=== design 1 ===
Figure 1. Clock network drawn from the DEF (design 1).
(4 px per um)
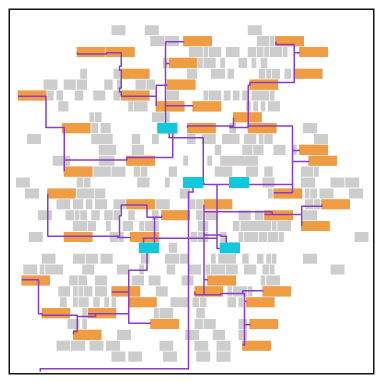

==> config.mk <==
export PLATFORM = sky130hd
export DESIGN_NAME = alarm_ctrl
export DESIGN_NICKNAME = d
export VERILOG_FILES = /design/src/rtl/alarm_ctrl.sv
export SDC_FILE = /design/constraint.sdc
export NUM_CORES = 1
export LEC_CHECK = 0
export CORE_MARGIN = 1
export CORE_UTILIZATION = 30
export CTS_CLUSTER_DIAMETER = 200
export DETAILED_ROUTE_END_ITERATION = 7
export PLACE_DENSITY = 0.49
export SYNTH_ARGS = -nofsm -noshare
export SYNTH_HDL_FRONTEND = slang
export SYNTH_SLANG_ARGS = --single-unit
==> constraint.sdc <==
create_clock -name clk -period 3.3 [get_ports clk]
set_clock_uncertainty 0.2 [all_clocks]
set_input_delay 0.825 -clock clk [delete_from_list [all_inputs] [get_ports clk]]
set_output_delay 0.825 -clock clk [all_outputs]
set_load 0.01 [all_outputs]
==> src/rtl/alarm_ctrl.sv <==
// alarm_ctrl: time-of-day keeper, set-mode sequencer and alarm/snooze ringer.
// Optional snooze support is built when SNOOZE_EN is defined.
module alarm_ctrl #(
    parameter int SNOOZE_MIN = 5,
    parameter int RING_SEC   = 60
) (
    input  logic       clk,
    input  logic       rst,
    input  logic       tick,
    input  logic       btn_mode,
    input  logic       btn_inc,
    input  logic       btn_snooze,
    output logic [4:0] hh,
    output logic [5:0] mm,
    output logic [5:0] ss,
    output logic [4:0] al_hh,
    output logic [5:0] al_mm,
    output logic [2:0] mode,
    output logic       armed,
    output logic       ringing
);

    localparam logic [2:0] S_RUN      = 3'd0;
    localparam logic [2:0] S_SET_HH   = 3'd1;
    localparam logic [2:0] S_SET_MM   = 3'd2;
    localparam logic [2:0] S_SET_AL_HH = 3'd3;
    localparam logic [2:0] S_SET_AL_MM = 3'd4;

    localparam logic [7:0] RING_N = 8'(RING_SEC);

    logic [2:0] state_q, state_d;
    logic [2:0] mode_q, mode_d;
    logic [4:0] hh_q, hh_d, al_hh_q, al_hh_d;
    logic [5:0] mm_q, mm_d, ss_q, ss_d, al_mm_q, al_mm_d;
    logic       armed_q, armed_d;
    logic       ring_q, ring_d;
    logic [7:0] cnt_q, cnt_d;
    logic       chk_q, chk_d;
    logic       run_st;
    logic       al_hit;

`ifdef SNOOZE_EN
    localparam logic [6:0] SNZ = 7'(SNOOZE_MIN);
    logic       pend_q, pend_d;
    logic [4:0] tgt_hh_q, tgt_hh_d;
    logic [5:0] tgt_mm_q, tgt_mm_d;
    logic [6:0] msum;
    logic       snz_hit;
`else
    logic       unused_snooze_min;
    assign unused_snooze_min = ^7'(SNOOZE_MIN);
`endif

    assign hh      = hh_q;
    assign mm      = mm_q;
    assign ss      = ss_q;
    assign al_hh   = al_hh_q;
    assign al_mm   = al_mm_q;
    assign mode    = mode_q;
    assign armed   = armed_q;
    assign ringing = ring_q;

    // Next-state logic: timekeeping, ringing, trigger, buttons, mode sequencing.
    always_comb begin
        state_d = state_q;
        hh_d    = hh_q;
        mm_d    = mm_q;
        ss_d    = ss_q;
        al_hh_d = al_hh_q;
        al_mm_d = al_mm_q;
        armed_d = armed_q;
        ring_d  = ring_q;
        cnt_d   = cnt_q;
        chk_d   = 1'b0;
        mode_d  = 3'b000;
        run_st  = (state_q == S_RUN) || (state_q == S_SET_AL_HH) ||
                  (state_q == S_SET_AL_MM);
        al_hit  = (hh_q == al_hh_q) && (mm_q == al_mm_q);
`ifdef SNOOZE_EN
        pend_d   = pend_q;
        tgt_hh_d = tgt_hh_q;
        tgt_mm_d = tgt_mm_q;
        msum     = {1'b0, mm_q} + SNZ;
        snz_hit  = pend_q && (hh_q == tgt_hh_q) && (mm_q == tgt_mm_q);
`endif

        if (tick && run_st) begin
            if (ss_q == 6'd59) begin
                ss_d  = 6'd0;
                chk_d = 1'b1;
                if (mm_q == 6'd59) begin
                    mm_d = 6'd0;
                    hh_d = (hh_q == 5'd23) ? 5'd0 : hh_q + 5'd1;
                end else begin
                    mm_d = mm_q + 6'd1;
                end
            end else begin
                ss_d = ss_q + 6'd1;
            end
        end

        if (ring_q) begin
            if (tick) begin
                cnt_d = cnt_q + 8'd1;
                if (cnt_q + 8'd1 == RING_N) ring_d = 1'b0;
            end
            if (btn_mode) ring_d = 1'b0;
            if (btn_snooze) begin
                ring_d = 1'b0;
`ifdef SNOOZE_EN
                pend_d = 1'b1;
                if (msum >= 7'd60) begin
                    tgt_mm_d = 6'(msum - 7'd60);
                    tgt_hh_d = (hh_q == 5'd23) ? 5'd0 : hh_q + 5'd1;
                end else begin
                    tgt_mm_d = msum[5:0];
                    tgt_hh_d = hh_q;
                end
`endif
            end
        end

`ifdef SNOOZE_EN
        if (chk_q && run_st && armed_q && (al_hit || snz_hit)) begin
            ring_d = 1'b1;
            cnt_d  = 8'd0;
            if (snz_hit) pend_d = 1'b0;
        end
`else
        if (chk_q && run_st && armed_q && al_hit) begin
            ring_d = 1'b1;
            cnt_d  = 8'd0;
        end
`endif

        if (btn_inc) begin
            unique case (state_q)
                S_RUN: begin
                    armed_d = ~armed_q;
                    if (armed_q) begin
                        ring_d = 1'b0;
`ifdef SNOOZE_EN
                        pend_d = 1'b0;
`endif
                    end
                end
                S_SET_HH:
                    hh_d = (hh_q == 5'd23) ? 5'd0 : hh_q + 5'd1;
                S_SET_MM:
                    mm_d = (mm_q == 6'd59) ? 6'd0 : mm_q + 6'd1;
                S_SET_AL_HH:
                    al_hh_d = (al_hh_q == 5'd23) ? 5'd0 : al_hh_q + 5'd1;
                S_SET_AL_MM:
                    al_mm_d = (al_mm_q == 6'd59) ? 6'd0 : al_mm_q + 6'd1;
                default: ;
            endcase
        end

        // A mode press during ringing only dismisses; it never steps the FSM.
        if (btn_mode && !ring_q) begin
            unique case (state_q)
                S_RUN: begin
                    state_d = S_SET_HH;
                    ss_d    = 6'd0;
                end
                S_SET_HH:    state_d = S_SET_MM;
                S_SET_MM:    state_d = S_SET_AL_HH;
                S_SET_AL_HH: state_d = S_SET_AL_MM;
                default:     state_d = S_RUN;
            endcase
        end

        unique case (state_d)
            S_SET_HH:                 mode_d = 3'b001;
            S_SET_MM:                 mode_d = 3'b010;
            S_SET_AL_HH, S_SET_AL_MM: mode_d = 3'b100;
            default:                  mode_d = 3'b000;
        endcase
    end

    // State registers with synchronous reset.
    always_ff @(posedge clk) begin
        if (rst) begin
            state_q <= S_RUN;
            mode_q  <= 3'b000;
            hh_q    <= 5'd0;
            mm_q    <= 6'd0;
            ss_q    <= 6'd0;
            al_hh_q <= 5'd6;
            al_mm_q <= 6'd0;
            armed_q <= 1'b0;
            ring_q  <= 1'b0;
            cnt_q   <= 8'd0;
            chk_q   <= 1'b0;
`ifdef SNOOZE_EN
            pend_q   <= 1'b0;
            tgt_hh_q <= 5'd0;
            tgt_mm_q <= 6'd0;
`endif
        end else begin
            state_q <= state_d;
            mode_q  <= mode_d;
            hh_q    <= hh_d;
            mm_q    <= mm_d;
            ss_q    <= ss_d;
            al_hh_q <= al_hh_d;
            al_mm_q <= al_mm_d;
            armed_q <= armed_d;
            ring_q  <= ring_d;
            cnt_q   <= cnt_d;
            chk_q   <= chk_d;
`ifdef SNOOZE_EN
            pend_q   <= pend_d;
            tgt_hh_q <= tgt_hh_d;
            tgt_mm_q <= tgt_mm_d;
`endif
        end
    end

endmodule

=== design 2 ===
**config.mk**
```make
export PLATFORM = sky130hd
export DESIGN_NAME = divu_p4d2_seq
export DESIGN_NICKNAME = d
export VERILOG_FILES = /design/src/rtl/divu_p4d2_seq.sv
export SDC_FILE = /design/constraint.sdc
export NUM_CORES = 1
export LEC_CHECK = 0
export CORE_UTILIZATION = 35
export DETAILED_ROUTE_END_ITERATION = 10
export SLEW_MARGIN = 0
export SYNTH_ARGS = -nofsm -noshare
export SYNTH_HDL_FRONTEND = slang
export SYNTH_SLANG_ARGS = --single-unit
```
**constraint.sdc**
```tcl
create_clock -name clk -period 2.3 [get_ports clk]
set_clock_uncertainty 0.2 [all_clocks]
set_input_delay 0.23 -clock clk [delete_from_list [all_inputs] [get_ports clk]]
set_output_delay 0.23 -clock clk [all_outputs]
set_load 0.005 [all_outputs]
```
**src/rtl/divu_p4d2_seq.sv**
```systemverilog
// divu_p4d2_seq: sequential unsigned restoring divider.
// Divides a P_WIDTH dividend by a D_WIDTH divisor, retiring one quotient bit
// per clock under a start/rdy handshake. The quotient and remainder are
// registered and change only when a result completes.
// Optional feature macro: DIVU_DIV0_FLAG_EN adds the div0 port. With the macro,
// a zero divisor short-circuits to DONE one edge after accept.
module divu_p4d2_seq #(
    parameter int P_WIDTH = 4,
    parameter int D_WIDTH = 2
) (
    input  logic               clk,
    input  logic               reset,
    input  logic               start,
    input  logic [P_WIDTH-1:0] p,
    input  logic [D_WIDTH-1:0] d,
    output logic               busy,
    output logic               rdy,
    output logic [P_WIDTH-1:0] q,
`ifdef DIVU_DIV0_FLAG_EN
    output logic [D_WIDTH-1:0] r,
    output logic               div0
`else
    output logic [D_WIDTH-1:0] r
`endif
);

    localparam int CNT_W = $clog2(P_WIDTH + 1);

    typedef enum logic [1:0] {
        IDLE,
        RUN,
        DONE
    } state_t;

    state_t             state;
    logic [P_WIDTH-1:0] p_work;
    logic [D_WIDTH-1:0] d_reg;
    logic [D_WIDTH:0]   rem;
    logic [P_WIDTH-1:0] q_work;
    logic [CNT_W-1:0]   cnt;

    logic [D_WIDTH:0]   rem_shift;
    logic [D_WIDTH:0]   d_ext;
    logic [D_WIDTH:0]   rem_next;
    logic [P_WIDTH-1:0] q_next;
    logic               take;

    // One restoring step: bring in the next dividend bit, subtract when it fits
    always_comb begin
        rem_shift = {rem[D_WIDTH-1:0], p_work[P_WIDTH-1]};
        d_ext     = {1'b0, d_reg};
        take      = (rem_shift >= d_ext);
        rem_next  = take ? (rem_shift - d_ext) : rem_shift;
        q_next    = {q_work[P_WIDTH-2:0], take};
    end

    // Control FSM, datapath registers and registered result outputs
    always_ff @(posedge clk or negedge reset) begin
        if (!reset) begin
            state  <= IDLE;
            p_work <= '0;
            d_reg  <= '0;
            rem    <= '0;
            q_work <= '0;
            cnt    <= '0;
            busy   <= 1'b0;
            rdy    <= 1'b0;
            q      <= '0;
            r      <= '0;
`ifdef DIVU_DIV0_FLAG_EN
            div0   <= 1'b0;
`endif
        end else begin
            case (state)
                IDLE, DONE: begin
                    if (start) begin
                        p_work <= p;
                        d_reg  <= d;
                        rem    <= '0;
                        q_work <= '0;
                        cnt    <= CNT_W'(P_WIDTH);
                        busy   <= 1'b1;
                        rdy    <= 1'b0;
                        state  <= RUN;
`ifdef DIVU_DIV0_FLAG_EN
                        div0   <= 1'b0;
`endif
                    end
                end
                RUN: begin
                    p_work <= {p_work[P_WIDTH-2:0], 1'b0};
                    rem    <= rem_next;
                    q_work <= q_next;
                    cnt    <= cnt - CNT_W'(1);
                    if (cnt == CNT_W'(1)) begin
                        q     <= q_next;
                        r     <= rem_next[D_WIDTH-1:0];
                        state <= DONE;
                        rdy   <= 1'b1;
                        busy  <= 1'b0;
                    end
`ifdef DIVU_DIV0_FLAG_EN
                    // p_work is still unshifted on the first RUN edge, so its low bits are the dividend's
                    if (d_reg == '0) begin
                        q     <= '1;
                        r     <= p_work[D_WIDTH-1:0];
                        div0  <= 1'b1;
                        state <= DONE;
                        rdy   <= 1'b1;
                        busy  <= 1'b0;
                    end
`endif
                end
                default: begin
                    state <= IDLE;
                end
            endcase
        end
    end

endmodule
```

==> layout pictures side by side <==
Routing congestion.
shot_01.png
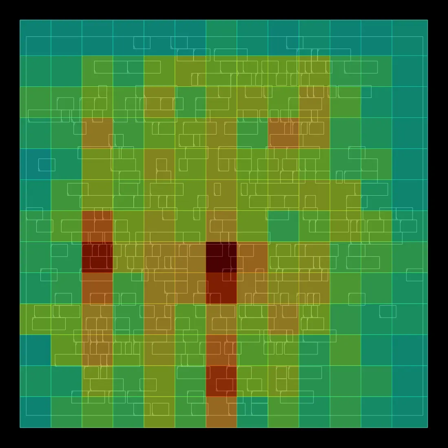
shot_02.png
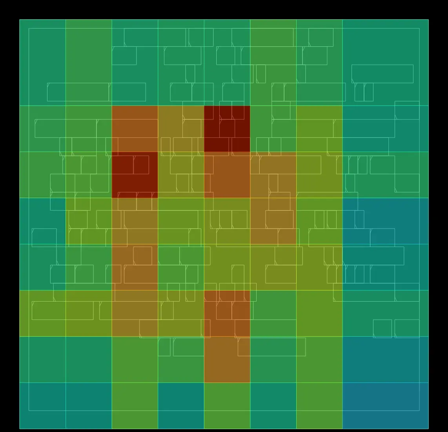
shot_02.png comes from design 2.
shot_01.png comes from design 1.

Figure 2. Wiring by layer (design 2).
(4 px per um)
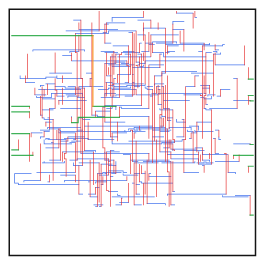
color	layer	wire length
red	metal 2	1,090 um
orange	metal 4	17.7 um
green	metal 3	70.0 um
blue	metal 1	1,110 um

==> impl_metrics.env, design 2 <==
# implementation run metrics
export IMPL_cts_hold_buf=0
export IMPL_synth_cellmix_compoundShare_pct=14.8
export IMPL_p_comb_share_pct=46.7
export IMPL_crit_path_start_kind="register"
export IMPL_stdcell_area_um2=1460
export IMPL_cts_buffers=3
export IMPL_hpwl_um=1620
export IMPL_p_clk_mw=0.307
export IMPL_crit_buf_inv=0
export IMPL_top_regs="p_work x4, q x4"
export IMPL_cts_setup_buffers=0
export IMPL_outcome="finished clean"
export IMPL_totalWireLength_um=2290
export IMPL_ant_nets=0
export IMPL_finalCritPeriodShare_pct=78.7
export IMPL_overflow=0
export IMPL_xor_share_pct=0.715
export IMPL_n_antenna_cell=0
export IMPL_mux_share_pct=7.56
export IMPL_drive_above_1_share_pct=13.1
## design 2: cells by family after synthesis
| logic type | after synthesis |
|---|---|
| simple gates | 37 |
| compound gates | 28 |
| flops | 24 |
| buf+inv | 11 |
| mux | 8 |
| fa+ha+maj | 4 |
| xor+xnor | 1 |
## design 2: final cells by class
class	count	area share [%]
well taps	46	3.93
inverters	5	1.28
clock inverters	1	2.05
flip-flops and latches	24	41.1
repair buffers	19	12.5
clock buffers	3	1.54
multi-input cells	78	37.6
Figure 3. The metal 3 layer (design 1).
(3 px per um)
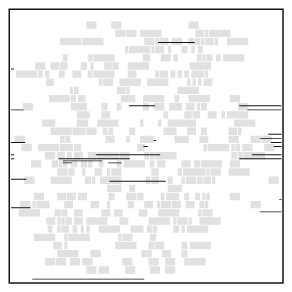
share of all routed wire	4.3%
wire length on this layer	235 um
nets with wire on the layer	25
met3 Use GR: 3.11%
final wirelength: 5410 um

Figure 4. Register map, names as in the netlist (design 1).
(3 px per um) Other sequential cells in the stronger gray, the rest of the logic in the fainter gray.
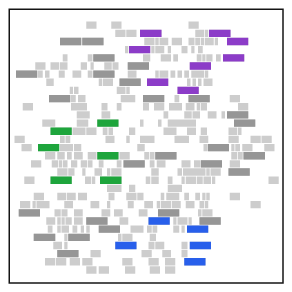
color	signal	flops
purple	`cnt_q`	8
green	`mm`	6
blue	`al_hh`	5
not colored	26

Notes on Figure 1 above:
[purple] clock wires | length: 656 um
[orange] flip-flops | count: 45
[cyan] clock drivers | count: 5
flops lie	all over the die
routed clock nets	6

==> impl_metrics.env, design 1 <==
# implementation run metrics
export IMPL_outcome="finished clean"
export IMPL_syn_to_final_growth_pct=22.6
export IMPL_crit_path_start_kind="register"
export IMPL_overflow=0
export IMPL_clock_latency_ns=0.29
export IMPL_clock_path_buffers=2
export IMPL_synth_distinct_cells=57
export IMPL_placeableCoreArea_um2=7450
export IMPL_wl_per_cell_um=13.6
export IMPL_final_hold_viol_count=0
export IMPL_reg2reg_to="mm[4]$_SDFF_PP0_"
export IMPL_flop_cell="dfxtp_1"
export IMPL_reg2reg_depth=4
export IMPL_synth_top_cell_area_share_pct=38.1
export IMPL_cts_setup_buffers=0
export IMPL_power_leader="registers"
export IMPL_p_clk_mw=0.338
export IMPL_final_common_cell="dfxtp_1"
export IMPL_dominant_cells="combinational gates"
export IMPL_sh_seq_area_pct=31.1
export IMPL_first_pass_iters=4
export IMPL_nFillCells=792
export IMPL_area_combinational_um2=1390
export IMPL_power_frac_seq_pct=57.4
export IMPL_cp_required_ns=2.27
export IMPL_clock_power_share_pct=34.4
export IMPL_area_leaders="dfxtp_1 38%, xor2_1 8.2%, nor2_1 4.1%, mux2i_1 3.8%, nand2_1 3.3%"
export IMPL_wl_met1_um=2900
export IMPL_internal_power_mw=0.736
export IMPL_cts_hold_buf=0
export IMPL_power_density_nw_per_um2=340
export IMPL_grt_pass1_vias=1824
export IMPL_hold_depth=2
export IMPL_fp_util_pct=31.7
export IMPL_cts_buffers=5
export IMPL_ant_nets=0
export IMPL_yosys_dominant_comb_family="simple AND/OR/NAND/NOR gates"
## design 1: registers in the layout (all words and copies together) (netlist names)
name	cells
ss	6
hh	5
ringing	1
al_mm	6
armed	1
mode	3
al_hh	5
chk_q	1
cnt_q	8
state_q	3
mm	6
## design 1: metrics by stage
step                      setup WS, ns  total power, mW  std cells  hold WS, ns
after floorplan                   1.26            0.626        263        0.253
after global placement           0.601            0.659        389        0.263
after detailed placement         0.570            0.660        389        0.278
after CTS                        0.842             1.00        397        0.290
after global routing             0.776             1.03        397        0.339
final                            0.843            0.984        397        0.290

=== design 3 ===
Figure 5. The metal 3 layer (design 3).
(2 px per um)
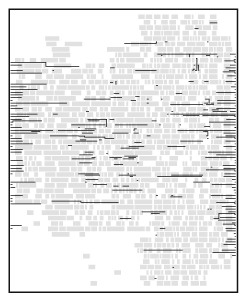

`src/rtl/tdd_sched.sv`:
```
// tdd_sched: TDD frame scheduler. Counts samples within a frame, raises
// tx_en / rx_en for the configured windows and pulses frame_sync at each
// frame start. Optional one-frame length adjustment is compiled in when the
// macro TDD_ADJ_EN is defined; without it adj_req/frame_adj are ignored.
module tdd_sched #(
    parameter int CNT_W = 24
) (
    input  logic             clk,
    input  logic             rst_n,
    input  logic             en,
    input  logic             ce,
    input  logic [CNT_W-1:0] frame_len,
    input  logic [CNT_W-1:0] tstart,
    input  logic [CNT_W-1:0] tend,
    input  logic [CNT_W-1:0] rstart,
    input  logic [CNT_W-1:0] rend,
    input  logic             adj_req,
    input  logic [CNT_W-1:0] frame_adj,
    output logic             tx_en,
    output logic             rx_en,
    output logic             frame_sync,
    output logic [CNT_W-1:0] cnt,
    output logic [15:0]      frame_num,
    output logic             adj_pending,
    output logic             overlap_err
);

    typedef enum logic {IDLE, RUN} state_t;

    state_t           state, state_nxt;
    logic             start;      // IDLE -> RUN this cycle
    logic             run;        // in RUN and staying there
    logic             wrap;       // last sample of the frame consumed
    logic [CNT_W-1:0] shadow_len;
    logic [CNT_W-1:0] last;
    logic [CNT_W-1:0] len_load;   // frame_len with 0 promoted to 1
    logic [CNT_W-1:0] next_len;   // length loaded at the coming wrap
    logic             tx_hit, rx_hit;

    // Half-open window test; start>end wraps around the frame end,
    // start==end is an empty window.
    function automatic logic in_win(input logic [CNT_W-1:0] c,
                                    input logic [CNT_W-1:0] s,
                                    input logic [CNT_W-1:0] e);
        logic r;
        if (s < e)      r = (c >= s) && (c < e);
        else if (s > e) r = (c >= s) || (c < e);
        else            r = 1'b0;
        return r;
    endfunction

    // State register
    always_ff @(posedge clk or negedge rst_n) begin
        if (!rst_n) state <= IDLE;
        else        state <= state_nxt;
    end

    // Next state: en alone decides; leaving RUN does not wait for frame end
    always_comb begin
        state_nxt = state;
        case (state)
            IDLE:    if (en)  state_nxt = RUN;
            RUN:     if (!en) state_nxt = IDLE;
            default: state_nxt = IDLE;
        endcase
    end

    // FSM-derived control strobes and window hits
    always_comb begin
        start    = (state == IDLE) && en;
        run      = (state == RUN) && en;
        last     = shadow_len - 1'b1;
        wrap     = run && ce && (cnt == last);
        len_load = (frame_len == '0) ? {{(CNT_W-1){1'b0}}, 1'b1} : frame_len;
        tx_hit   = in_win(cnt, tstart, tend);
        rx_hit   = in_win(cnt, rstart, rend);
    end

`ifdef TDD_ADJ_EN
    logic [CNT_W-1:0]        adj_val;
    logic                    adj_in_frame;  // the adjusted frame is running
    logic signed [CNT_W+1:0] adj_sum;
    logic [CNT_W-1:0]        adj_len;

    // Adjusted length = current shadow + signed offset, clamped to [1, max]
    always_comb begin
        adj_sum = $signed({2'b00, shadow_len}) + $signed({{2{adj_val[CNT_W-1]}}, adj_val});
        if (adj_sum < $signed({{(CNT_W+1){1'b0}}, 1'b1}))
            adj_len = {{(CNT_W-1){1'b0}}, 1'b1};
        else if (adj_sum > $signed({2'b00, {CNT_W{1'b1}}}))
            adj_len = {CNT_W{1'b1}};
        else
            adj_len = adj_sum[CNT_W-1:0];
        next_len = (adj_pending && !adj_in_frame) ? adj_len : len_load;
    end

    // Accept one adjustment, apply it to the frame after the next wrap,
    // retire it at the wrap that ends that frame
    always_ff @(posedge clk or negedge rst_n) begin
        if (!rst_n) begin
            adj_val      <= '0;
            adj_pending  <= 1'b0;
            adj_in_frame <= 1'b0;
        end else if (!run) begin
            adj_pending  <= 1'b0;
            adj_in_frame <= 1'b0;
        end else if (wrap && adj_pending) begin
            if (!adj_in_frame) begin
                adj_in_frame <= 1'b1;
            end else begin
                adj_pending  <= 1'b0;
                adj_in_frame <= 1'b0;
            end
        end else if (adj_req && !adj_pending) begin
            adj_val     <= frame_adj;
            adj_pending <= 1'b1;
        end
    end
`else
    logic unused_adj;

    assign next_len    = len_load;
    assign adj_pending = 1'b0;
    assign unused_adj  = ^{adj_req, frame_adj};
`endif

    // Sample counter, frame length shadow, frame_sync pulse and frame number
    always_ff @(posedge clk or negedge rst_n) begin
        if (!rst_n) begin
            cnt        <= '0;
            shadow_len <= {{(CNT_W-1){1'b0}}, 1'b1};
            frame_sync <= 1'b0;
            frame_num  <= '0;
        end else if (start) begin
            cnt        <= '0;
            shadow_len <= len_load;
            frame_sync <= 1'b1;
        end else if (run) begin
            frame_sync <= 1'b0;
            if (wrap) begin
                cnt        <= '0;
                shadow_len <= next_len;
                frame_sync <= 1'b1;
                frame_num  <= frame_num + 16'd1;
            end else if (ce) begin
                cnt <= cnt + 1'b1;
            end
        end else begin
            cnt        <= '0;
            frame_sync <= 1'b0;
        end
    end

    // Registered window enables; TX wins a collision and flags it stickily
    always_ff @(posedge clk or negedge rst_n) begin
        if (!rst_n) begin
            tx_en       <= 1'b0;
            rx_en       <= 1'b0;
            overlap_err <= 1'b0;
        end else if (run) begin
            tx_en <= tx_hit;
            rx_en <= rx_hit && !tx_hit;
            if (tx_hit && rx_hit) overlap_err <= 1'b1;
        end else begin
            tx_en <= 1'b0;
            rx_en <= 1'b0;
        end
    end

endmodule

```
`config.mk`:
```
export PLATFORM = sky130hd
export DESIGN_NAME = tdd_sched
export DESIGN_NICKNAME = d
export VERILOG_FILES = /design/src/rtl/tdd_sched.sv
export SDC_FILE = /design/constraint.sdc
export NUM_CORES = 1
export LEC_CHECK = 0
export CAP_MARGIN = 20
export CORE_ASPECT_RATIO = 1.25
export CORE_MARGIN = 2
export CORE_UTILIZATION = 50
export CTS_CLUSTER_SIZE = 14
export DETAILED_ROUTE_END_ITERATION = 16
export PLACE_DENSITY = 0.92
export SETUP_SLACK_MARGIN = 0.2
export SLEW_MARGIN = 5
export SYNTH_ARGS = -nofsm -noshare
export SYNTH_HDL_FRONTEND = slang
export SYNTH_SLANG_ARGS = --single-unit
```
`constraint.sdc`:
```
create_clock -name clk -period 4.1 [get_ports clk]
set_input_delay 0.82 -clock clk [delete_from_list [all_inputs] [get_ports clk]]
set_output_delay 0.82 -clock clk [all_outputs]
set_load 0.02 [all_outputs]
```
=== design 4 ===
## src/rtl/sense_trace_capture.sv

```systemverilog
// Trace-capture engine: records decoded sensor samples into an on-chip buffer
// a programmable delay after a trigger edge, with run-time length/decimation.
module sense_trace_capture #(
  parameter int unsigned DATA_W = 8,
  parameter int unsigned ADDR_W = 9,
  parameter int unsigned DLY_W  = 16
) (
  input  logic              clk48m,
  input  logic              rst,
  input  logic              arm,
  input  logic              abort,
  input  logic              trig,
  input  logic [DATA_W-1:0] sample_in,
  input  logic [DLY_W-1:0]  cfg_delay,
  input  logic [ADDR_W-1:0] cfg_len,
  input  logic [3:0]        cfg_decim,
  input  logic [ADDR_W-1:0] rd_addr,
  output logic [DATA_W-1:0] rd_data,
  output logic              busy,
  output logic              done,
  output logic [ADDR_W:0]   wr_count
);

  localparam int unsigned DEPTH = 1 << ADDR_W;
  localparam int unsigned CNT_W = ADDR_W + 1;

  typedef enum logic [2:0] {
    S_IDLE    = 3'd0,
    S_ARMED   = 3'd1,
    S_DELAY   = 3'd2,
    S_CAPTURE = 3'd3,
    S_DONE    = 3'd4
  } state_t;

  state_t              state_q, state_d;
  logic                trig_q;
  logic [DLY_W-1:0]    dly_sh_q, dly_sh_d;
  logic [ADDR_W-1:0]   len_sh_q, len_sh_d;
  logic [3:0]          decim_sh_q, decim_sh_d;
  logic [DLY_W-1:0]    dly_cnt_q, dly_cnt_d;
  logic [3:0]          decim_cnt_q, decim_cnt_d;
  logic [CNT_W-1:0]    wr_count_q, wr_count_d;
  logic                busy_q, busy_d;
  logic                done_q, done_d;
  logic [DATA_W-1:0]   rd_data_q;
  logic                we_c;
  logic                trig_edge_c;
  logic [DATA_W-1:0]   mem_q [DEPTH];

  assign trig_edge_c = trig & ~trig_q;

  // Next-state, shadow config and counter update; abort overrides everything.
  always_comb begin
    state_d     = state_q;
    dly_sh_d    = dly_sh_q;
    len_sh_d    = len_sh_q;
    decim_sh_d  = decim_sh_q;
    dly_cnt_d   = dly_cnt_q;
    decim_cnt_d = decim_cnt_q;
    wr_count_d  = wr_count_q;
    we_c        = 1'b0;

    if (abort) begin
      state_d = S_IDLE;
    end else begin
      unique case (state_q)
        S_IDLE, S_DONE: begin
          if (arm) begin
            dly_sh_d    = cfg_delay;
            len_sh_d    = cfg_len;
            decim_sh_d  = cfg_decim;
            wr_count_d  = '0;
            decim_cnt_d = '0;
            state_d     = S_ARMED;
          end
        end
        S_ARMED: begin
          if (trig_edge_c) begin
            decim_cnt_d = '0;
            if (dly_sh_q == '0) begin
              state_d = S_CAPTURE;
            end else begin
              dly_cnt_d = dly_sh_q;
              state_d   = S_DELAY;
            end
          end
        end
        S_DELAY: begin
          if (dly_cnt_q <= DLY_W'(1)) begin
            state_d = S_CAPTURE;
          end else begin
            dly_cnt_d = dly_cnt_q - DLY_W'(1);
          end
        end
        S_CAPTURE: begin
          if (decim_cnt_q == '0) begin
            we_c       = 1'b1;
            wr_count_d = wr_count_q + CNT_W'(1);
            if (wr_count_q == CNT_W'(len_sh_q)) begin
              state_d = S_DONE;
            end
          end
          decim_cnt_d = (decim_cnt_q == decim_sh_q) ? 4'd0 : decim_cnt_q + 4'd1;
        end
        default: state_d = S_IDLE;
      endcase
    end

    busy_d = (state_d == S_ARMED) || (state_d == S_DELAY) || (state_d == S_CAPTURE);
    done_d = (state_d == S_DONE);
  end

  always_ff @(posedge clk48m or posedge rst) begin
    if (rst) begin
      state_q     <= S_IDLE;
      trig_q      <= 1'b0;
      dly_sh_q    <= '0;
      len_sh_q    <= '0;
      decim_sh_q  <= '0;
      dly_cnt_q   <= '0;
      decim_cnt_q <= '0;
      wr_count_q  <= '0;
      busy_q      <= 1'b0;
      done_q      <= 1'b0;
    end else begin
      state_q     <= state_d;
      trig_q      <= trig;
      dly_sh_q    <= dly_sh_d;
      len_sh_q    <= len_sh_d;
      decim_sh_q  <= decim_sh_d;
      dly_cnt_q   <= dly_cnt_d;
      decim_cnt_q <= decim_cnt_d;
      wr_count_q  <= wr_count_d;
      busy_q      <= busy_d;
      done_q      <= done_d;
    end
  end

  // Sample buffer write port; kept reset-free so it maps onto block RAM.
  always_ff @(posedge clk48m) begin
    if (we_c) begin
      mem_q[wr_count_q[ADDR_W-1:0]] <= sample_in;
    end
  end

  // Registered read-first readback port.
  always_ff @(posedge clk48m or posedge rst) begin
    if (rst) begin
      rd_data_q <= '0;
    end else begin
      rd_data_q <= mem_q[rd_addr];
    end
  end

  assign rd_data  = rd_data_q;
  assign busy     = busy_q;
  assign done     = done_q;
  assign wr_count = wr_count_q;

endmodule

```

## config.mk

```make
export PLATFORM = sky130hd
export DESIGN_NAME = sense_trace_capture
export DESIGN_NICKNAME = d
export VERILOG_FILES = /design/src/rtl/sense_trace_capture.sv
export SDC_FILE = /design/constraint.sdc
export NUM_CORES = 2
export LEC_CHECK = 0
export CAP_MARGIN = 25
export CORE_MARGIN = 2
export CORE_UTILIZATION = 65
export CTS_BUF_LIST = sky130_fd_sc_hd__clkbuf_2 sky130_fd_sc_hd__clkbuf_4 sky130_fd_sc_hd__clkbuf_8
export CTS_CLUSTER_DIAMETER = 50
export DETAILED_ROUTE_END_ITERATION = 10
export PLACE_DENSITY = 0.81
export SLEW_MARGIN = 20
export SYNTH_ARGS = -nofsm -noshare
export SYNTH_HDL_FRONTEND = slang
export SYNTH_SLANG_ARGS = --single-unit
```

## constraint.sdc

```tcl
create_clock -name clk48m -period 3.4 [get_ports clk48m]
set_input_delay 0.85 -clock clk48m [delete_from_list [all_inputs] [get_ports clk48m]]
set_output_delay 0.85 -clock clk48m [all_outputs]
set_load 0.01 [all_outputs]
```

=== design 5 ===
File: config.mk
export PLATFORM = sky130hd
export DESIGN_NAME = seg7_scan_ctrl_flat
export DESIGN_NICKNAME = d
export VERILOG_FILES = /design/src/rtl/seg7_scan_ctrl_pkg.sv /design/src/rtl/seg7_scan_ctrl_if.sv /design/src/rtl/seg7_scan_ctrl_seg7.sv /design/src/rtl/seg7_scan_ctrl.sv /design/src/flat_wrapper.sv
export SDC_FILE = /design/constraint.sdc
export NUM_CORES = 1
export LEC_CHECK = 0
export ABC_AREA = 1
export CORE_MARGIN = 5
export CORE_UTILIZATION = 37
export DETAILED_ROUTE_END_ITERATION = 6
export GPL_TIMING_DRIVEN = 0
export PLACE_DENSITY = 0.67
export SYNTH_ARGS = -nofsm -noshare
export SYNTH_HDL_FRONTEND = slang
export SYNTH_HIERARCHICAL = 1
export SYNTH_SLANG_ARGS = --single-unit
File: constraint.sdc
create_clock -name clk -period 3.1 [get_ports clk]
set_input_delay 0.93 -clock clk [delete_from_list [all_inputs] [get_ports clk]]
set_output_delay 0.93 -clock clk [all_outputs]
set_load 0.03 [all_outputs]
File: src/rtl/seg7_scan_ctrl_pkg.sv
`default_nettype none
// ============================================================================
// Module : seg7_scan_ctrl_pkg
// Brief  : Shared constants, anode table and digit helpers for the scan ctrl.
// Rev    : 1.0
// ============================================================================
package seg7_scan_ctrl_pkg;

  localparam int DEF_CLK_DIV = 50000;
  localparam int DEF_GUARD   = 16;

  localparam logic [6:0] SEG_MINUS = 7'b0111111;
  localparam logic [6:0] SEG_BLANK = 7'b1111111;

  // Element 0 drives the rightmost digit.
  localparam logic [3:0][3:0] ANODE_TBL = {4'b0111, 4'b1011, 4'b1101, 4'b1110};

  typedef enum logic [1:0] {
    DIG0 = 2'd0,
    DIG1 = 2'd1,
    DIG2 = 2'd2,
    DIG3 = 2'd3
  } digit_e;

  function automatic logic [3:0] nibble_of(input logic [15:0] v, input digit_e d);
    logic [3:0] n;
    case (d)
      DIG0:    n = v[3:0];
      DIG1:    n = v[7:4];
      DIG2:    n = v[11:8];
      default: n = v[15:12];
    endcase
    return n;
  endfunction

endpackage
`default_nettype wire

File: src/rtl/seg7_scan_ctrl_if.sv
`default_nettype none
// ============================================================================
// Module : seg7_scan_ctrl_if
// Brief  : Ready/enable write port carrying a new 16-bit display value.
// Rev    : 1.0
// ============================================================================
interface seg7_scan_ctrl_if;
  logic        wr_en;
  logic [15:0] wr_data;
  logic        wr_ready;

  modport master (output wr_en, output wr_data, input wr_ready);
  modport slave  (input wr_en, input wr_data, output wr_ready);
endinterface
`default_nettype wire

File: src/rtl/seg7_scan_ctrl_seg7.sv
`default_nettype none
// ============================================================================
// Module : seg7_scan_ctrl_seg7
// Brief  : Registered hex-to-seven-segment decoder, active-low {g,f,e,d,c,b,a}.
// Rev    : 1.0
// ============================================================================
module seg7_scan_ctrl_seg7
  import seg7_scan_ctrl_pkg::*;
(
  input  logic       clk,
  input  logic       rst,
  input  logic [3:0] nib_i,
  input  logic       sinal_i,
  output logic [6:0] seg_o
);

  logic [6:0] seg_q;
  logic [6:0] seg_d;
  logic [6:0] w_hex;

  always_comb begin
    w_hex = SEG_BLANK;
    case (nib_i)
      4'h0: w_hex = 7'b1000000;
      4'h1: w_hex = 7'b1111001;
      4'h2: w_hex = 7'b0100100;
      4'h3: w_hex = 7'b0110000;
      4'h4: w_hex = 7'b0011001;
      4'h5: w_hex = 7'b0010010;
      4'h6: w_hex = 7'b0000010;
      4'h7: w_hex = 7'b1111000;
      4'h8: w_hex = 7'b0000000;
      4'h9: w_hex = 7'b0010000;
      4'hA: w_hex = 7'b0001000;
      4'hB: w_hex = 7'b0000011;
      4'hC: w_hex = 7'b1000110;
      4'hD: w_hex = 7'b0100001;
      4'hE: w_hex = 7'b0000110;
      default: w_hex = 7'b0001110;
    endcase
    seg_d = sinal_i ? SEG_MINUS : w_hex;
  end

  always_ff @(posedge clk or posedge rst) begin
    if (rst) begin
      seg_q <= SEG_BLANK;
    end else begin
      seg_q <= seg_d;
    end
  end

  assign seg_o = seg_q;

endmodule
`default_nettype wire

File: src/rtl/seg7_scan_ctrl.sv
`default_nettype none
// ============================================================================
// Module : seg7_scan_ctrl
// Brief  : 4-digit multiplexed seven-segment scanner with tear-free updates.
// Rev    : 1.0
// ============================================================================
module seg7_scan_ctrl
  import seg7_scan_ctrl_pkg::*;
#(
  parameter int CLK_DIV = DEF_CLK_DIV,
  parameter int GUARD   = DEF_GUARD
) (
  input  logic                   clk,
  input  logic                   rst,
  seg7_scan_ctrl_if.slave        wr,
  input  logic                   signed_mode,
  input  logic                   blank_lz,
  output logic [6:0]             hex_out,
  output logic [3:0]             an_n,
  output logic                   frame_done,
  output logic                   ovf
);

  localparam int CNT_W = (CLK_DIV > 1) ? $clog2(CLK_DIV) : 1;

  logic [CNT_W-1:0] cnt_q, cnt_d;
  digit_e           idx_q, idx_d;
  logic [15:0]      disp_q, disp_d;
  logic [15:0]      pend_q, pend_d;
  logic             pend_v_q, pend_v_d;
  logic [3:0]       an_q, an_d;
  logic             fd_q, fd_d;

  logic             w_wrap;
  logic             w_neg;
  logic [15:0]      w_mag;
  logic [15:0]      w_show;
  logic [3:0]       w_nib;
  logic             w_minus;
  logic             w_upper_zero;
  logic             w_blank;

  always_comb begin
    w_wrap = (cnt_q == CNT_W'(CLK_DIV - 1));
    cnt_d  = w_wrap ? '0 : cnt_q + CNT_W'(1);
    idx_d  = w_wrap ? digit_e'(idx_q + 2'd1) : idx_q;
    // Registered so the pulse coincides with the final count of digit 3.
    fd_d   = (idx_q == DIG3) && (cnt_q == CNT_W'(CLK_DIV - 2));

    disp_d   = disp_q;
    pend_d   = pend_q;
    pend_v_d = pend_v_q;
    if (fd_q && pend_v_q) begin
      disp_d   = pend_q;
      pend_v_d = 1'b0;
    end else if (wr.wr_en && !pend_v_q) begin
      pend_d   = wr.wr_data;
      pend_v_d = 1'b1;
    end
  end

  always_comb begin
    w_neg   = signed_mode & disp_q[15];
    w_mag   = disp_q[15] ? (~disp_q + 16'd1) : disp_q;
    w_show  = w_neg ? {4'h0, w_mag[11:0]} : disp_q;
    w_nib   = nibble_of(w_show, idx_q);
    w_minus = w_neg && (idx_q == DIG3);

    w_upper_zero = 1'b0;
    case (idx_q)
      DIG0:    w_upper_zero = 1'b0;
      DIG1:    w_upper_zero = (w_show[15:4] == 12'h000);
      DIG2:    w_upper_zero = (w_show[15:8] == 8'h00);
      default: w_upper_zero = (w_show[15:12] == 4'h0);
    endcase
    w_blank = blank_lz && !w_minus && w_upper_zero;

    an_d = ((cnt_q < CNT_W'(GUARD)) || w_blank) ? 4'b1111 : ANODE_TBL[idx_q];
  end

  always_ff @(posedge clk or posedge rst) begin
    if (rst) begin
      cnt_q    <= '0;
      idx_q    <= DIG0;
      disp_q   <= '0;
      pend_q   <= '0;
      pend_v_q <= 1'b0;
      an_q     <= 4'b1111;
      fd_q     <= 1'b0;
    end else begin
      cnt_q    <= cnt_d;
      idx_q    <= idx_d;
      disp_q   <= disp_d;
      pend_q   <= pend_d;
      pend_v_q <= pend_v_d;
      an_q     <= an_d;
      fd_q     <= fd_d;
    end
  end

  seg7_scan_ctrl_seg7 u_seg7 (
    .clk     (clk),
    .rst     (rst),
    .nib_i   (w_nib),
    .sinal_i (w_minus),
    .seg_o   (hex_out)
  );

  assign wr.wr_ready = !pend_v_q;
  assign an_n        = an_q;
  assign frame_done  = fd_q;
  assign ovf         = w_neg && (w_mag > 16'h0FFF);

endmodule
`default_nettype wire

File: src/flat_wrapper.sv
// flat-port wrapper written by rule: the top's interface ports become plain ports
module seg7_scan_ctrl_flat import seg7_scan_ctrl_pkg::*;
#(
  parameter int CLK_DIV = DEF_CLK_DIV,
  parameter int GUARD   = DEF_GUARD
)
  (clk, rst, signed_mode, blank_lz, hex_out, an_n, frame_done, ovf, wr_wr_en, wr_wr_data, wr_wr_ready);
  seg7_scan_ctrl_if wr_i ();
  input  logic clk;
  input  logic rst;
  input  logic signed_mode;
  input  logic blank_lz;
  output logic [6:0] hex_out;
  output logic [3:0] an_n;
  output logic frame_done;
  output logic ovf;
  input wire logic [$bits(wr_i.wr_en)-1:0] wr_wr_en;
  input wire logic [$bits(wr_i.wr_data)-1:0] wr_wr_data;
  output wire logic [$bits(wr_i.wr_ready)-1:0] wr_wr_ready;
  assign wr_i.wr_en = wr_wr_en;
  assign wr_i.wr_data = wr_wr_data;
  assign wr_wr_ready = wr_i.wr_ready;
  seg7_scan_ctrl #(.CLK_DIV(CLK_DIV), .GUARD(GUARD)) u_core (.clk(clk), .rst(rst), .wr(wr_i), .signed_mode(signed_mode), .blank_lz(blank_lz), .hex_out(hex_out), .an_n(an_n), .frame_done(frame_done), .ovf(ovf));
endmodule
=== design 6 ===
[src/rtl/uart_arb_pkg.sv]
`default_nettype none
// ============================================================================
//  Module      : uart_arb_pkg
//  Description : Shared types and helpers for the UART transmit arbiter:
//                state encoding, owner-ID header tag, one-hot conversion.
//  Revision    : 1.0 - initial release
// ============================================================================
package uart_arb_pkg;

   // Widest requester vector the helpers support
   localparam int c_MAX_REQ = 16;

   // Upper nibble of the owner-ID header byte
   localparam logic [3:0] c_HDR_TAG = 4'hA;

   typedef enum logic [1:0] {
      ST_IDLE = 2'd0,
      ST_HDR  = 2'd1,
      ST_XFER = 2'd2
   } arb_state_t;

   // Index to one-hot over the widest supported vector
   function automatic logic [c_MAX_REQ-1:0] idx_to_onehot(input logic [3:0] idx);
      logic [c_MAX_REQ-1:0] v;
      v      = '0;
      v[idx] = 1'b1;
      return v;
   endfunction

endpackage
`default_nettype wire

[src/rtl/uart_rr_pick.sv]
`default_nettype none
// ============================================================================
//  Module      : uart_rr_pick
//  Description : Combinational rotated-priority picker. Searches upward from
//                pointer+1 with wrap-around and returns the first requester.
//  Revision    : 1.0 - initial release
// ============================================================================
module uart_rr_pick
   import uart_arb_pkg::*;
#(
   parameter int P_REQ_NUM = 4,
   parameter int P_IDX_W   = $clog2(P_REQ_NUM)
) (
   input  logic [P_REQ_NUM-1:0] i_req,
   input  logic [P_IDX_W-1:0]   i_ptr,
   output logic [P_REQ_NUM-1:0] o_onehot,
   output logic [P_IDX_W-1:0]   o_idx
);

   logic                 w_found;
   logic [P_IDX_W-1:0]   w_pos;
   logic [c_MAX_REQ-1:0] w_oh_full;

   // First requesting index after the pointer, wrapping at P_REQ_NUM
   always_comb begin
      w_found = 1'b0;
      w_pos   = '0;
      o_idx   = '0;
      for (int i = 1; i <= P_REQ_NUM; i++) begin
         w_pos = P_IDX_W'((int'(i_ptr) + i) % P_REQ_NUM);
         if (!w_found && i_req[w_pos]) begin
            w_found = 1'b1;
            o_idx   = w_pos;
         end
      end
   end

   assign w_oh_full = idx_to_onehot(4'(o_idx));
   assign o_onehot  = w_found ? w_oh_full[P_REQ_NUM-1:0] : '0;

   generate
      if (P_REQ_NUM < c_MAX_REQ) begin : g_oh_spare
         logic w_unused_oh;
         assign w_unused_oh = |w_oh_full[c_MAX_REQ-1:P_REQ_NUM];
      end
   endgenerate

endmodule
`default_nettype wire

[src/rtl/uart_tx_arb.sv]
`default_nettype none
// ============================================================================
//  Module      : uart_tx_arb
//  Description : Round-robin, packet-locked arbiter sharing one UART
//                transmitter. Grant is held from first byte to last byte,
//                then priority rotates past the finished owner. A watchdog
//                releases an owner that goes quiet mid-packet.
//                Optional build macro UART_TX_ARB_ID_EN prefixes each packet
//                with an owner-ID header byte (0xA0 | owner).
//  Revision    : 1.0 - initial release
// ============================================================================
module uart_tx_arb
   import uart_arb_pkg::*;
#(
   parameter int P_REQ_NUM    = 4,
   parameter int P_DATA_WIDTH = 8,
   parameter int P_TIMEOUT    = 1023
) (
   input  logic                              i_clk,
   input  logic                              i_rst_n,
   input  logic [P_REQ_NUM*P_DATA_WIDTH-1:0] i_req_data,
   input  logic [P_REQ_NUM-1:0]              i_req_valid,
   input  logic [P_REQ_NUM-1:0]              i_req_last,
   output logic [P_REQ_NUM-1:0]              o_req_ready,
   output logic [P_DATA_WIDTH-1:0]           o_uart_tx_data,
   output logic                              o_uart_tx_valid,
   input  logic                              i_uart_tx_ready,
   output logic [P_REQ_NUM-1:0]              o_grant,
   output logic                              o_busy,
   output logic                              o_timeout
);

   localparam int c_IDX_W  = $clog2(P_REQ_NUM);
   localparam int c_WD_W   = (P_TIMEOUT > 0) ? $clog2(P_TIMEOUT + 1) : 1;
   localparam int c_WD_LIM = (P_TIMEOUT > 0) ? P_TIMEOUT - 1 : 0;
   localparam bit c_WD_EN  = (P_TIMEOUT != 0);

   arb_state_t             r_state;
   logic [P_REQ_NUM-1:0]   r_grant;
   logic [c_IDX_W-1:0]     r_gidx;
   logic [c_IDX_W-1:0]     r_ptr;
   logic [c_WD_W-1:0]      r_wd;
   logic                   r_busy;
   logic                   r_timeout;

   logic [P_REQ_NUM-1:0]   w_pick_oh;
   logic [c_IDX_W-1:0]     w_pick_idx;
   logic [P_DATA_WIDTH-1:0] w_g_data;
   logic                   w_g_valid;
   logic                   w_g_last;
   logic                   w_wd_expire;

   uart_rr_pick #(
      .P_REQ_NUM (P_REQ_NUM),
      .P_IDX_W   (c_IDX_W)
   ) u_pick (
      .i_req    (i_req_valid),
      .i_ptr    (r_ptr),
      .o_onehot (w_pick_oh),
      .o_idx    (w_pick_idx)
   );

   assign w_g_data    = i_req_data[int'(r_gidx)*P_DATA_WIDTH +: P_DATA_WIDTH];
   assign w_g_valid   = i_req_valid[r_gidx];
   assign w_g_last    = i_req_last[r_gidx];
   assign w_wd_expire = c_WD_EN && (r_wd == c_WD_W'(c_WD_LIM));

   assign o_grant   = r_grant;
   assign o_busy    = r_busy;
   assign o_timeout = r_timeout;

   // Downstream mux driven from the registered owner; silent while idle
   always_comb begin
      o_uart_tx_valid = 1'b0;
      o_uart_tx_data  = '0;
      o_req_ready     = '0;
      case (r_state)
         ST_XFER: begin
            o_uart_tx_valid = w_g_valid;
            o_uart_tx_data  = w_g_data;
            o_req_ready     = r_grant & {P_REQ_NUM{i_uart_tx_ready}};
         end
`ifdef UART_TX_ARB_ID_EN
         ST_HDR: begin
            o_uart_tx_valid = 1'b1;
            o_uart_tx_data  = P_DATA_WIDTH'({c_HDR_TAG, 4'(r_gidx)});
         end
`endif
         default: ;
      endcase
   end

   // Arbitration FSM, packet lock, priority rotation and watchdog
   always_ff @(posedge i_clk or negedge i_rst_n) begin
      if (!i_rst_n) begin
         r_state   <= ST_IDLE;
         r_grant   <= '0;
         r_gidx    <= '0;
         r_ptr     <= c_IDX_W'(P_REQ_NUM - 1);
         r_wd      <= '0;
         r_busy    <= 1'b0;
         r_timeout <= 1'b0;
      end else begin
         r_timeout <= 1'b0;
         case (r_state)
            ST_IDLE: begin
               if (|i_req_valid) begin
                  r_grant <= w_pick_oh;
                  r_gidx  <= w_pick_idx;
                  r_busy  <= 1'b1;
                  r_wd    <= '0;
`ifdef UART_TX_ARB_ID_EN
                  r_state <= ST_HDR;
`else
                  r_state <= ST_XFER;
`endif
               end
            end
            ST_HDR: begin
               if (i_uart_tx_ready) begin
                  r_state <= ST_XFER;
               end
            end
            ST_XFER: begin
               if (w_g_valid) begin
                  r_wd <= '0;
                  if (i_uart_tx_ready && w_g_last) begin
                     r_state <= ST_IDLE;
                     r_ptr   <= r_gidx;
                     r_grant <= '0;
                     r_busy  <= 1'b0;
                  end
               end else if (w_wd_expire) begin
                  r_timeout <= 1'b1;
                  r_state   <= ST_IDLE;
                  r_ptr     <= r_gidx;
                  r_grant   <= '0;
                  r_busy    <= 1'b0;
               end else if (r_wd != '1) begin
                  r_wd <= r_wd + 1'b1;
               end
            end
            default: begin
               r_state <= ST_IDLE;
               r_grant <= '0;
               r_busy  <= 1'b0;
            end
         endcase
      end
   end

endmodule
`default_nettype wire

[config.mk]
export PLATFORM = sky130hd
export DESIGN_NAME = uart_tx_arb
export DESIGN_NICKNAME = d
export VERILOG_FILES = /design/src/rtl/uart_arb_pkg.sv /design/src/rtl/uart_rr_pick.sv /design/src/rtl/uart_tx_arb.sv
export SDC_FILE = /design/constraint.sdc
export NUM_CORES = 1
export LEC_CHECK = 0
export CAP_MARGIN = 40
export CORE_MARGIN = 4
export CORE_UTILIZATION = 46
export DETAILED_ROUTE_END_ITERATION = 10
export GPL_ROUTABILITY_DRIVEN = 1
export PLACE_DENSITY_LB_ADDON = 0.15
export SLEW_MARGIN = 0
export SYNTH_ARGS = -nofsm -noshare
export SYNTH_HDL_FRONTEND = slang
export SYNTH_SLANG_ARGS = --single-unit
[constraint.sdc]
create_clock -name i_clk -period 3.5 [get_ports i_clk]
set_input_delay 0.525 -clock i_clk [delete_from_list [all_inputs] [get_ports i_clk]]
set_output_delay 0.525 -clock i_clk [all_outputs]
set_load 0.005 [all_outputs]

==> screenshots <==
Routing congestion.
(a)
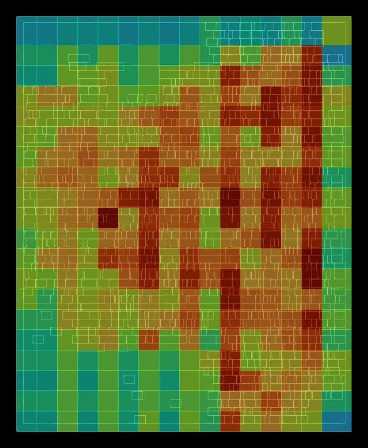
(b)
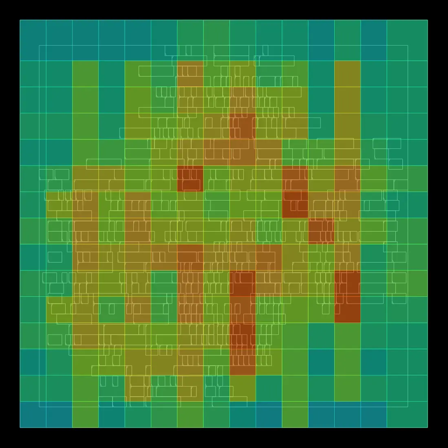
(c)
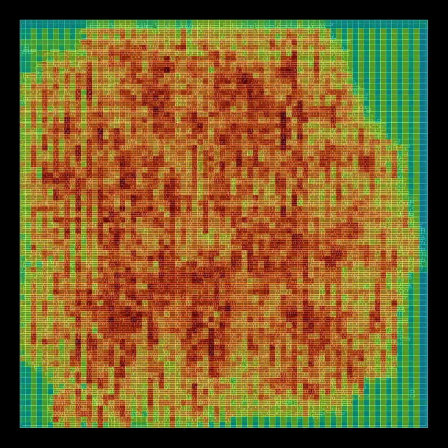
The one with the lowest utilization is (b).
The one with the most wire per cell is (c).
(c) -> design 4
(a) -> design 3
(b) -> design 5

Figure 6. Register map, names as in the netlist (design 5).
(2 px per um) Other sequential cells in the stronger gray, the rest of the logic in the fainter gray.
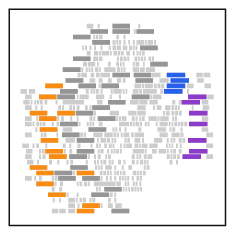
color	signal	flops
blue	`u_core/an_n`	4
purple	`u_core/u_seg7/seg_o`	7
orange	`u_core/pend_q`	16

==> impl_metrics.env, design 5 <==
# implementation run metrics
export IMPL_outcome="finished clean"
export IMPL_grtUsageTotal_pct=13.5
export IMPL_totalWireLength_um=7210
export IMPL_nFillCells=922
export IMPL_dominant_cells="combinational gates"
export IMPL_met2_usage_pct=21.1
export IMPL_num_rows=35
export IMPL_drive_above_1_share_pct=13.7
export IMPL_dr_max_layer_used="met4"
export IMPL_ys_chip_area_um2=3500
export IMPL_logic_gate_count=304
export IMPL_leakage_nw=2.11
export IMPL_seq_area_um2=1590
export IMPL_io_pins=35
export IMPL_inverters=70
export IMPL_fp_util_pct=37.9
export IMPL_overflow=0
export IMPL_fin_crit_ns=3.06
export IMPL_seq_cell_count=63
export IMPL_antenna_found_initial=0
export IMPL_max_slew_margin_rel_pct=71.7
## design 5: synth_stat cells (all sizes together), types with 2 or more instances
cell    instances  area (um^2)
dfrtp          52         1300
a31oi           4         25.0
o21ai          22          110
o21bai          2         15.0
xor2            5         43.8
nand3          43          215
nor3            9         66.3
clkbuf          7         26.3
nand4           3         18.8
nor4            4         25.0
inv            70          263
ha             19          238
nor2           52          228
nand2         106          413
buf             3         26.3
dfstp          11          289
a21oi          28          144
## design 5: where the power goes
group / internal [mW] / switching [mW] / total [mW]
combinational: 0.0249 / 0.0200 / 0.0449
clock: 0.454 / 0.336 / 0.790
sequential: 0.822 / 0 / 0.822
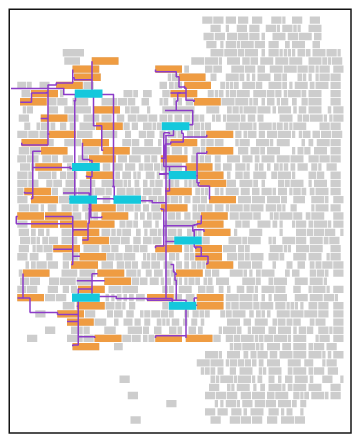
Figure 7: design 3, clock network drawn from the DEF.
(3 px per um)
[purple] clock wires | length: 868 um
[cyan] clock drivers | count: 9
[orange] flip-flops | count: 69
routed clock nets	10

Figure 8. Register map, names as in the netlist (design 3).
(2 px per um) Other sequential cells in the stronger gray, the rest of the logic in the fainter gray.
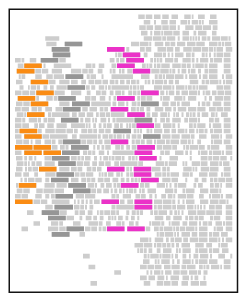
color	signal	flops
orange	`frame_num`	16
magenta	`cnt`	24
not colored	29
FF+latch area: 1730 um^2
final core utilization: 65.8%
register share of the cell area: 17.7%
Seq. pwr: 0.785 mW

## Picture notes: Figure 5
longest straight run	32.4 um
nets with wire on the layer	181
main direction	horizontal
share of all routed wire	6.4%
wire length on this layer	1,390 um

==> impl_metrics.env, design 3 <==
# implementation run metrics
export IMPL_rsz0062_at_grt="no"
export IMPL_grt_pass1_wl_um=35200
export IMPL_htree_levels=3
export IMPL_synth_top_cell_area_share_pct=24.3
export IMPL_tns_ns=0
export IMPL_syn_cell_area_um2=7480
export IMPL_leakage_nw=4.84
export IMPL_synth_cellmix_simpleShare_pct=18.1
export IMPL_r2r_slack_ns=0.41
export IMPL_outcome="finished clean"
export IMPL_max_freq_ghz=0.271
export IMPL_seq_cell_count=69
export IMPL_clk_share_pct=3.44
export IMPL_wl_per_cell_um=17.8
export IMPL_worst_clock_skew_ns=0.00528
export IMPL_hpwl_um=17300
export IMPL_adder_share_pct=24.3
export IMPL_clk_pin_slew_ns=0.06
export IMPL_syn_to_final_growth_pct=30.5
export IMPL_common_cells="145 x ha_1, 107 x inv_1, 68 x dfrtp_1, 50 x o21ai_0, 42 x a21oi_1"
export IMPL_dominant_cells="combinational gates"
export IMPL_flop_cell="dfrtp_1"
export IMPL_drc=0
export IMPL_tightest_slew_ns=0.958
export IMPL_stdcell_area_um2=9760
export IMPL_cts_hold_buf=0
export IMPL_final_hold_viol_count=0
export IMPL_n_antenna_cell=0
export IMPL_antenna_found_initial=0
export IMPL_vias=7379
export IMPL_crit_buf_inv=1
export IMPL_mux_share_pct=5.05
export IMPL_critPathKind="reg -> reg"
export IMPL_fin_crit_ns=3.69
export IMPL_synth_cellmix_compoundShare_pct=18.1
==> design 3: state kept, by name, indices dropped and copies added, names as in the netlist <==
signal and cells:
cnt 24, frame_num 16, frame_sync 1, overlap_err 1, rx_en 1, shadow_len 24
state 1, tx_en 1
==> design 3: power breakdown <==
group	leakage, nW	switching (mW)	internal (mW)
clock	0.166	0.292	0.566
sequential	0.895	0.0626	0.722
combinational	3.78	0.262	0.306
total	4.84	0.617	1.59
==> design 3: metal layers <==
layer | track usage, % | share of wire (%)
met5 | 0 | 0
met4 | 10.8 | 3.5
met3 | 4.26 | 6.4
met2 | 49.8 | 51
met1 | 30.9 | 40
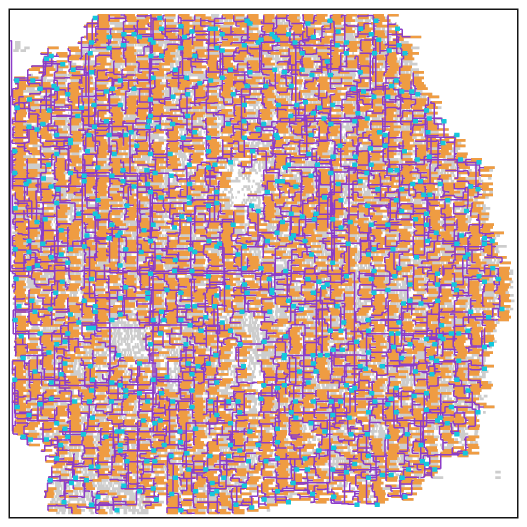
Figure 9: design 4, clock network drawn from the DEF.
(1 px per um)
[orange] flip-flops | count: 4,169
[cyan] clock drivers | count: 635
[purple] clock wires | length: 46.5 mm
routed clock nets	636
clock network power share: 39.2%
worst skew pair latency: 1.13 ns

==> impl_metrics.env, design 4 <==
# implementation run metrics
export IMPL_ant_nets=0
export IMPL_outcome="finished clean"
export IMPL_hpwl_um=302000
export IMPL_setup_ws_ns=0.0220
export IMPL_syn_avg_cell_area_um2=19.3
export IMPL_common_cells="4,096 x edfxtp_1, 835 x mux2i_1, 663 x nor2_1, 609 x mux4_2, 298 x o221ai_1"
export IMPL_warnings=52
export IMPL_cts_tree="done"
export IMPL_cp_depth=1
export IMPL_largest_register_ffs=4096
export IMPL_nFillCells=12279
export IMPL_power_leader="registers"
export IMPL_cp_required_ns=2.55
export IMPL_placed_cell_area_um2=181000
export IMPL_wl_met1_um=154000
export IMPL_async_flop_share_pct=1.75
export IMPL_cts_root_buf="clkbuf_8"
export IMPL_vias=98260
export IMPL_reg2reg_to="mem_q[480][3]$_DFFE_PP_"
[design 4: layout make-up]
class | instances | area, um^2 | share of cell area (%)
Antenna cell | 19 | 47.5 | 0.0246
Clock buffer | 848 | 10400 | 5.39
Clock inverter | 268 | 1870 | 0.967
Inverter | 12 | 60.1 | 0.0311
Multi-Input combinational cell | 3818 | 36300 | 18.8
Sequential cell | 4169 | 125000 | 64.6
Tap cell | 3348 | 4190 | 2.17
Timing Repair Buffer | 1704 | 15600 | 8.06
[design 4: what timing repair did]
item | 4_1_cts | 5_1_grt
buffers inserted | 0 | 0
endpoints found under the setup margin | 4 | 0
resized | 4 | 0
Figure 10. Wiring by layer (design 6).
(4 px per um)
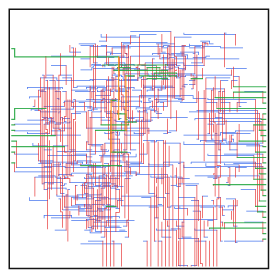
color	layer	wire length
orange	metal 4	42.2 um
blue	metal 1	1,820 um
green	metal 3	289 um
red	metal 2	2,290 um

==> impl_metrics.env, design 6 <==
# implementation run metrics
export IMPL_grt_max_degree=24
export IMPL_syn_cell_area_um2=1460
export IMPL_cp_max_fo=7
export IMPL_area_combinational_um2=925
export IMPL_fp_util_pct=48.0
export IMPL_grt_pass1_vias=1507
export IMPL_fin_util_pct=71.6
export IMPL_tns_ns=0
export IMPL_n_antenna_cell=0
export IMPL_synth_cellmix_simpleShare_pct=25.4
export IMPL_cp_startpoint="i_req_valid[3]"
export IMPL_fin_nets=253
export IMPL_path_cells="clkdlybuf4s50_1 -> mux4_2 -> and2_1 -> clkdlybuf4s50_1"
export IMPL_maxCapViolations=0
export IMPL_critPathKind="in -> out"
export IMPL_post_cts_resized=0
export IMPL_nWellTaps=44
export IMPL_cp_slowest_cell="mux4_2"
export IMPL_drtIter0Drc=91
export IMPL_cts_setup_buffers=0
export IMPL_pre_cts_slack_ns=0.703
export IMPL_drc=0
export IMPL_nFillCells=247
export IMPL_xor_share_pct=0.598
export IMPL_wl_per_cell_um=17.7
export IMPL_outcome="finished clean"
export IMPL_internal_power_mw=0.859
## design 6: power groups by stage
stage	Combinational [mW]	Sequential (mW)	Clock, mW
floorplan	0.430	0.365	0
global placement	0.684	0.422	0
detailed placement	0.705	0.426	0
CTS	0.710	0.424	0.197
global route	0.768	0.442	0.207
finish	0.705	0.426	0.195
## design 6: registers in the layout, summed over array words and instances, names as in the netlist
signal / cells
o_busy: 1
o_grant: 4
o_timeout: 1
r_gidx: 2
r_ptr: 2
r_wd: 10

=== design 7 ===
Figure 11. Routing congestion (design 7).
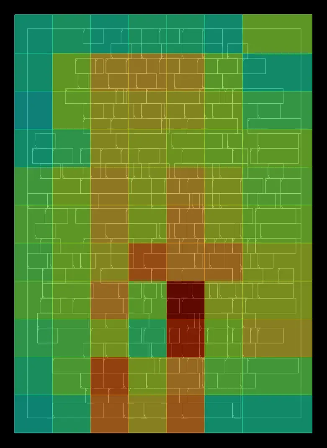

### src/rtl/acia_bus_sequencer.sv
// Autonomous 6850-style bus master: programs the ACIA control register once, then polls
// status and moves bytes between the ACIA and one RX sink / two round-robin TX requesters.
module acia_bus_sequencer #(
  parameter logic [7:0]  CTRL_INIT = 8'h15,
  parameter int unsigned POLL_GAP  = 4
) (
  input  logic       i_clk,
  input  logic       i_rst,
  output logic       o_acia_e,
  output logic       o_acia_rs,
  output logic       o_acia_rw_n,
  output logic [7:0] o_acia_dout,
  output logic       o_acia_doe,
  input  logic [7:0] i_acia_din,
  input  logic       i_tx0_valid,
  input  logic [7:0] i_tx0_data,
  output logic       o_tx0_ready,
  input  logic       i_tx1_valid,
  input  logic [7:0] i_tx1_data,
  output logic       o_tx1_ready,
  output logic       o_rx_valid,
  output logic [7:0] o_rx_data,
  input  logic       i_rx_ready,
  output logic       o_busy_init
);

  typedef enum logic [2:0] {StInit, StGap, StPoll, StDecide, StRd, StWr} state_e;
  typedef enum logic [1:0] {PhIdle, PhSetup, PhStrobe, PhHold} phase_e;

  localparam int unsigned GW = (POLL_GAP > 2) ? $clog2(POLL_GAP) : 1;
  localparam logic [GW-1:0] GapLast = GW'(POLL_GAP - 1);
  // With no idle gap, a finished bus cycle goes straight into the next status poll.
  localparam state_e AfterState = (POLL_GAP == 0) ? StPoll : StGap;
  localparam phase_e AfterPhase = (POLL_GAP == 0) ? PhSetup : PhIdle;

  state_e      r_state, w_state_d;
  phase_e      r_phase, w_phase_d;
  logic [GW-1:0] r_gap, w_gap_d;
  logic [1:0]  r_status;
  logic        r_grant;
  logic        r_last;
  logic [7:0]  r_dout;
  logic        r_rx_valid;
  logic [7:0]  r_rx_data;
  logic        r_busy;

  logic w_grant;
  logic w_strobe;
  logic w_active;
  logic w_write;

  assign w_grant  = (i_tx0_valid && i_tx1_valid) ? ~r_last : i_tx1_valid;
  assign w_strobe = (r_phase == PhStrobe);
  assign w_active = (r_phase != PhIdle);
  assign w_write  = (r_state == StInit) || (r_state == StWr);

  always_comb begin
    w_state_d = r_state;
    w_phase_d = r_phase;
    w_gap_d   = r_gap;
    unique case (r_state)
      StInit, StPoll, StRd, StWr: begin
        unique case (r_phase)
          PhIdle:   w_phase_d = PhSetup;
          PhSetup:  w_phase_d = PhStrobe;
          PhStrobe: w_phase_d = PhHold;
          PhHold: begin
            if (r_state == StPoll) begin
              w_state_d = StDecide;
              w_phase_d = PhIdle;
            end else begin
              w_state_d = AfterState;
              w_phase_d = AfterPhase;
              w_gap_d   = '0;
            end
          end
        endcase
      end
      StGap: begin
        if (r_gap == GapLast) begin
          w_state_d = StPoll;
          w_phase_d = PhSetup;
        end else begin
          w_gap_d = r_gap + 1'b1;
        end
      end
      StDecide: begin
        // RX first: a full holding register leaves the byte waiting inside the ACIA.
        if (r_status[0] && !r_rx_valid) begin
          w_state_d = StRd;
          w_phase_d = PhSetup;
        end else if (r_status[1] && (i_tx0_valid || i_tx1_valid)) begin
          w_state_d = StWr;
          w_phase_d = PhSetup;
        end else begin
          w_state_d = AfterState;
          w_phase_d = AfterPhase;
          w_gap_d   = '0;
        end
      end
      default: begin
        w_state_d = StInit;
        w_phase_d = PhIdle;
      end
    endcase
  end

  always_ff @(posedge i_clk or posedge i_rst) begin
    if (i_rst) begin
      r_state    <= StInit;
      r_phase    <= PhIdle;
      r_gap      <= '0;
      r_status   <= '0;
      r_grant    <= 1'b0;
      r_last     <= 1'b1;
      r_dout     <= '0;
      r_rx_valid <= 1'b0;
      r_rx_data  <= '0;
      r_busy     <= 1'b1;
    end else begin
      r_state <= w_state_d;
      r_phase <= w_phase_d;
      r_gap   <= w_gap_d;
      if (r_state == StInit && r_phase == PhIdle) begin
        r_dout <= CTRL_INIT;
      end
      // Grant and byte are frozen here so a late VALID drop cannot change the transfer.
      if (r_state == StDecide && w_state_d == StWr) begin
        r_grant <= w_grant;
        r_dout  <= w_grant ? i_tx1_data : i_tx0_data;
      end
      if (w_strobe && r_state == StPoll) begin
        r_status <= i_acia_din[1:0];
      end
      if (w_strobe && r_state == StWr) begin
        r_last <= r_grant;
      end
      if (r_state == StInit && r_phase == PhHold) begin
        r_busy <= 1'b0;
      end
      if (w_strobe && r_state == StRd) begin
        r_rx_valid <= 1'b1;
        r_rx_data  <= i_acia_din;
      end else if (r_rx_valid && i_rx_ready) begin
        r_rx_valid <= 1'b0;
      end
    end
  end

  assign o_acia_e    = w_strobe;
  assign o_acia_rs   = w_active && ((r_state == StRd) || (r_state == StWr));
  assign o_acia_rw_n = ~(w_active && w_write);
  assign o_acia_doe  = w_active && w_write;
  assign o_acia_dout = r_dout;
  assign o_tx0_ready = w_strobe && (r_state == StWr) && ~r_grant;
  assign o_tx1_ready = w_strobe && (r_state == StWr) && r_grant;
  assign o_rx_valid  = r_rx_valid;
  assign o_rx_data   = r_rx_data;
  assign o_busy_init = r_busy;

endmodule

### config.mk
export PLATFORM = sky130hd
export DESIGN_NAME = acia_bus_sequencer
export DESIGN_NICKNAME = d
export VERILOG_FILES = /design/src/rtl/acia_bus_sequencer.sv
export SDC_FILE = /design/constraint.sdc
export NUM_CORES = 1
export LEC_CHECK = 0
export ABC_AREA = 0
export CORE_AREA = 2 2 52 74
export DETAILED_ROUTE_END_ITERATION = 8
export DIE_AREA = 0 0 54 76
export HOLD_SLACK_MARGIN = 0.12
export PLACE_DENSITY = 0.77
export RECOVER_POWER = 50
export SYNTH_ARGS = -nofsm -noshare
export SYNTH_HDL_FRONTEND = slang
export SYNTH_SLANG_ARGS = --single-unit
### constraint.sdc
create_clock -name i_clk -period 1.82 [get_ports i_clk]
set_input_delay 0.273 -clock i_clk [delete_from_list [all_inputs] [get_ports i_clk]]
set_output_delay 0.273 -clock i_clk [all_outputs]
set_load 0.05 [all_outputs]
=== design 8 ===
--- src/rtl/mem_port_arbiter.sv ---
// Shares one single-ported memory between instruction fetch and the data path.
// Data has fixed priority with a streak limit; one outstanding transaction with a watchdog.
module mem_port_arbiter #(
    parameter int unsigned ADDR_W          = 32,
    parameter int unsigned DATA_W          = 32,
    parameter int unsigned MAX_DATA_STREAK = 4,
    parameter int unsigned TIMEOUT         = 255
) (
    input  logic                clk,
    input  logic                rst,
    input  logic                if_req,
    input  logic [ADDR_W-1:0]   if_addr,
    output logic                if_gnt,
    output logic                if_rvalid,
    output logic [DATA_W-1:0]   if_rdata,
    output logic                if_err,
    input  logic                d_req,
    input  logic                d_we,
    input  logic [ADDR_W-1:0]   d_addr,
    input  logic [DATA_W-1:0]   d_wdata,
    input  logic [DATA_W/8-1:0] d_be,
    output logic                d_gnt,
    output logic                d_rvalid,
    output logic [DATA_W-1:0]   d_rdata,
    output logic                d_err,
    output logic                mem_req,
    output logic                mem_we,
    output logic [ADDR_W-1:0]   mem_addr,
    output logic [DATA_W-1:0]   mem_wdata,
    output logic [DATA_W/8-1:0] mem_be,
    input  logic                mem_gnt,
    input  logic                mem_rvalid,
    input  logic [DATA_W-1:0]   mem_rdata
);

    localparam int unsigned STREAK_W = $clog2(MAX_DATA_STREAK + 1);
    localparam int unsigned TMO_W    = $clog2(TIMEOUT);
    localparam logic [STREAK_W-1:0] StreakMax = STREAK_W'(MAX_DATA_STREAK);
    localparam logic [TMO_W-1:0]    TmoLast   = TMO_W'(TIMEOUT - 1);

    typedef enum logic {StIdle, StWaitRsp} state_e;
    typedef enum logic {OwnIf, OwnD} owner_e;

    state_e              state_q, state_d;
    owner_e              owner_q, owner_d;
    logic [STREAK_W-1:0] streak_q, streak_d;
    logic [TMO_W-1:0]    tmo_q, tmo_d;

    logic              pick_d;
    logic              rsp_valid;
    logic              rsp_err;
    logic [DATA_W-1:0] rsp_data;

    // IF only wins a contested cycle once data has used up its streak.
    assign pick_d = d_req && !(if_req && (streak_q == StreakMax));

    always_comb begin
        state_d   = state_q;
        owner_d   = owner_q;
        streak_d  = streak_q;
        tmo_d     = tmo_q;
        if_gnt    = 1'b0;
        d_gnt     = 1'b0;
        mem_req   = 1'b0;
        mem_we    = 1'b0;
        mem_addr  = '0;
        mem_wdata = '0;
        mem_be    = '0;
        rsp_valid = 1'b0;
        rsp_err   = 1'b0;
        rsp_data  = '0;

        if (!rst) begin
            unique case (state_q)
                StIdle: begin
                    if (if_req || d_req) begin
                        mem_req = 1'b1;
                        if (pick_d) begin
                            mem_we    = d_we;
                            mem_addr  = d_addr;
                            mem_wdata = d_wdata;
                            mem_be    = d_be;
                            d_gnt     = mem_gnt;
                        end else begin
                            mem_addr = if_addr;
                            mem_be   = '1;
                            if_gnt   = mem_gnt;
                        end
                        if (mem_gnt) begin
                            state_d = StWaitRsp;
                            owner_d = pick_d ? OwnD : OwnIf;
                            tmo_d   = '0;
                            if (pick_d && if_req) begin
                                streak_d = (streak_q == StreakMax) ? streak_q
                                                                   : streak_q + 1'b1;
                            end else begin
                                streak_d = '0;
                            end
                        end
                    end
                end
                StWaitRsp: begin
                    tmo_d = tmo_q + 1'b1;
                    if (mem_rvalid) begin
                        rsp_valid = 1'b1;
                        rsp_data  = mem_rdata;
                        state_d   = StIdle;
                        tmo_d     = '0;
                    end else if (tmo_q == TmoLast) begin
                        rsp_valid = 1'b1;
                        rsp_err   = 1'b1;
                        state_d   = StIdle;
                        tmo_d     = '0;
                    end
                end
                default: state_d = StIdle;
            endcase
        end

        if_rvalid = rsp_valid && (owner_q == OwnIf);
        if_err    = rsp_err && (owner_q == OwnIf);
        if_rdata  = (owner_q == OwnIf) ? rsp_data : '0;
        d_rvalid  = rsp_valid && (owner_q == OwnD);
        d_err     = rsp_err && (owner_q == OwnD);
        d_rdata   = (owner_q == OwnD) ? rsp_data : '0;
    end

    always_ff @(posedge clk) begin
        if (rst) begin
            state_q  <= StIdle;
            owner_q  <= OwnIf;
            streak_q <= '0;
            tmo_q    <= '0;
        end else begin
            state_q  <= state_d;
            owner_q  <= owner_d;
            streak_q <= streak_d;
            tmo_q    <= tmo_d;
        end
    end

endmodule

--- config.mk ---
export PLATFORM = sky130hd
export DESIGN_NAME = mem_port_arbiter
export DESIGN_NICKNAME = d
export VERILOG_FILES = /design/src/rtl/mem_port_arbiter.sv
export SDC_FILE = /design/constraint.sdc
export NUM_CORES = 1
export LEC_CHECK = 0
export ABC_AREA = 1
export ABC_CLOCK_PERIOD_IN_PS = 2050
export CAP_MARGIN = 0
export CORE_AREA = 3 3 107 109
export DETAILED_ROUTE_END_ITERATION = 10
export DIE_AREA = 0 0 110 112
export GPL_ROUTABILITY_DRIVEN = 0
export PLACE_DENSITY = 0.63
export SLEW_MARGIN = 15
export SYNTH_ARGS = -nofsm -noshare
export SYNTH_HDL_FRONTEND = slang
export SYNTH_SLANG_ARGS = --single-unit
--- constraint.sdc ---
create_clock -name clk -period 2.05 [get_ports clk]
set_input_delay 0.41 -clock clk [delete_from_list [all_inputs] [get_ports clk]]
set_output_delay 0.41 -clock clk [all_outputs]
set_load 0.01 [all_outputs]
=== design 9 ===
[src/rtl/rf_pkg.sv]
// Shared register-file write-port types and constants.
package rf_pkg;

  localparam int unsigned XLEN  = 32;
  localparam int unsigned AW    = 5;
  localparam int unsigned NREGS = 32;

  typedef enum logic {
    CLEAR,
    RUN
  } state_t;

  typedef struct packed {
    logic            we;
    logic [AW-1:0]   waddr;
    logic [XLEN-1:0] wdata;
  } rf_wr_t;

endpackage

[src/rtl/rr_arbiter.sv]
// Combinational round-robin picker: first set request at or after ptr, wrapping.
module rr_arbiter #(
  parameter int unsigned NREQ = 3,
  parameter int unsigned IW   = $clog2(NREQ)
) (
  input  logic [NREQ-1:0] req,
  input  logic [IW-1:0]   ptr,
  output logic [NREQ-1:0] gnt,
  output logic [IW-1:0]   idx,
  output logic            any
);

  int unsigned cand;

  // Walk NREQ candidates from ptr; ptr is always < NREQ so one subtraction wraps.
  always_comb begin
    gnt  = '0;
    idx  = '0;
    any  = 1'b0;
    cand = 0;
    for (int unsigned k = 0; k < NREQ; k++) begin
      cand = 32'(ptr) + k;
      if (cand >= NREQ) cand = cand - NREQ;
      if (!any && req[IW'(cand)]) begin
        any            = 1'b1;
        gnt[IW'(cand)] = 1'b1;
        idx            = IW'(cand);
      end
    end
  end

endmodule

[src/rtl/regfile_wr_arbiter.sv]
// Register-file write-port owner: clears all registers after reset, then
// round-robin shares the port between write-back requesters, dropping x0 writes.
module regfile_wr_arbiter
  import rf_pkg::*;
#(
  parameter int unsigned NREQ = 3,
  parameter int unsigned IW   = $clog2(NREQ)
) (
  input  logic                 clk,
  input  logic                 rst_n,
  input  logic [NREQ-1:0]      req_valid,
  input  logic [NREQ*AW-1:0]   req_addr,
  input  logic [NREQ*XLEN-1:0] req_data,
  output logic [NREQ-1:0]      req_ready,
  output logic                 rf_we,
  output logic [AW-1:0]        rf_waddr,
  output logic [XLEN-1:0]      rf_wdata,
  output logic                 init_done,
  output logic [IW-1:0]        grant_id,
  output logic                 x0_drop
);

  localparam logic [AW:0]   CLR_END  = (AW+1)'(NREGS);
  localparam logic [IW-1:0] PTR_LAST = IW'(NREQ - 1);

  state_t          state, state_nxt;
  logic [AW:0]     clr_cnt, clr_cnt_nxt;
  logic [IW-1:0]   rr_ptr, rr_ptr_nxt;
  logic [IW-1:0]   grant_q, grant_nxt;
  rf_wr_t          wr_q, wr_nxt;
  logic            init_q, init_nxt;
  logic            drop_q, drop_nxt;

  logic [NREQ-1:0] gnt;
  logic [IW-1:0]   gidx;
  logic            gany;
  logic [AW-1:0]   addr_arr [NREQ];
  logic [XLEN-1:0] data_arr [NREQ];
  logic [AW-1:0]   sel_addr;
  logic [XLEN-1:0] sel_data;

  for (genvar i = 0; i < NREQ; i++) begin : g_unpack
    assign addr_arr[i] = req_addr[i*AW +: AW];
    assign data_arr[i] = req_data[i*XLEN +: XLEN];
  end

  rr_arbiter #(
    .NREQ (NREQ),
    .IW   (IW)
  ) u_rr (
    .req (req_valid),
    .ptr (rr_ptr),
    .gnt (gnt),
    .idx (gidx),
    .any (gany)
  );

  assign sel_addr = addr_arr[gidx];
  assign sel_data = data_arr[gidx];

  // Next-state and next-output logic; write strobe and drop pulse default low.
  always_comb begin
    state_nxt   = state;
    clr_cnt_nxt = clr_cnt;
    rr_ptr_nxt  = rr_ptr;
    grant_nxt   = grant_q;
    wr_nxt      = wr_q;
    wr_nxt.we   = 1'b0;
    init_nxt    = init_q;
    drop_nxt    = 1'b0;
    req_ready   = '0;
    case (state)
      CLEAR: begin
        // clr_cnt reaching 32 marks the cycle after the last clear write.
        if (clr_cnt == CLR_END) begin
          state_nxt = RUN;
          init_nxt  = 1'b1;
        end else begin
          wr_nxt.we    = 1'b1;
          wr_nxt.waddr = clr_cnt[AW-1:0];
          wr_nxt.wdata = '0;
          clr_cnt_nxt  = clr_cnt + 1'b1;
        end
      end
      RUN: begin
        req_ready = gnt;
        if (gany) begin
          wr_nxt.we    = |sel_addr;
          wr_nxt.waddr = sel_addr;
          wr_nxt.wdata = sel_data;
          drop_nxt     = ~|sel_addr;
          grant_nxt    = gidx;
          rr_ptr_nxt   = (gidx == PTR_LAST) ? '0 : gidx + 1'b1;
        end
      end
      default: state_nxt = CLEAR;
    endcase
  end

  always_ff @(posedge clk or negedge rst_n) begin
    if (!rst_n) begin
      state   <= CLEAR;
      clr_cnt <= '0;
      rr_ptr  <= '0;
      grant_q <= '0;
      wr_q    <= '0;
      init_q  <= 1'b0;
      drop_q  <= 1'b0;
    end else begin
      state   <= state_nxt;
      clr_cnt <= clr_cnt_nxt;
      rr_ptr  <= rr_ptr_nxt;
      grant_q <= grant_nxt;
      wr_q    <= wr_nxt;
      init_q  <= init_nxt;
      drop_q  <= drop_nxt;
    end
  end

  assign rf_we     = wr_q.we;
  assign rf_waddr  = wr_q.waddr;
  assign rf_wdata  = wr_q.wdata;
  assign init_done = init_q;
  assign grant_id  = grant_q;
  assign x0_drop   = drop_q;

endmodule

[config.mk]
export PLATFORM = sky130hd
export DESIGN_NAME = regfile_wr_arbiter
export DESIGN_NICKNAME = d
export VERILOG_FILES = /design/src/rtl/rf_pkg.sv /design/src/rtl/rr_arbiter.sv /design/src/rtl/regfile_wr_arbiter.sv
export SDC_FILE = /design/constraint.sdc
export NUM_CORES = 1
export LEC_CHECK = 0
export CAP_MARGIN = 25
export CORE_ASPECT_RATIO = 2
export CORE_MARGIN = 5
export CORE_UTILIZATION = 39
export DETAILED_ROUTE_END_ITERATION = 16
export PLACE_DENSITY = 0.81
export SLEW_MARGIN = 5
export SYNTH_ARGS = -nofsm -noshare
export SYNTH_HDL_FRONTEND = slang
export SYNTH_SLANG_ARGS = --single-unit
[constraint.sdc]
create_clock -name clk -period 2.7 [get_ports clk]
set_input_delay 0.405 -clock clk [delete_from_list [all_inputs] [get_ports clk]]
set_output_delay 0.405 -clock clk [all_outputs]
set_load 0.05 [all_outputs]
=== design 10 ===
## src/rtl/sram_arbiter.sv

```systemverilog
// Two-requester arbiter in front of a single-port SRAM with registered read data.
// Round-robin on contention, one transaction in flight, write-protect window at wp_base and above.
module sram_arbiter #(
    parameter int RD_LAT = 1
) (
    input  logic       clk,
    input  logic       rst,
    input  logic       a_req,
    input  logic       a_we,
    input  logic [5:0] a_addr,
    input  logic [7:0] a_wdata,
    output logic       a_ack,
    output logic       a_err,
    output logic [7:0] a_rdata,
    input  logic       b_req,
    input  logic       b_we,
    input  logic [5:0] b_addr,
    input  logic [7:0] b_wdata,
    output logic       b_ack,
    output logic       b_err,
    output logic [7:0] b_rdata,
    input  logic       wp_en,
    input  logic [5:0] wp_base,
    output logic [5:0] mem_addr,
    output logic [7:0] mem_din,
    output logic       mem_wren,
    input  logic [7:0] mem_dout,
    output logic       busy,
    output logic [1:0] dbg_state
);

    typedef enum logic [1:0] {
        IDLE   = 2'd0,
        ISSUE  = 2'd1,
        RDWAIT = 2'd2
    } state_t;

    state_t     r_state;
    state_t     w_next_state;
    logic       r_last_grant;  // 1 = B was granted last
    logic       r_owner;       // 1 = B owns the transaction in flight
    logic       r_we;
    logic       r_reject;
    logic [1:0] r_wait_cnt;
    logic [5:0] r_mem_addr;
    logic [7:0] r_mem_din;
    logic       r_mem_wren;
    logic       r_a_ack;
    logic       r_a_err;
    logic [7:0] r_a_rdata;
    logic       r_b_ack;
    logic       r_b_err;
    logic [7:0] r_b_rdata;

    logic       w_a_elig;
    logic       w_b_elig;
    logic       w_grant;
    logic       w_grant_b;
    logic       w_sel_we;
    logic [5:0] w_sel_addr;
    logic [7:0] w_sel_wdata;
    logic       w_reject;

    // Handshake: a requester holds req (and we/addr/wdata stable) until it sees a
    // one-cycle ack; a requester whose ack is high this cycle is not eligible, so a
    // req still held during the ack cycle is never serviced twice.
    always_comb begin
        w_a_elig     = a_req & ~r_a_ack;
        w_b_elig     = b_req & ~r_b_ack;
        w_grant      = 1'b0;
        w_grant_b    = 1'b0;
        w_next_state = r_state;
        case (r_state)
            IDLE: begin
                if (w_a_elig || w_b_elig) begin
                    w_grant      = 1'b1;
                    w_grant_b    = w_b_elig & (~w_a_elig | ~r_last_grant);
                    w_next_state = ISSUE;
                end
            end
            ISSUE:   w_next_state = r_we ? IDLE : RDWAIT;
            RDWAIT:  w_next_state = (r_wait_cnt == 2'd0) ? IDLE : RDWAIT;
            default: w_next_state = IDLE;
        endcase
        w_sel_we    = w_grant_b ? b_we    : a_we;
        w_sel_addr  = w_grant_b ? b_addr  : a_addr;
        w_sel_wdata = w_grant_b ? b_wdata : a_wdata;
        w_reject    = w_sel_we & wp_en & (w_sel_addr >= wp_base);
    end

    always_ff @(posedge clk or posedge rst) begin
        if (rst) begin
            r_state <= IDLE;
        end else begin
            r_state <= w_next_state;
        end
    end

    always_ff @(posedge clk or posedge rst) begin
        if (rst) begin
            r_last_grant <= 1'b1;
            r_owner      <= 1'b0;
            r_we         <= 1'b0;
            r_reject     <= 1'b0;
            r_wait_cnt   <= 2'd0;
            r_mem_addr   <= 6'd0;
            r_mem_din    <= 8'd0;
            r_mem_wren   <= 1'b0;
            r_a_ack      <= 1'b0;
            r_a_err      <= 1'b0;
            r_a_rdata    <= 8'd0;
            r_b_ack      <= 1'b0;
            r_b_err      <= 1'b0;
            r_b_rdata    <= 8'd0;
        end else begin
            r_mem_wren <= 1'b0;
            r_a_ack    <= 1'b0;
            r_a_err    <= 1'b0;
            r_b_ack    <= 1'b0;
            r_b_err    <= 1'b0;
            case (r_state)
                IDLE: begin
                    if (w_grant) begin
                        r_owner      <= w_grant_b;
                        r_last_grant <= w_grant_b;
                        r_we         <= w_sel_we;
                        r_reject     <= w_reject;
                        r_mem_addr   <= w_sel_addr;
                        r_mem_din    <= w_sel_wdata;
                        r_mem_wren   <= w_sel_we & ~w_reject;
                    end
                end
                ISSUE: begin
                    if (r_we) begin
                        // A rejected write still completes with the normal write timing.
                        if (r_owner) begin
                            r_b_ack <= 1'b1;
                            r_b_err <= r_reject;
                        end else begin
                            r_a_ack <= 1'b1;
                            r_a_err <= r_reject;
                        end
                    end else begin
                        r_wait_cnt <= 2'(RD_LAT - 1);
                    end
                end
                RDWAIT: begin
                    if (r_wait_cnt == 2'd0) begin
                        if (r_owner) begin
                            r_b_ack   <= 1'b1;
                            r_b_rdata <= mem_dout;
                        end else begin
                            r_a_ack   <= 1'b1;
                            r_a_rdata <= mem_dout;
                        end
                    end else begin
                        r_wait_cnt <= r_wait_cnt - 2'd1;
                    end
                end
                default: ;
            endcase
        end
    end

    assign mem_addr  = r_mem_addr;
    assign mem_din   = r_mem_din;
    assign mem_wren  = r_mem_wren;
    assign a_ack     = r_a_ack;
    assign a_err     = r_a_err;
    assign a_rdata   = r_a_rdata;
    assign b_ack     = r_b_ack;
    assign b_err     = r_b_err;
    assign b_rdata   = r_b_rdata;
    assign busy      = (r_state != IDLE);
    assign dbg_state = r_state;

endmodule

```

## config.mk

```make
export PLATFORM = sky130hd
export DESIGN_NAME = sram_arbiter
export DESIGN_NICKNAME = d
export VERILOG_FILES = /design/src/rtl/sram_arbiter.sv
export SDC_FILE = /design/constraint.sdc
export NUM_CORES = 1
export LEC_CHECK = 0
export CAP_MARGIN = 10
export CORE_MARGIN = 2
export CORE_UTILIZATION = 43
export DETAILED_ROUTE_END_ITERATION = 8
export GPL_ROUTABILITY_DRIVEN = 0
export MAX_ROUTING_LAYER = met4
export PLACE_DENSITY = 0.8
export SETUP_SLACK_MARGIN = 0.2
export SYNTH_ARGS = -nofsm -noshare
export SYNTH_HDL_FRONTEND = slang
export SYNTH_SLANG_ARGS = --single-unit
```

## constraint.sdc

```tcl
create_clock -name clk -period 3 [get_ports clk]
set_input_delay 0.45 -clock clk [delete_from_list [all_inputs] [get_ports clk]]
set_output_delay 0.45 -clock clk [all_outputs]
set_load 0.01 [all_outputs]
```

=== design 11 ===
**src/rtl/mux_rr.sv**
```systemverilog
// mux_rr: N-channel data multiplexer with manual or round-robin selection
// into a single registered output word with valid/ready handshake.
module mux_rr #(
    parameter int WIDTH    = 8,
    parameter int CHANNELS = 8,
    parameter int SELW     = $clog2(CHANNELS)
) (
    input  logic                      clk,
    input  logic                      rst_n,
    input  logic                      mode,
    input  logic [SELW-1:0]           sel,
    input  logic [CHANNELS*WIDTH-1:0] din,
    input  logic [CHANNELS-1:0]       req,
    output logic [CHANNELS-1:0]       gnt,
    output logic [WIDTH-1:0]          q,
    output logic [SELW-1:0]           q_ch,
    output logic                      q_valid,
    input  logic                      q_ready
);

    logic [SELW-1:0]  r_ptr;
    logic [WIDTH-1:0] r_q;
    logic [SELW-1:0]  r_q_ch;
    logic             r_q_valid;

    logic             w_man_hit;
    logic             w_rr_hit;
    logic [SELW-1:0]  w_rr_idx;
    logic             w_hit;
    logic [SELW-1:0]  w_cand;
    logic             w_load;
    logic             w_cap;
    logic [WIDTH-1:0] w_data;

    // Round-robin search: scan from ptr+1 upward, ptr itself checked last.
    always_comb begin
        int v_idx;
        v_idx    = 0;
        w_rr_hit = 1'b0;
        w_rr_idx = '0;
        for (int i = CHANNELS; i >= 1; i--) begin
            v_idx = (int'(r_ptr) + i) % CHANNELS;
            if (req[SELW'(v_idx)]) begin
                w_rr_hit = 1'b1;
                w_rr_idx = SELW'(v_idx);
            end
        end
    end

    // Candidate selection, capture decision and one-hot grant.
    always_comb begin
        w_man_hit = (int'(sel) < CHANNELS) && req[sel];
        w_hit     = mode ? w_rr_hit : w_man_hit;
        w_cand    = mode ? w_rr_idx : sel;
        w_load    = !r_q_valid || q_ready;
        w_cap     = rst_n && w_load && w_hit;
        w_data    = din[w_cand*WIDTH +: WIDTH];
        gnt       = w_cap ? (CHANNELS'(1) << w_cand) : '0;
    end

    // Output word register and round-robin pointer.
    always_ff @(posedge clk or negedge rst_n) begin
        if (!rst_n) begin
            r_q       <= '0;
            r_q_ch    <= '0;
            r_q_valid <= 1'b0;
            r_ptr     <= SELW'(CHANNELS - 1);
        end else if (w_cap) begin
            r_q       <= w_data;
            r_q_ch    <= w_cand;
            r_q_valid <= 1'b1;
            r_ptr     <= w_cand;
        end else if (q_ready) begin
            r_q_valid <= 1'b0;
        end
    end

    assign q       = r_q;
    assign q_ch    = r_q_ch;
    assign q_valid = r_q_valid;

endmodule

```
**config.mk**
```make
export PLATFORM = sky130hd
export DESIGN_NAME = mux_rr
export DESIGN_NICKNAME = d
export VERILOG_FILES = /design/src/rtl/mux_rr.sv
export SDC_FILE = /design/constraint.sdc
export NUM_CORES = 1
export LEC_CHECK = 0
export ABC_AREA = 0
export ABC_CLOCK_PERIOD_IN_PS = 6100
export CORE_ASPECT_RATIO = 0.9
export CORE_MARGIN = 2
export CORE_UTILIZATION = 44
export CTS_BUF_LIST = sky130_fd_sc_hd__clkbuf_8
export DETAILED_ROUTE_END_ITERATION = 8
export PLACE_DENSITY = 0.83
export SYNTH_ARGS = -nofsm -noshare
export SYNTH_HDL_FRONTEND = slang
export SYNTH_SLANG_ARGS = --single-unit
```
**constraint.sdc**
```tcl
create_clock -name clk -period 6.1 [get_ports clk]
set_clock_uncertainty 0.15 [all_clocks]
set_input_delay 1.525 -clock clk [delete_from_list [all_inputs] [get_ports clk]]
set_output_delay 1.525 -clock clk [all_outputs]
set_load 0.01 [all_outputs]
```

==> gallery <==
Wiring by layer.
panel A
(2 px per um)
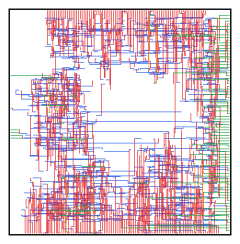
panel B
(4 px per um)
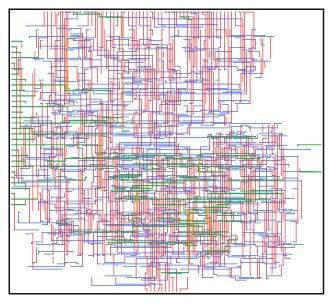
panel C
(4 px per um)
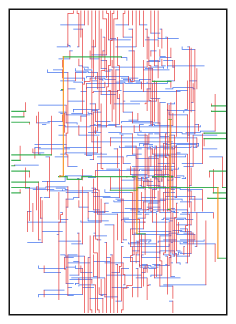
panel D
(4 px per um)
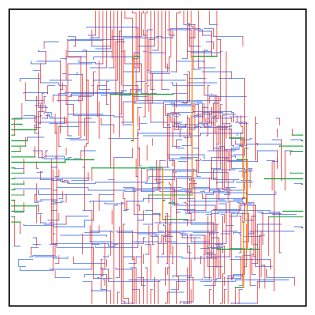
panel E
(3 px per um)
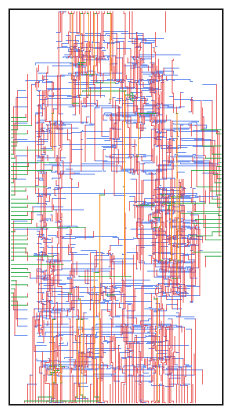
design 9: panel E
design 8: panel A
design 7: panel C
design 11: panel B
design 10: panel D
Of these, largest die: panel A
Of these, most wire: panel A

Key to panel C:
color	layer	wire length
red	metal 2	2,030 um
green	metal 3	147 um
blue	metal 1	1,420 um
orange	metal 4	85.2 um

Figure 12. Clock network drawn from the DEF (design 8).
(3 px per um)
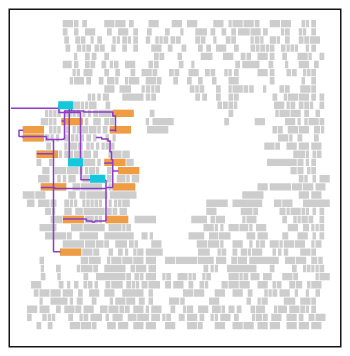
[orange] flip-flops | count: 13
[purple] clock wires | length: 259 um
[cyan] clock drivers | count: 3
routed clock nets	4
flops lie	west

==> impl_metrics.env, design 8 <==
# implementation run metrics
export IMPL_outcome="complete, but fails checks"
export IMPL_violations="setup timing"
export IMPL_final_hold_viol_count=0
export IMPL_first_pass_iters=4
export IMPL_wl_met2_um=7440
export IMPL_lay_top_cells="135 x clkdlybuf4s50_1, 74 x nor2_1, 72 x nand2_1"
export IMPL_flop_cell="dfxtp_1"
export IMPL_cts_buffers=3
export IMPL_cp_max_fo=5
export IMPL_crit_path_start_kind="register"
export IMPL_grt_pass1_wl_um=19700
export IMPL_fin_util_pct=50.0
export IMPL_pre_cts_slack_ns=-0.642
export IMPL_area_combinational_um2=1770
export IMPL_finalCritPeriodShare_pct=101
export IMPL_n_all_buffers=334
export IMPL_placeableCoreArea_um2=10700
export IMPL_cp_required_ns=1.64
export IMPL_fin_crit_ns=2.07
export IMPL_vdd_drop_max_mv=0.263
export IMPL_clk_share_pct=0.842
export IMPL_warnings=30
export IMPL_setup_viol=9
export IMPL_critPathKind="reg -> out"
export IMPL_end_kind="output pin"
export IMPL_die_y_um=112
export IMPL_setup_ws_ns=-0.0246
export IMPL_yosys_cells=417
export IMPL_cts_setup_buffers=10
export IMPL_p_clk_mw=0.247
export IMPL_antenna_found_initial=0
export IMPL_powerSeq_mw=0.266
export IMPL_buf_share_pct=54.3
export IMPL_drtIter0Drc=228
export IMPL_max_freq_ghz=0.482
export IMPL_synth_seq_share_pct=12.5
-- design 8: kinds of logic (layout without fill, tap and decap cells) --
| kind of cell | Yosys count | in the layout | synth area share, % |
|---|---|---|---|
| adder cells (fa/ha/maj) | 4 | 4 | 2.41 |
| other | 0 | 1 | 0 |
| AND/OR/NAND/NOR | 268 | 269 | 54.9 |
| flip-flops | 13 | 13 | 12.5 |
| AND-OR/OR-AND | 50 | 50 | 12.2 |
| buffers and inverters | 79 | 386 | 16.6 |
| XOR/XNOR | 3 | 3 | 1.27 |
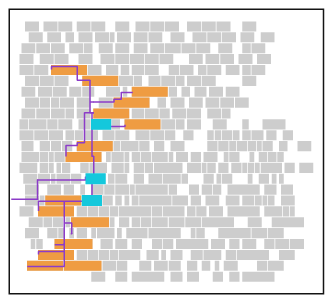
Figure 13: design 11, clock network drawn from the DEF.
(4 px per um)
[cyan] clock drivers | count: 3
[purple] clock wires | length: 170 um
[orange] flip-flops | count: 15
routed clock nets	4
Power Clock: 0.0773 mW
clock network power share: 3.9%
worst skew pair latency: 0.24 ns

==> impl_metrics.env, design 11 <==
# implementation run metrics
export IMPL_finalCritPeriodShare_pct=98.1
export IMPL_drtIter0Drc=260
export IMPL_outcome="finished clean"
export IMPL_crit_path_start_kind="input port"
export IMPL_r2r_start="r_ptr[0]$_DFFE_PN1P_"
export IMPL_flop_cell="dfrtp_1"
export IMPL_drc=0
export IMPL_reg2reg_to="q[4]$_DFFE_PN0P_"
export IMPL_syn_num_nets=315
export IMPL_p_comb_mw=1.68
export IMPL_cp_max_fo=8
export IMPL_reg2reg_depth=14
export IMPL_syn_inst=234
export IMPL_rsz0062_at_grt="no"
export IMPL_finalMaxSlewViolations=0
export IMPL_p_switching_mw=0.901
export IMPL_final_common_cell="clkdlybuf4s50_1"
export IMPL_post_cts_resized=21
export IMPL_area_combinational_um2=1720
export IMPL_yosys_dominant_comb_family="multiplexers"
export IMPL_grt_pass1_vias=2676
==> design 11: per-stage QoR <==
stage	setup slack, ns	cell area (um^2)	instances	power [mW]
after floorplan	0.702	2180	234	1.21
after global placement	-0.121	3470	425	1.69
after detailed placement	-0.193	3470	425	1.72
after CTS	0.00849	3560	432	1.88
after global routing	0.0147	3600	434	2.08
final	0.116	3600	434	1.96
==> design 11: sequential cells by signal, indices dropped and copies added (netlist names) <==
| name | count |
|---|---|
| r_ptr | 3 |
| q_ch | 3 |
| q_valid | 1 |
| q | 8 |
Figure 14. Routing congestion (design 10).
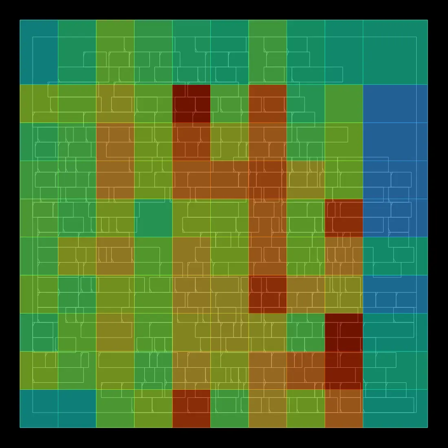
global routing usage on met2: 31.4%
met3 Use GR: 4.39%
routed len/inst: 14.5 um
GRT Util Overall: 19.2%
final core utilization: 67.6%

Figure 15. The metal 3 layer (design 10).
(4 px per um)
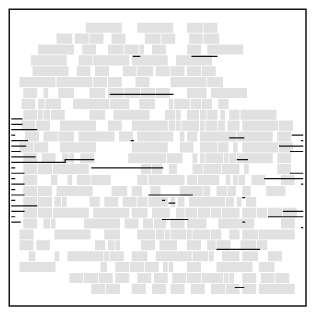
longest straight run	17.7 um
nets with wire on the layer	37
share of all routed wire	3.8%
main direction	horizontal
wire length on this layer	189 um
via count: 1,675
final wirelength: 4940 um

==> impl_metrics.env, design 10 <==
# implementation run metrics
export IMPL_synth_cellmix_compoundShare_pct=9.26
export IMPL_setup_viol=0
export IMPL_sh_seq_area_pct=33.7
export IMPL_synth_edff_count=0
export IMPL_end_kind="register"
export IMPL_buf_share_pct=29.8
export IMPL_synth_distinct_cells=33
export IMPL_cp_required_ns=3.25
export IMPL_syn_num_nets=235
export IMPL_powerSeq_mw=1.02
export IMPL_yosys_cells=174
export IMPL_seq_cell_count=43
export IMPL_drive_above_1_share_pct=20.1
export IMPL_r2r_slack_ns=0.31
export IMPL_critPathKind="reg -> reg"
export IMPL_reg2reg_to="mem_wren$_DFF_PP0_"
export IMPL_dominant_cells="registers"
export IMPL_synth_cellmix_simpleShare_pct=8.66
export IMPL_grt_busiest_layer="met2"
export IMPL_ant_nets=0
export IMPL_syn_cell_area_um2=2090
export IMPL_yosys_register_bits=43
export IMPL_outcome="finished clean"
export IMPL_hold_class="reg -> reg"
export IMPL_reg2reg_depth=10
export IMPL_final_cells=341
export IMPL_power_leader="combinational cells"
export IMPL_antenna_found_initial=0
export IMPL_p_comb_share_pct=51.0
export IMPL_clk_pin_slew_ns=0.09
export IMPL_die_y_um=73.8
export IMPL_io_pins=87
export IMPL_grt_pass1_vias=1637
export IMPL_clock_power_share_pct=13.4
export IMPL_drc=0
export IMPL_syn_avg_cell_area_um2=12.0
export IMPL_yosys_warnings=0
export IMPL_mux_share_pct=19.8
export IMPL_final_common_cell="clkdlybuf4s50_1"
export IMPL_avgViaCountPerCell=4.91
export IMPL_maxCapViolations=0
export IMPL_cp_depth=10
export IMPL_grt_max_degree=22
## design 10: Yosys cell counts (all sizes together) (3+ instances only)
cell type / n / share of area (%)
a21oi: 3 / 1.3
nand2: 15 / 2.7
dfrtp: 42 / 50
inv: 11 / 2.0
nor2: 6 / 1.1
a21o: 5 / 1.8
buf: 3 / 1.2
mux2: 27 / 15
o21ai: 13 / 3.1
nand2b: 3 / 0.90
ha: 12 / 7.2
mux2i: 11 / 5.3
clkbuf: 3 / 0.54
## design 10: per-layer routing
layer	vias to the layer above	share of wire [%]
li1	805	-
met1	808	41
met2	49	53
met3	13	3.8
met4	0	2.5
met5	-	0
Figure 16. Clock network drawn from the DEF (design 7).
(4 px per um)
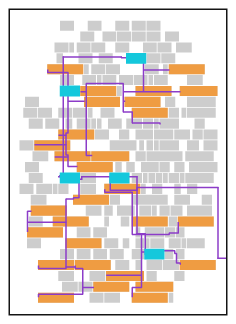
[orange] flip-flops | count: 29
[purple] clock wires | length: 419 um
[cyan] clock drivers | count: 5
routed clock nets	6
flops lie	all over the die

About Figure 11:
met1 GRT Util: 22.8%
routed len/inst: 15.6 um
final core utilization: 65.9%

==> impl_metrics.env, design 7 <==
# implementation run metrics
export IMPL_common_cells="27 x dfrtp_1, 16 x mux2i_1, 12 x mux2_2, 9 x nor2_1, 8 x inv_1"
export IMPL_drive_above_1_share_pct=28.9
export IMPL_crit_path_start_kind="register"
export IMPL_rsz0062_at_grt="yes"
export IMPL_cp_slowest_cell="or4_4"
export IMPL_xor_share_pct=0
export IMPL_path_cells="or4_4 -> clkinvlp_4 -> buf_12"
export IMPL_setup_viol=2
export IMPL_fin_nets=227
export IMPL_synth_edff_count=0
export IMPL_seq_area_um2=731
export IMPL_crit_family="simple AND/OR/NAND/NOR gates"
export IMPL_outcome="complete, but fails checks"
export IMPL_logic_gate_count=84
export IMPL_p_clk_mw=0.586
export IMPL_violations="setup timing"
export IMPL_fin_crit_ns=1.88
export IMPL_cp_required_ns=1.55
export IMPL_setup_ws_ns=-0.0627
export IMPL_cp_depth=3
==> design 7: metrics by stage <==
step	hold WS (ns)	setup TNS (ns)	area, um^2	util, %
final	0.468	-0.106	2310	65.9
after global routing	0.483	-0.300	2310	65.9
after detailed placement	0.457	0	2140	60.9
after floorplan	0.350	-0.00846	1500	-
after CTS	0.362	-0.123	2300	65.5
after global placement	0.456	0	2140	60.9
==> design 7: state kept, by name (all words and copies together) (netlist names) <==
signal       cells
o_acia_dout      8
o_rx_data        8
r_state          3
r_gap            2
r_phase          2
r_status         2
o_busy_init      1
o_rx_valid       1
r_grant          1
r_last           1
Figure 17. Routing congestion (design 9).
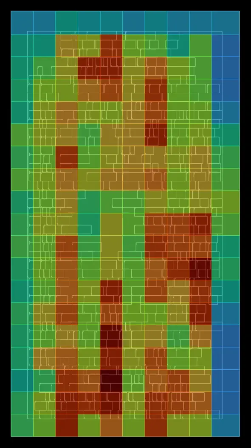
global routing usage on met2: 41.4%
met1 GRT Util: 22.6%

==> impl_metrics.env, design 9 <==
# implementation run metrics
export IMPL_hold_class="in -> async"
export IMPL_worstPathArrival_ns=2.24
export IMPL_p_switching_mw=3.81
export IMPL_mux_share_pct=2.13
export IMPL_clock_path_buffers=2
export IMPL_power_leader="combinational cells"
export IMPL_p_clk_mw=0.739
export IMPL_cp_max_fo=6
export IMPL_r2r_slack_ns=0.13
export IMPL_overflow=0
export IMPL_nFillCells=572
export IMPL_vdd_drop_max_mv=0.808
export IMPL_top_cell="nand2_1"
export IMPL_hold_slack_ns=0.160
export IMPL_max_freq_ghz=0.378
export IMPL_synth_cellmix_compoundShare_pct=27.1
export IMPL_r2r_start="rr_ptr[0]$_DFFE_PN0P_"
export IMPL_power_density_nw_per_um2=1560
export IMPL_post_cts_resized=8
export IMPL_syn_cell_area_um2=2870
export IMPL_area_leaders="dfrtp_1 44%, a221o_1 12%, nand2_1 10%, a21oi_1 6.1%, ha_1 2.6%"
export IMPL_synth_edff_count=0
export IMPL_placeableCoreArea_um2=7210
export IMPL_placed_cell_area_um2=4710
export IMPL_yosysTopAreaCell="dfrtp_1"
export IMPL_clk_pin_slew_ns=0.06
export IMPL_outcome="finished clean"
export IMPL_die_area_um2=9290
export IMPL_synth_seq_share_pct=44.4
export IMPL_lay_top_cells="156 x clkdlybuf4s50_1, 78 x nand2_1, 51 x dfrtp_1"
export IMPL_io_pins=161
export IMPL_critPathMaxStageDelay_ns=0.44
==> design 9: metal layers <==
layer / share of wire, % / vias up / wire [um] / GRT usage (%)
met1: 35 / 1499 / 3720 / 22.6
met2: 54 / 149 / 5690 / 41.4
met5: 0 / - / 0 / 0
li1: - / 1467 / - / -
met3: 5.4 / 45 / 571 / 4.66
met4: 5.7 / 0 / 604 / 13.0
==> design 9: area by class of cell <==
type                            count  area share [%]
Sequential cell                    51            25.8
Multi-Input combinational cell    232            31.0
Inverter                            9           0.682
Timing Repair Buffer              181            36.8
Tap cell                           92            2.32
Clock buffer                        6            2.80
Clock inverter                      2           0.707

=== design 12 ===
Figure 18. The metal 3 layer (design 12).
(2 px per um)
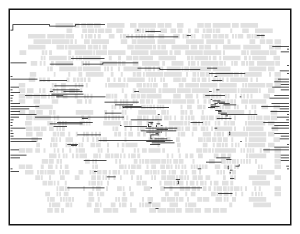

### src/rtl/rv32_inst_encoder_if.sv
// Request/response bundle for the RV32 instruction encoder.
// The slave modport is the encoder's view; the master modport is the requester/consumer's view.
interface rv32_inst_encoder_if #(
  parameter int count_width_p = 16
) ();
  logic                     v_i;
  logic                     ready_o;
  logic [2:0]               cmd_i;
  logic [4:0]               rd_i;
  logic [4:0]               rs1_i;
  logic [4:0]               rs2_i;
  logic [2:0]               funct3_i;
  logic [6:0]               funct7_i;
  logic [31:0]              imm_i;
  logic                     v_o;
  logic [31:0]              instr_o;
  logic                     ready_i;
  logic                     error_o;
  logic [count_width_p-1:0] emitted_count_o;

  modport slave (
    input  v_i, cmd_i, rd_i, rs1_i, rs2_i, funct3_i, funct7_i, imm_i, ready_i,
    output ready_o, v_o, instr_o, error_o, emitted_count_o
  );

  modport master (
    output v_i, cmd_i, rd_i, rs1_i, rs2_i, funct3_i, funct7_i, imm_i, ready_i,
    input  ready_o, v_o, instr_o, error_o, emitted_count_o
  );
endinterface

### src/rtl/rv32_inst_encoder.sv
// Sequential RV32I/Zicsr encoder: field-level requests in, 32-bit instruction words out,
// with LI expanded to ADDI or LUI(+ADDI). One registered output word, full throughput.
module rv32_inst_encoder #(
  parameter int count_width_p = 16,
  parameter bit enable_li_p   = 1'b1
) (
  input  logic               clk_i,
  input  logic               reset_i,
  rv32_inst_encoder_if.slave bus
);

  localparam logic [6:0] OPC_OP     = 7'b0110011;
  localparam logic [6:0] OPC_OP_IMM = 7'b0010011;
  localparam logic [6:0] OPC_LOAD   = 7'b0000011;
  localparam logic [6:0] OPC_STORE  = 7'b0100011;
  localparam logic [6:0] OPC_BRANCH = 7'b1100011;
  localparam logic [6:0] OPC_JAL    = 7'b1101111;
  localparam logic [6:0] OPC_CSR    = 7'b1110011;
  localparam logic [6:0] OPC_LUI    = 7'b0110111;

  typedef enum logic {
    S_IDLE,
    S_HOLD2
  } state_t;

  state_t                   r_state;
  logic                     r_v;
  logic [31:0]              r_instr;
  logic [31:0]              r_pend;
  logic                     r_error;
  logic [count_width_p-1:0] r_count;

  logic        w_accept;
  logic        w_out_hs;
  logic        w_fit12;
  logic        w_fit13;
  logic        w_fit21;
  logic [19:0] w_upper;
  logic [31:0] w_word1;
  logic [31:0] w_word2;
  logic        w_two;
  logic        w_illegal;

  assign bus.ready_o         = (~r_v | bus.ready_i) & (r_state != S_HOLD2);
  assign bus.v_o             = r_v;
  assign bus.instr_o         = r_instr;
  assign bus.error_o         = r_error;
  assign bus.emitted_count_o = r_count;

  assign w_accept = bus.v_i & bus.ready_o;
  assign w_out_hs = r_v & bus.ready_i;

  // A value fits N signed bits when bits [31:N-1] are all copies of the sign.
  assign w_fit12 = (&bus.imm_i[31:11]) | ~(|bus.imm_i[31:11]);
  assign w_fit13 = (&bus.imm_i[31:12]) | ~(|bus.imm_i[31:12]);
  assign w_fit21 = (&bus.imm_i[31:20]) | ~(|bus.imm_i[31:20]);

  // Rounding up by imm[11] compensates for ADDI sign-extending the low 12 bits.
  assign w_upper = bus.imm_i[31:12] + {19'd0, bus.imm_i[11]};

  always_comb begin
    w_word1   = '0;
    w_word2   = '0;
    w_two     = 1'b0;
    w_illegal = 1'b0;
    case (bus.cmd_i)
      3'd0: w_word1 = {bus.funct7_i, bus.rs2_i, bus.rs1_i, bus.funct3_i, bus.rd_i, OPC_OP};
      3'd1: begin
        w_illegal = ~w_fit12;
        w_word1   = {bus.imm_i[11:0], bus.rs1_i, bus.funct3_i, bus.rd_i, OPC_OP_IMM};
      end
      3'd2: begin
        w_illegal = ~w_fit12;
        w_word1   = {bus.imm_i[11:0], bus.rs1_i, bus.funct3_i, bus.rd_i, OPC_LOAD};
      end
      3'd3: begin
        w_illegal = ~w_fit12;
        w_word1   = {bus.imm_i[11:5], bus.rs2_i, bus.rs1_i, bus.funct3_i, bus.imm_i[4:0],
                     OPC_STORE};
      end
      3'd4: begin
        w_illegal = bus.imm_i[0] | ~w_fit13;
        w_word1   = {bus.imm_i[12], bus.imm_i[10:5], bus.rs2_i, bus.rs1_i, bus.funct3_i,
                     bus.imm_i[4:1], bus.imm_i[11], OPC_BRANCH};
      end
      3'd5: begin
        w_illegal = bus.imm_i[0] | ~w_fit21;
        w_word1   = {bus.imm_i[20], bus.imm_i[10:1], bus.imm_i[11], bus.imm_i[19:12],
                     bus.rd_i, OPC_JAL};
      end
      3'd6: begin
        if (!enable_li_p) begin
          w_illegal = 1'b1;
        end else if (w_fit12) begin
          w_word1 = {bus.imm_i[11:0], 5'd0, 3'b000, bus.rd_i, OPC_OP_IMM};
        end else begin
          w_word1 = {w_upper, bus.rd_i, OPC_LUI};
          w_word2 = {bus.imm_i[11:0], bus.rd_i, 3'b000, bus.rd_i, OPC_OP_IMM};
          w_two   = |bus.imm_i[11:0];
        end
      end
      default: w_word1 = {bus.imm_i[11:0], bus.rs1_i, bus.funct3_i, bus.rd_i, OPC_CSR};
    endcase
  end

  always_ff @(posedge clk_i or posedge reset_i) begin
    if (reset_i) begin
      r_state <= S_IDLE;
      r_v     <= 1'b0;
      r_instr <= '0;
      r_pend  <= '0;
      r_error <= 1'b0;
      r_count <= '0;
    end else begin
      r_error <= w_accept & w_illegal;
      if (w_out_hs) begin
        r_count <= r_count + count_width_p'(1);
      end
      case (r_state)
        S_IDLE: begin
          if (w_accept && !w_illegal) begin
            r_v     <= 1'b1;
            r_instr <= w_word1;
            if (w_two) begin
              r_pend  <= w_word2;
              r_state <= S_HOLD2;
            end
          end else if (w_out_hs) begin
            r_v <= 1'b0;
          end
        end
        S_HOLD2: begin
          // The buffered ADDI replaces the LUI as it leaves; v_o stays high.
          if (w_out_hs) begin
            r_instr <= r_pend;
            r_state <= S_IDLE;
          end
        end
        default: r_state <= S_IDLE;
      endcase
    end
  end

endmodule

### src/flat_wrapper.sv
// flat-port wrapper written by rule: the top's interface ports become plain ports
module rv32_inst_encoder_flat 
#(
  parameter int count_width_p = 16,
  parameter bit enable_li_p   = 1'b1
)
  (clk_i, reset_i, bus_v_i, bus_cmd_i, bus_rd_i, bus_rs1_i, bus_rs2_i, bus_funct3_i, bus_funct7_i, bus_imm_i, bus_ready_i, bus_ready_o, bus_v_o, bus_instr_o, bus_error_o, bus_emitted_count_o);
  rv32_inst_encoder_if #(.count_width_p(count_width_p)) bus_i ();
  input  logic clk_i;
  input  logic reset_i;
  input wire logic [$bits(bus_i.v_i)-1:0] bus_v_i;
  input wire logic [$bits(bus_i.cmd_i)-1:0] bus_cmd_i;
  input wire logic [$bits(bus_i.rd_i)-1:0] bus_rd_i;
  input wire logic [$bits(bus_i.rs1_i)-1:0] bus_rs1_i;
  input wire logic [$bits(bus_i.rs2_i)-1:0] bus_rs2_i;
  input wire logic [$bits(bus_i.funct3_i)-1:0] bus_funct3_i;
  input wire logic [$bits(bus_i.funct7_i)-1:0] bus_funct7_i;
  input wire logic [$bits(bus_i.imm_i)-1:0] bus_imm_i;
  input wire logic [$bits(bus_i.ready_i)-1:0] bus_ready_i;
  output wire logic [$bits(bus_i.ready_o)-1:0] bus_ready_o;
  output wire logic [$bits(bus_i.v_o)-1:0] bus_v_o;
  output wire logic [$bits(bus_i.instr_o)-1:0] bus_instr_o;
  output wire logic [$bits(bus_i.error_o)-1:0] bus_error_o;
  output wire logic [$bits(bus_i.emitted_count_o)-1:0] bus_emitted_count_o;
  assign bus_i.v_i = bus_v_i;
  assign bus_i.cmd_i = bus_cmd_i;
  assign bus_i.rd_i = bus_rd_i;
  assign bus_i.rs1_i = bus_rs1_i;
  assign bus_i.rs2_i = bus_rs2_i;
  assign bus_i.funct3_i = bus_funct3_i;
  assign bus_i.funct7_i = bus_funct7_i;
  assign bus_i.imm_i = bus_imm_i;
  assign bus_i.ready_i = bus_ready_i;
  assign bus_ready_o = bus_i.ready_o;
  assign bus_v_o = bus_i.v_o;
  assign bus_instr_o = bus_i.instr_o;
  assign bus_error_o = bus_i.error_o;
  assign bus_emitted_count_o = bus_i.emitted_count_o;
  rv32_inst_encoder #(.count_width_p(count_width_p), .enable_li_p(enable_li_p)) u_core (.clk_i(clk_i), .reset_i(reset_i), .bus(bus_i));
endmodule
### config.mk
export PLATFORM = sky130hd
export DESIGN_NAME = rv32_inst_encoder_flat
export DESIGN_NICKNAME = d
export VERILOG_FILES = /design/src/rtl/rv32_inst_encoder_if.sv /design/src/rtl/rv32_inst_encoder.sv /design/src/flat_wrapper.sv
export SDC_FILE = /design/constraint.sdc
export NUM_CORES = 1
export LEC_CHECK = 0
export ABC_AREA = 1
export CAP_MARGIN = 30
export CORE_ASPECT_RATIO = 0.75
export CORE_MARGIN = 4
export CORE_UTILIZATION = 36
export CTS_CLUSTER_DIAMETER = 100
export CTS_CLUSTER_SIZE = 14
export DETAILED_ROUTE_END_ITERATION = 10
export PLACE_DENSITY = 0.63
export SLEW_MARGIN = 30
export SYNTH_ARGS = -nofsm -noshare
export SYNTH_HDL_FRONTEND = slang
export SYNTH_SLANG_ARGS = --single-unit
### constraint.sdc
create_clock -name clk_i -period 2.1 [get_ports clk_i]
set_clock_uncertainty 0.2 [all_clocks]
set_input_delay 0.21 -clock clk_i [delete_from_list [all_inputs] [get_ports clk_i]]
set_output_delay 0.21 -clock clk_i [all_outputs]
set_load 0.03 [all_outputs]
=== design 13 ===
==> src/rtl/step_sequencer.sv <==
// Microcode step sequencer: step counter and datapath clock enable for SAP1.
// Define STEP_SEQUENCER_INSTR_COUNT_EN to build the retired-instruction counter.
module step_sequencer #(
  parameter int INSTRUCTION_STEPS = 8,
  parameter int STEP_WIDTH = $clog2(INSTRUCTION_STEPS),
  parameter int COUNT_WIDTH = 16
) (
  input  logic                   i_clk,
  input  logic                   i_reset,
  input  logic                   i_run,
  input  logic                   i_step_req,
  input  logic                   i_resume,
  input  logic                   i_adv,
  input  logic                   i_hlt,
  output logic [STEP_WIDTH-1:0]  o_step,
  output logic                   o_clk_en,
  output logic                   o_halted,
  output logic                   o_overrun,
  output logic [COUNT_WIDTH-1:0] o_instr_count
);

  typedef enum logic [1:0] {
    PAUSE,
    RUN,
    HALTED
  } state_e;

  localparam logic [STEP_WIDTH-1:0] LAST =
    STEP_WIDTH'(INSTRUCTION_STEPS - 1);

  state_e                state_q, state_d;
  logic [STEP_WIDTH-1:0] step_q, step_d;
  logic                  halted_q, halted_d;
  logic                  overrun_q, overrun_d;
  logic                  req_q;
  logic                  step_pulse;
  logic                  clk_en;

  assign step_pulse = i_step_req & ~req_q;
  assign clk_en = (state_q == RUN) |
                  ((state_q == PAUSE) & step_pulse);

  always_comb begin
    state_d   = state_q;
    step_d    = step_q;
    halted_d  = halted_q;
    overrun_d = overrun_q;
    unique case (state_q)
      HALTED: begin
        if (i_resume) begin
          step_d   = '0;
          halted_d = 1'b0;
          state_d  = i_run ? RUN : PAUSE;
        end
      end
      default: begin
        state_d = i_run ? RUN : PAUSE;
        // Halt beats both a mode change and c_ADV; step holds on c_HLT.
        if (clk_en) begin
          if (i_hlt) begin
            state_d  = HALTED;
            halted_d = 1'b1;
          end else if (i_adv) begin
            step_d = '0;
          end else if (step_q == LAST) begin
            step_d    = '0;
            overrun_d = 1'b1;
          end else begin
            step_d = step_q + 1'b1;
          end
        end
      end
    endcase
  end

  always_ff @(posedge i_clk or posedge i_reset) begin
    if (i_reset) begin
      state_q   <= PAUSE;
      step_q    <= '0;
      halted_q  <= 1'b0;
      overrun_q <= 1'b0;
      req_q     <= 1'b0;
    end else begin
      state_q   <= state_d;
      step_q    <= step_d;
      halted_q  <= halted_d;
      overrun_q <= overrun_d;
      req_q     <= i_step_req;
    end
  end

`ifdef STEP_SEQUENCER_INSTR_COUNT_EN
  logic [COUNT_WIDTH-1:0] count_q;

  always_ff @(posedge i_clk or posedge i_reset) begin
    if (i_reset) begin
      count_q <= '0;
    end else if (clk_en & i_adv & ~i_hlt) begin
      count_q <= count_q + 1'b1;
    end
  end

  assign o_instr_count = count_q;
`else
  assign o_instr_count = '0;
`endif

  assign o_step    = step_q;
  assign o_clk_en  = clk_en;
  assign o_halted  = halted_q;
  assign o_overrun = overrun_q;

endmodule

==> config.mk <==
export PLATFORM = sky130hd
export DESIGN_NAME = step_sequencer
export DESIGN_NICKNAME = d
export VERILOG_FILES = /design/src/rtl/step_sequencer.sv
export SDC_FILE = /design/constraint.sdc
export NUM_CORES = 1
export LEC_CHECK = 0
export ABC_AREA = 1
export CAP_MARGIN = 0
export CORE_ASPECT_RATIO = 0.7
export CORE_UTILIZATION = 25
export CTS_BUF_LIST = sky130_fd_sc_hd__clkbuf_4
export CTS_CLUSTER_SIZE = 30
export DETAILED_ROUTE_END_ITERATION = 16
export HOLD_SLACK_MARGIN = 0.05
export SYNTH_ARGS = -nofsm -noshare
export SYNTH_HDL_FRONTEND = slang
export SYNTH_SLANG_ARGS = --single-unit
==> constraint.sdc <==
create_clock -name i_clk -period 1.3 [get_ports i_clk]
set_input_delay 0.325 -clock i_clk [delete_from_list [all_inputs] [get_ports i_clk]]
set_output_delay 0.325 -clock i_clk [all_outputs]
set_load 0.005 [all_outputs]
Figure 19. The metal 3 layer (design 13).
(4 px per um)
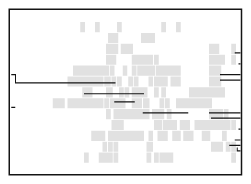
main direction	horizontal
longest straight run	24.8 um
wire length on this layer	90.1 um
share of all routed wire	10%

Figure 20. Routing congestion (design 13).
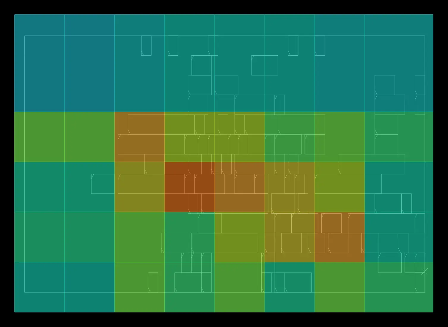
busiest grt layer: met2
final core utilization: 35.8%
met3 Use GR: 7.57%

==> impl_metrics.env, design 13 <==
# implementation run metrics
export IMPL_outcome="complete, but fails checks"
export IMPL_violations="DRC"
export IMPL_final_common_cell="conb_1"
export IMPL_fin_crit_ns=1.27
export IMPL_swShare_pct=31.8
export IMPL_tns_ns=0
export IMPL_path_cells="inv_1 -> nand2_2 -> a21oi_2 -> buf_2"
export IMPL_clock_latency_ns=0.26
export IMPL_syn_cell_area_um2=543
export IMPL_p_clk_mw=0.192
export IMPL_syn_inst=64
export IMPL_final_hold_viol_count=0
export IMPL_syn_avg_cell_area_um2=8.48
export IMPL_async_flop_share_pct=100
export IMPL_drc=1
export IMPL_power_frac_seq_pct=38.9
export IMPL_mux_share_pct=0
export IMPL_antenna_found_initial=0
export IMPL_powerSeq_mw=0.321
export IMPL_yosys_warnings=0
export IMPL_hold_slack_ns=0.304
export IMPL_dr_wl_met3_um=90
export IMPL_internal_power_mw=0.563
==> design 13: area by class of cell <==
type | count | area [um^2] | share of cell area, %
sequential | 8 | 200 | 28.6
inverter | 8 | 30.0 | 4.29
tap | 22 | 27.5 | 3.94
timing repair buffer | 18 | 156 | 22.4
multi-input combinational | 47 | 263 | 37.6
clock buffer | 3 | 22.5 | 3.22
==> design 13: state kept, by name (all words and copies together) (netlist names) <==
| name | flops |
|---|---|
| o_overrun | 1 |
| o_halted | 1 |
| state_q | 2 |
| o_step | 3 |
| req_q | 1 |
Figure 21. Register map, names as in the netlist (design 12).
(2 px per um) Other sequential cells in the stronger gray, the rest of the logic in the fainter gray.
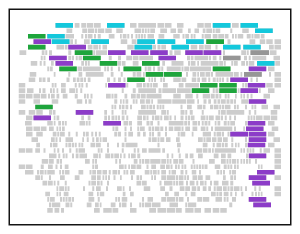
color	signal	flops
purple	`u_core.bus.instr_o`	31
green	`u_core.r_pend`	18
cyan	`u_core.bus.emitted_count_o`	16
not colored	3
register share of the cell area: 22.4%
Seq. pwr: 1.94 mW
final core utilization: 60.8%

## Picture notes: Figure 18
nets with wire on the layer	136
longest straight run	44.2 um
main direction	horizontal
share of all routed wire	6.5%
met3 Use GR: 4.41%
final wirelength: 17,800 um
via count: 5,759

==> impl_metrics.env, design 12 <==
# implementation run metrics
export IMPL_outcome="finished clean"
export IMPL_drive_above_1_share_pct=22.2
export IMPL_yosys_warnings=0
export IMPL_wl_met1_um=8930
export IMPL_drtIter0Drc=425
export IMPL_leakage_nw=3.89
export IMPL_critPathMaxStageDelay_ns=0.49
export IMPL_xor_share_pct=2.98
export IMPL_synth_top_cell_area_share_pct=36.2
export IMPL_stdcell_area_um2=7620
export IMPL_synth_edff_count=0
export IMPL_grt_busiest_layer="met1"
export IMPL_grt_pass1_vias=5452
export IMPL_cts_buffers=9
export IMPL_wl_per_cell_um=15.6
export IMPL_yosys_register_bits=68
export IMPL_syn_inst=716
export IMPL_finalMaxSlewViolations=0
export IMPL_fp_util_pct=37.5
export IMPL_fin_crit_ns=2.02
export IMPL_top_cell="nand2_1"
export IMPL_pre_cts_slack_ns=-0.572
export IMPL_synth_cellmix_simpleShare_pct=45.2
export IMPL_vdd_drop_max_mv=0.569
export IMPL_crit_path_start_kind="input port"
export IMPL_final_hold_viol_count=0
export IMPL_n_antenna_cell=0
==> design 12: stage by stage <==
stage | power, mW | hold slack, ns
3_5_place_dp | 4.28 | 0.259
4_1_cts | 5.98 | 0.148
5_1_grt | 6.33 | 0.170
2_1_floorplan | 3.12 | 0.155
3_3_place_gp | 4.25 | 0.253
6_report | 6.02 | 0.117
==> design 12: report_power, final <==
part | internal (mW) | total (mW) | switching (mW)
combinational | 1.07 | 2.43 | 1.36
sequential | 1.67 | 1.94 | 0.263
clock | 1.05 | 1.65 | 0.602
total | 3.79 | 6.02 | 2.23

==> layout pictures side by side <==
Clock network drawn from the DEF.
image #1
(6 px per um)
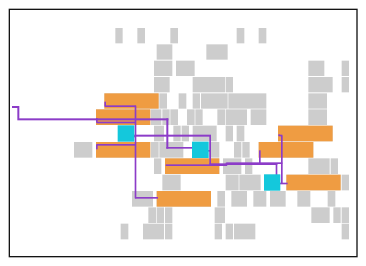
image #2
(3 px per um)
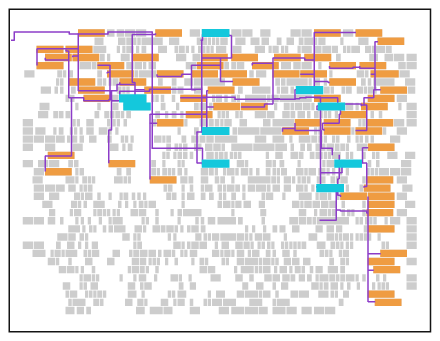
image #1 -> design 13
image #2 -> design 12



==> gallery <==
Routing congestion.
Plate I
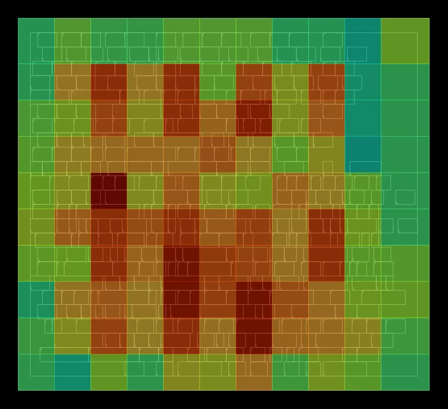
Plate II
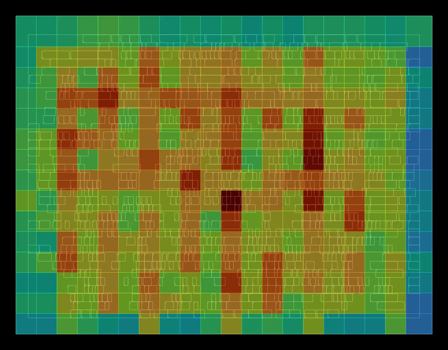
Plate III
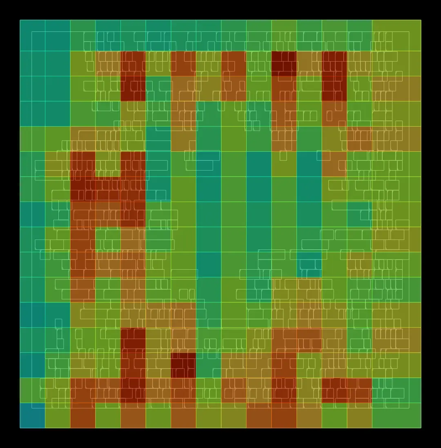
Plate II comes from design 12.
Plate III comes from design 8.
Plate I comes from design 11.


==> screenshots <==
The metal 3 layer.
picture 1
(4 px per um)
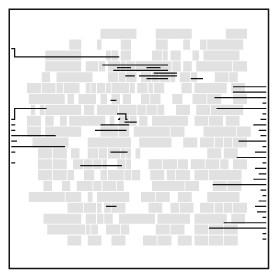
picture 2
(2 px per um)
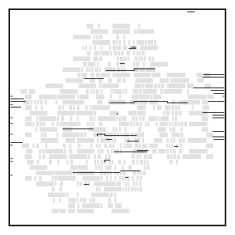
picture 3
(3 px per um)
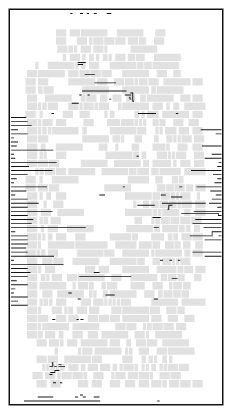
picture 4
(4 px per um)
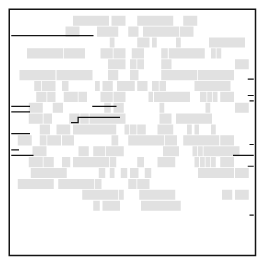
picture 5
(1 px per um)
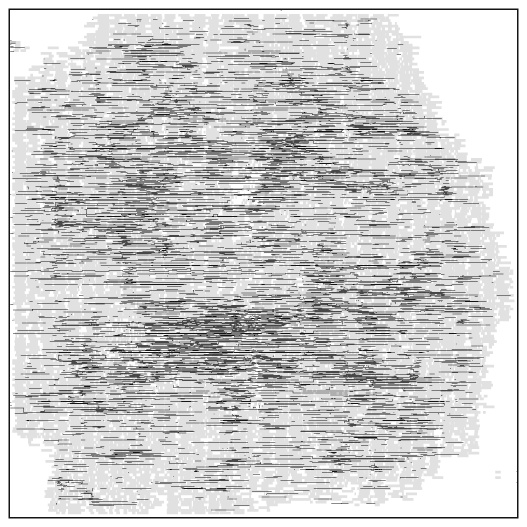
picture 6
(4 px per um)
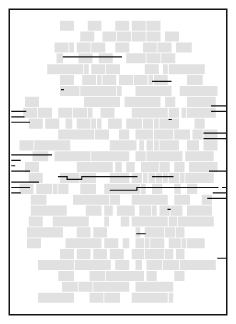
Picture 2 is design 5.
Picture 6 is design 7.
Picture 5 is design 4.
Picture 3 is design 9.
Picture 4 is design 2.
Picture 1 is design 6.

No activity file was given, so power comes from the tool's default toggle rates.
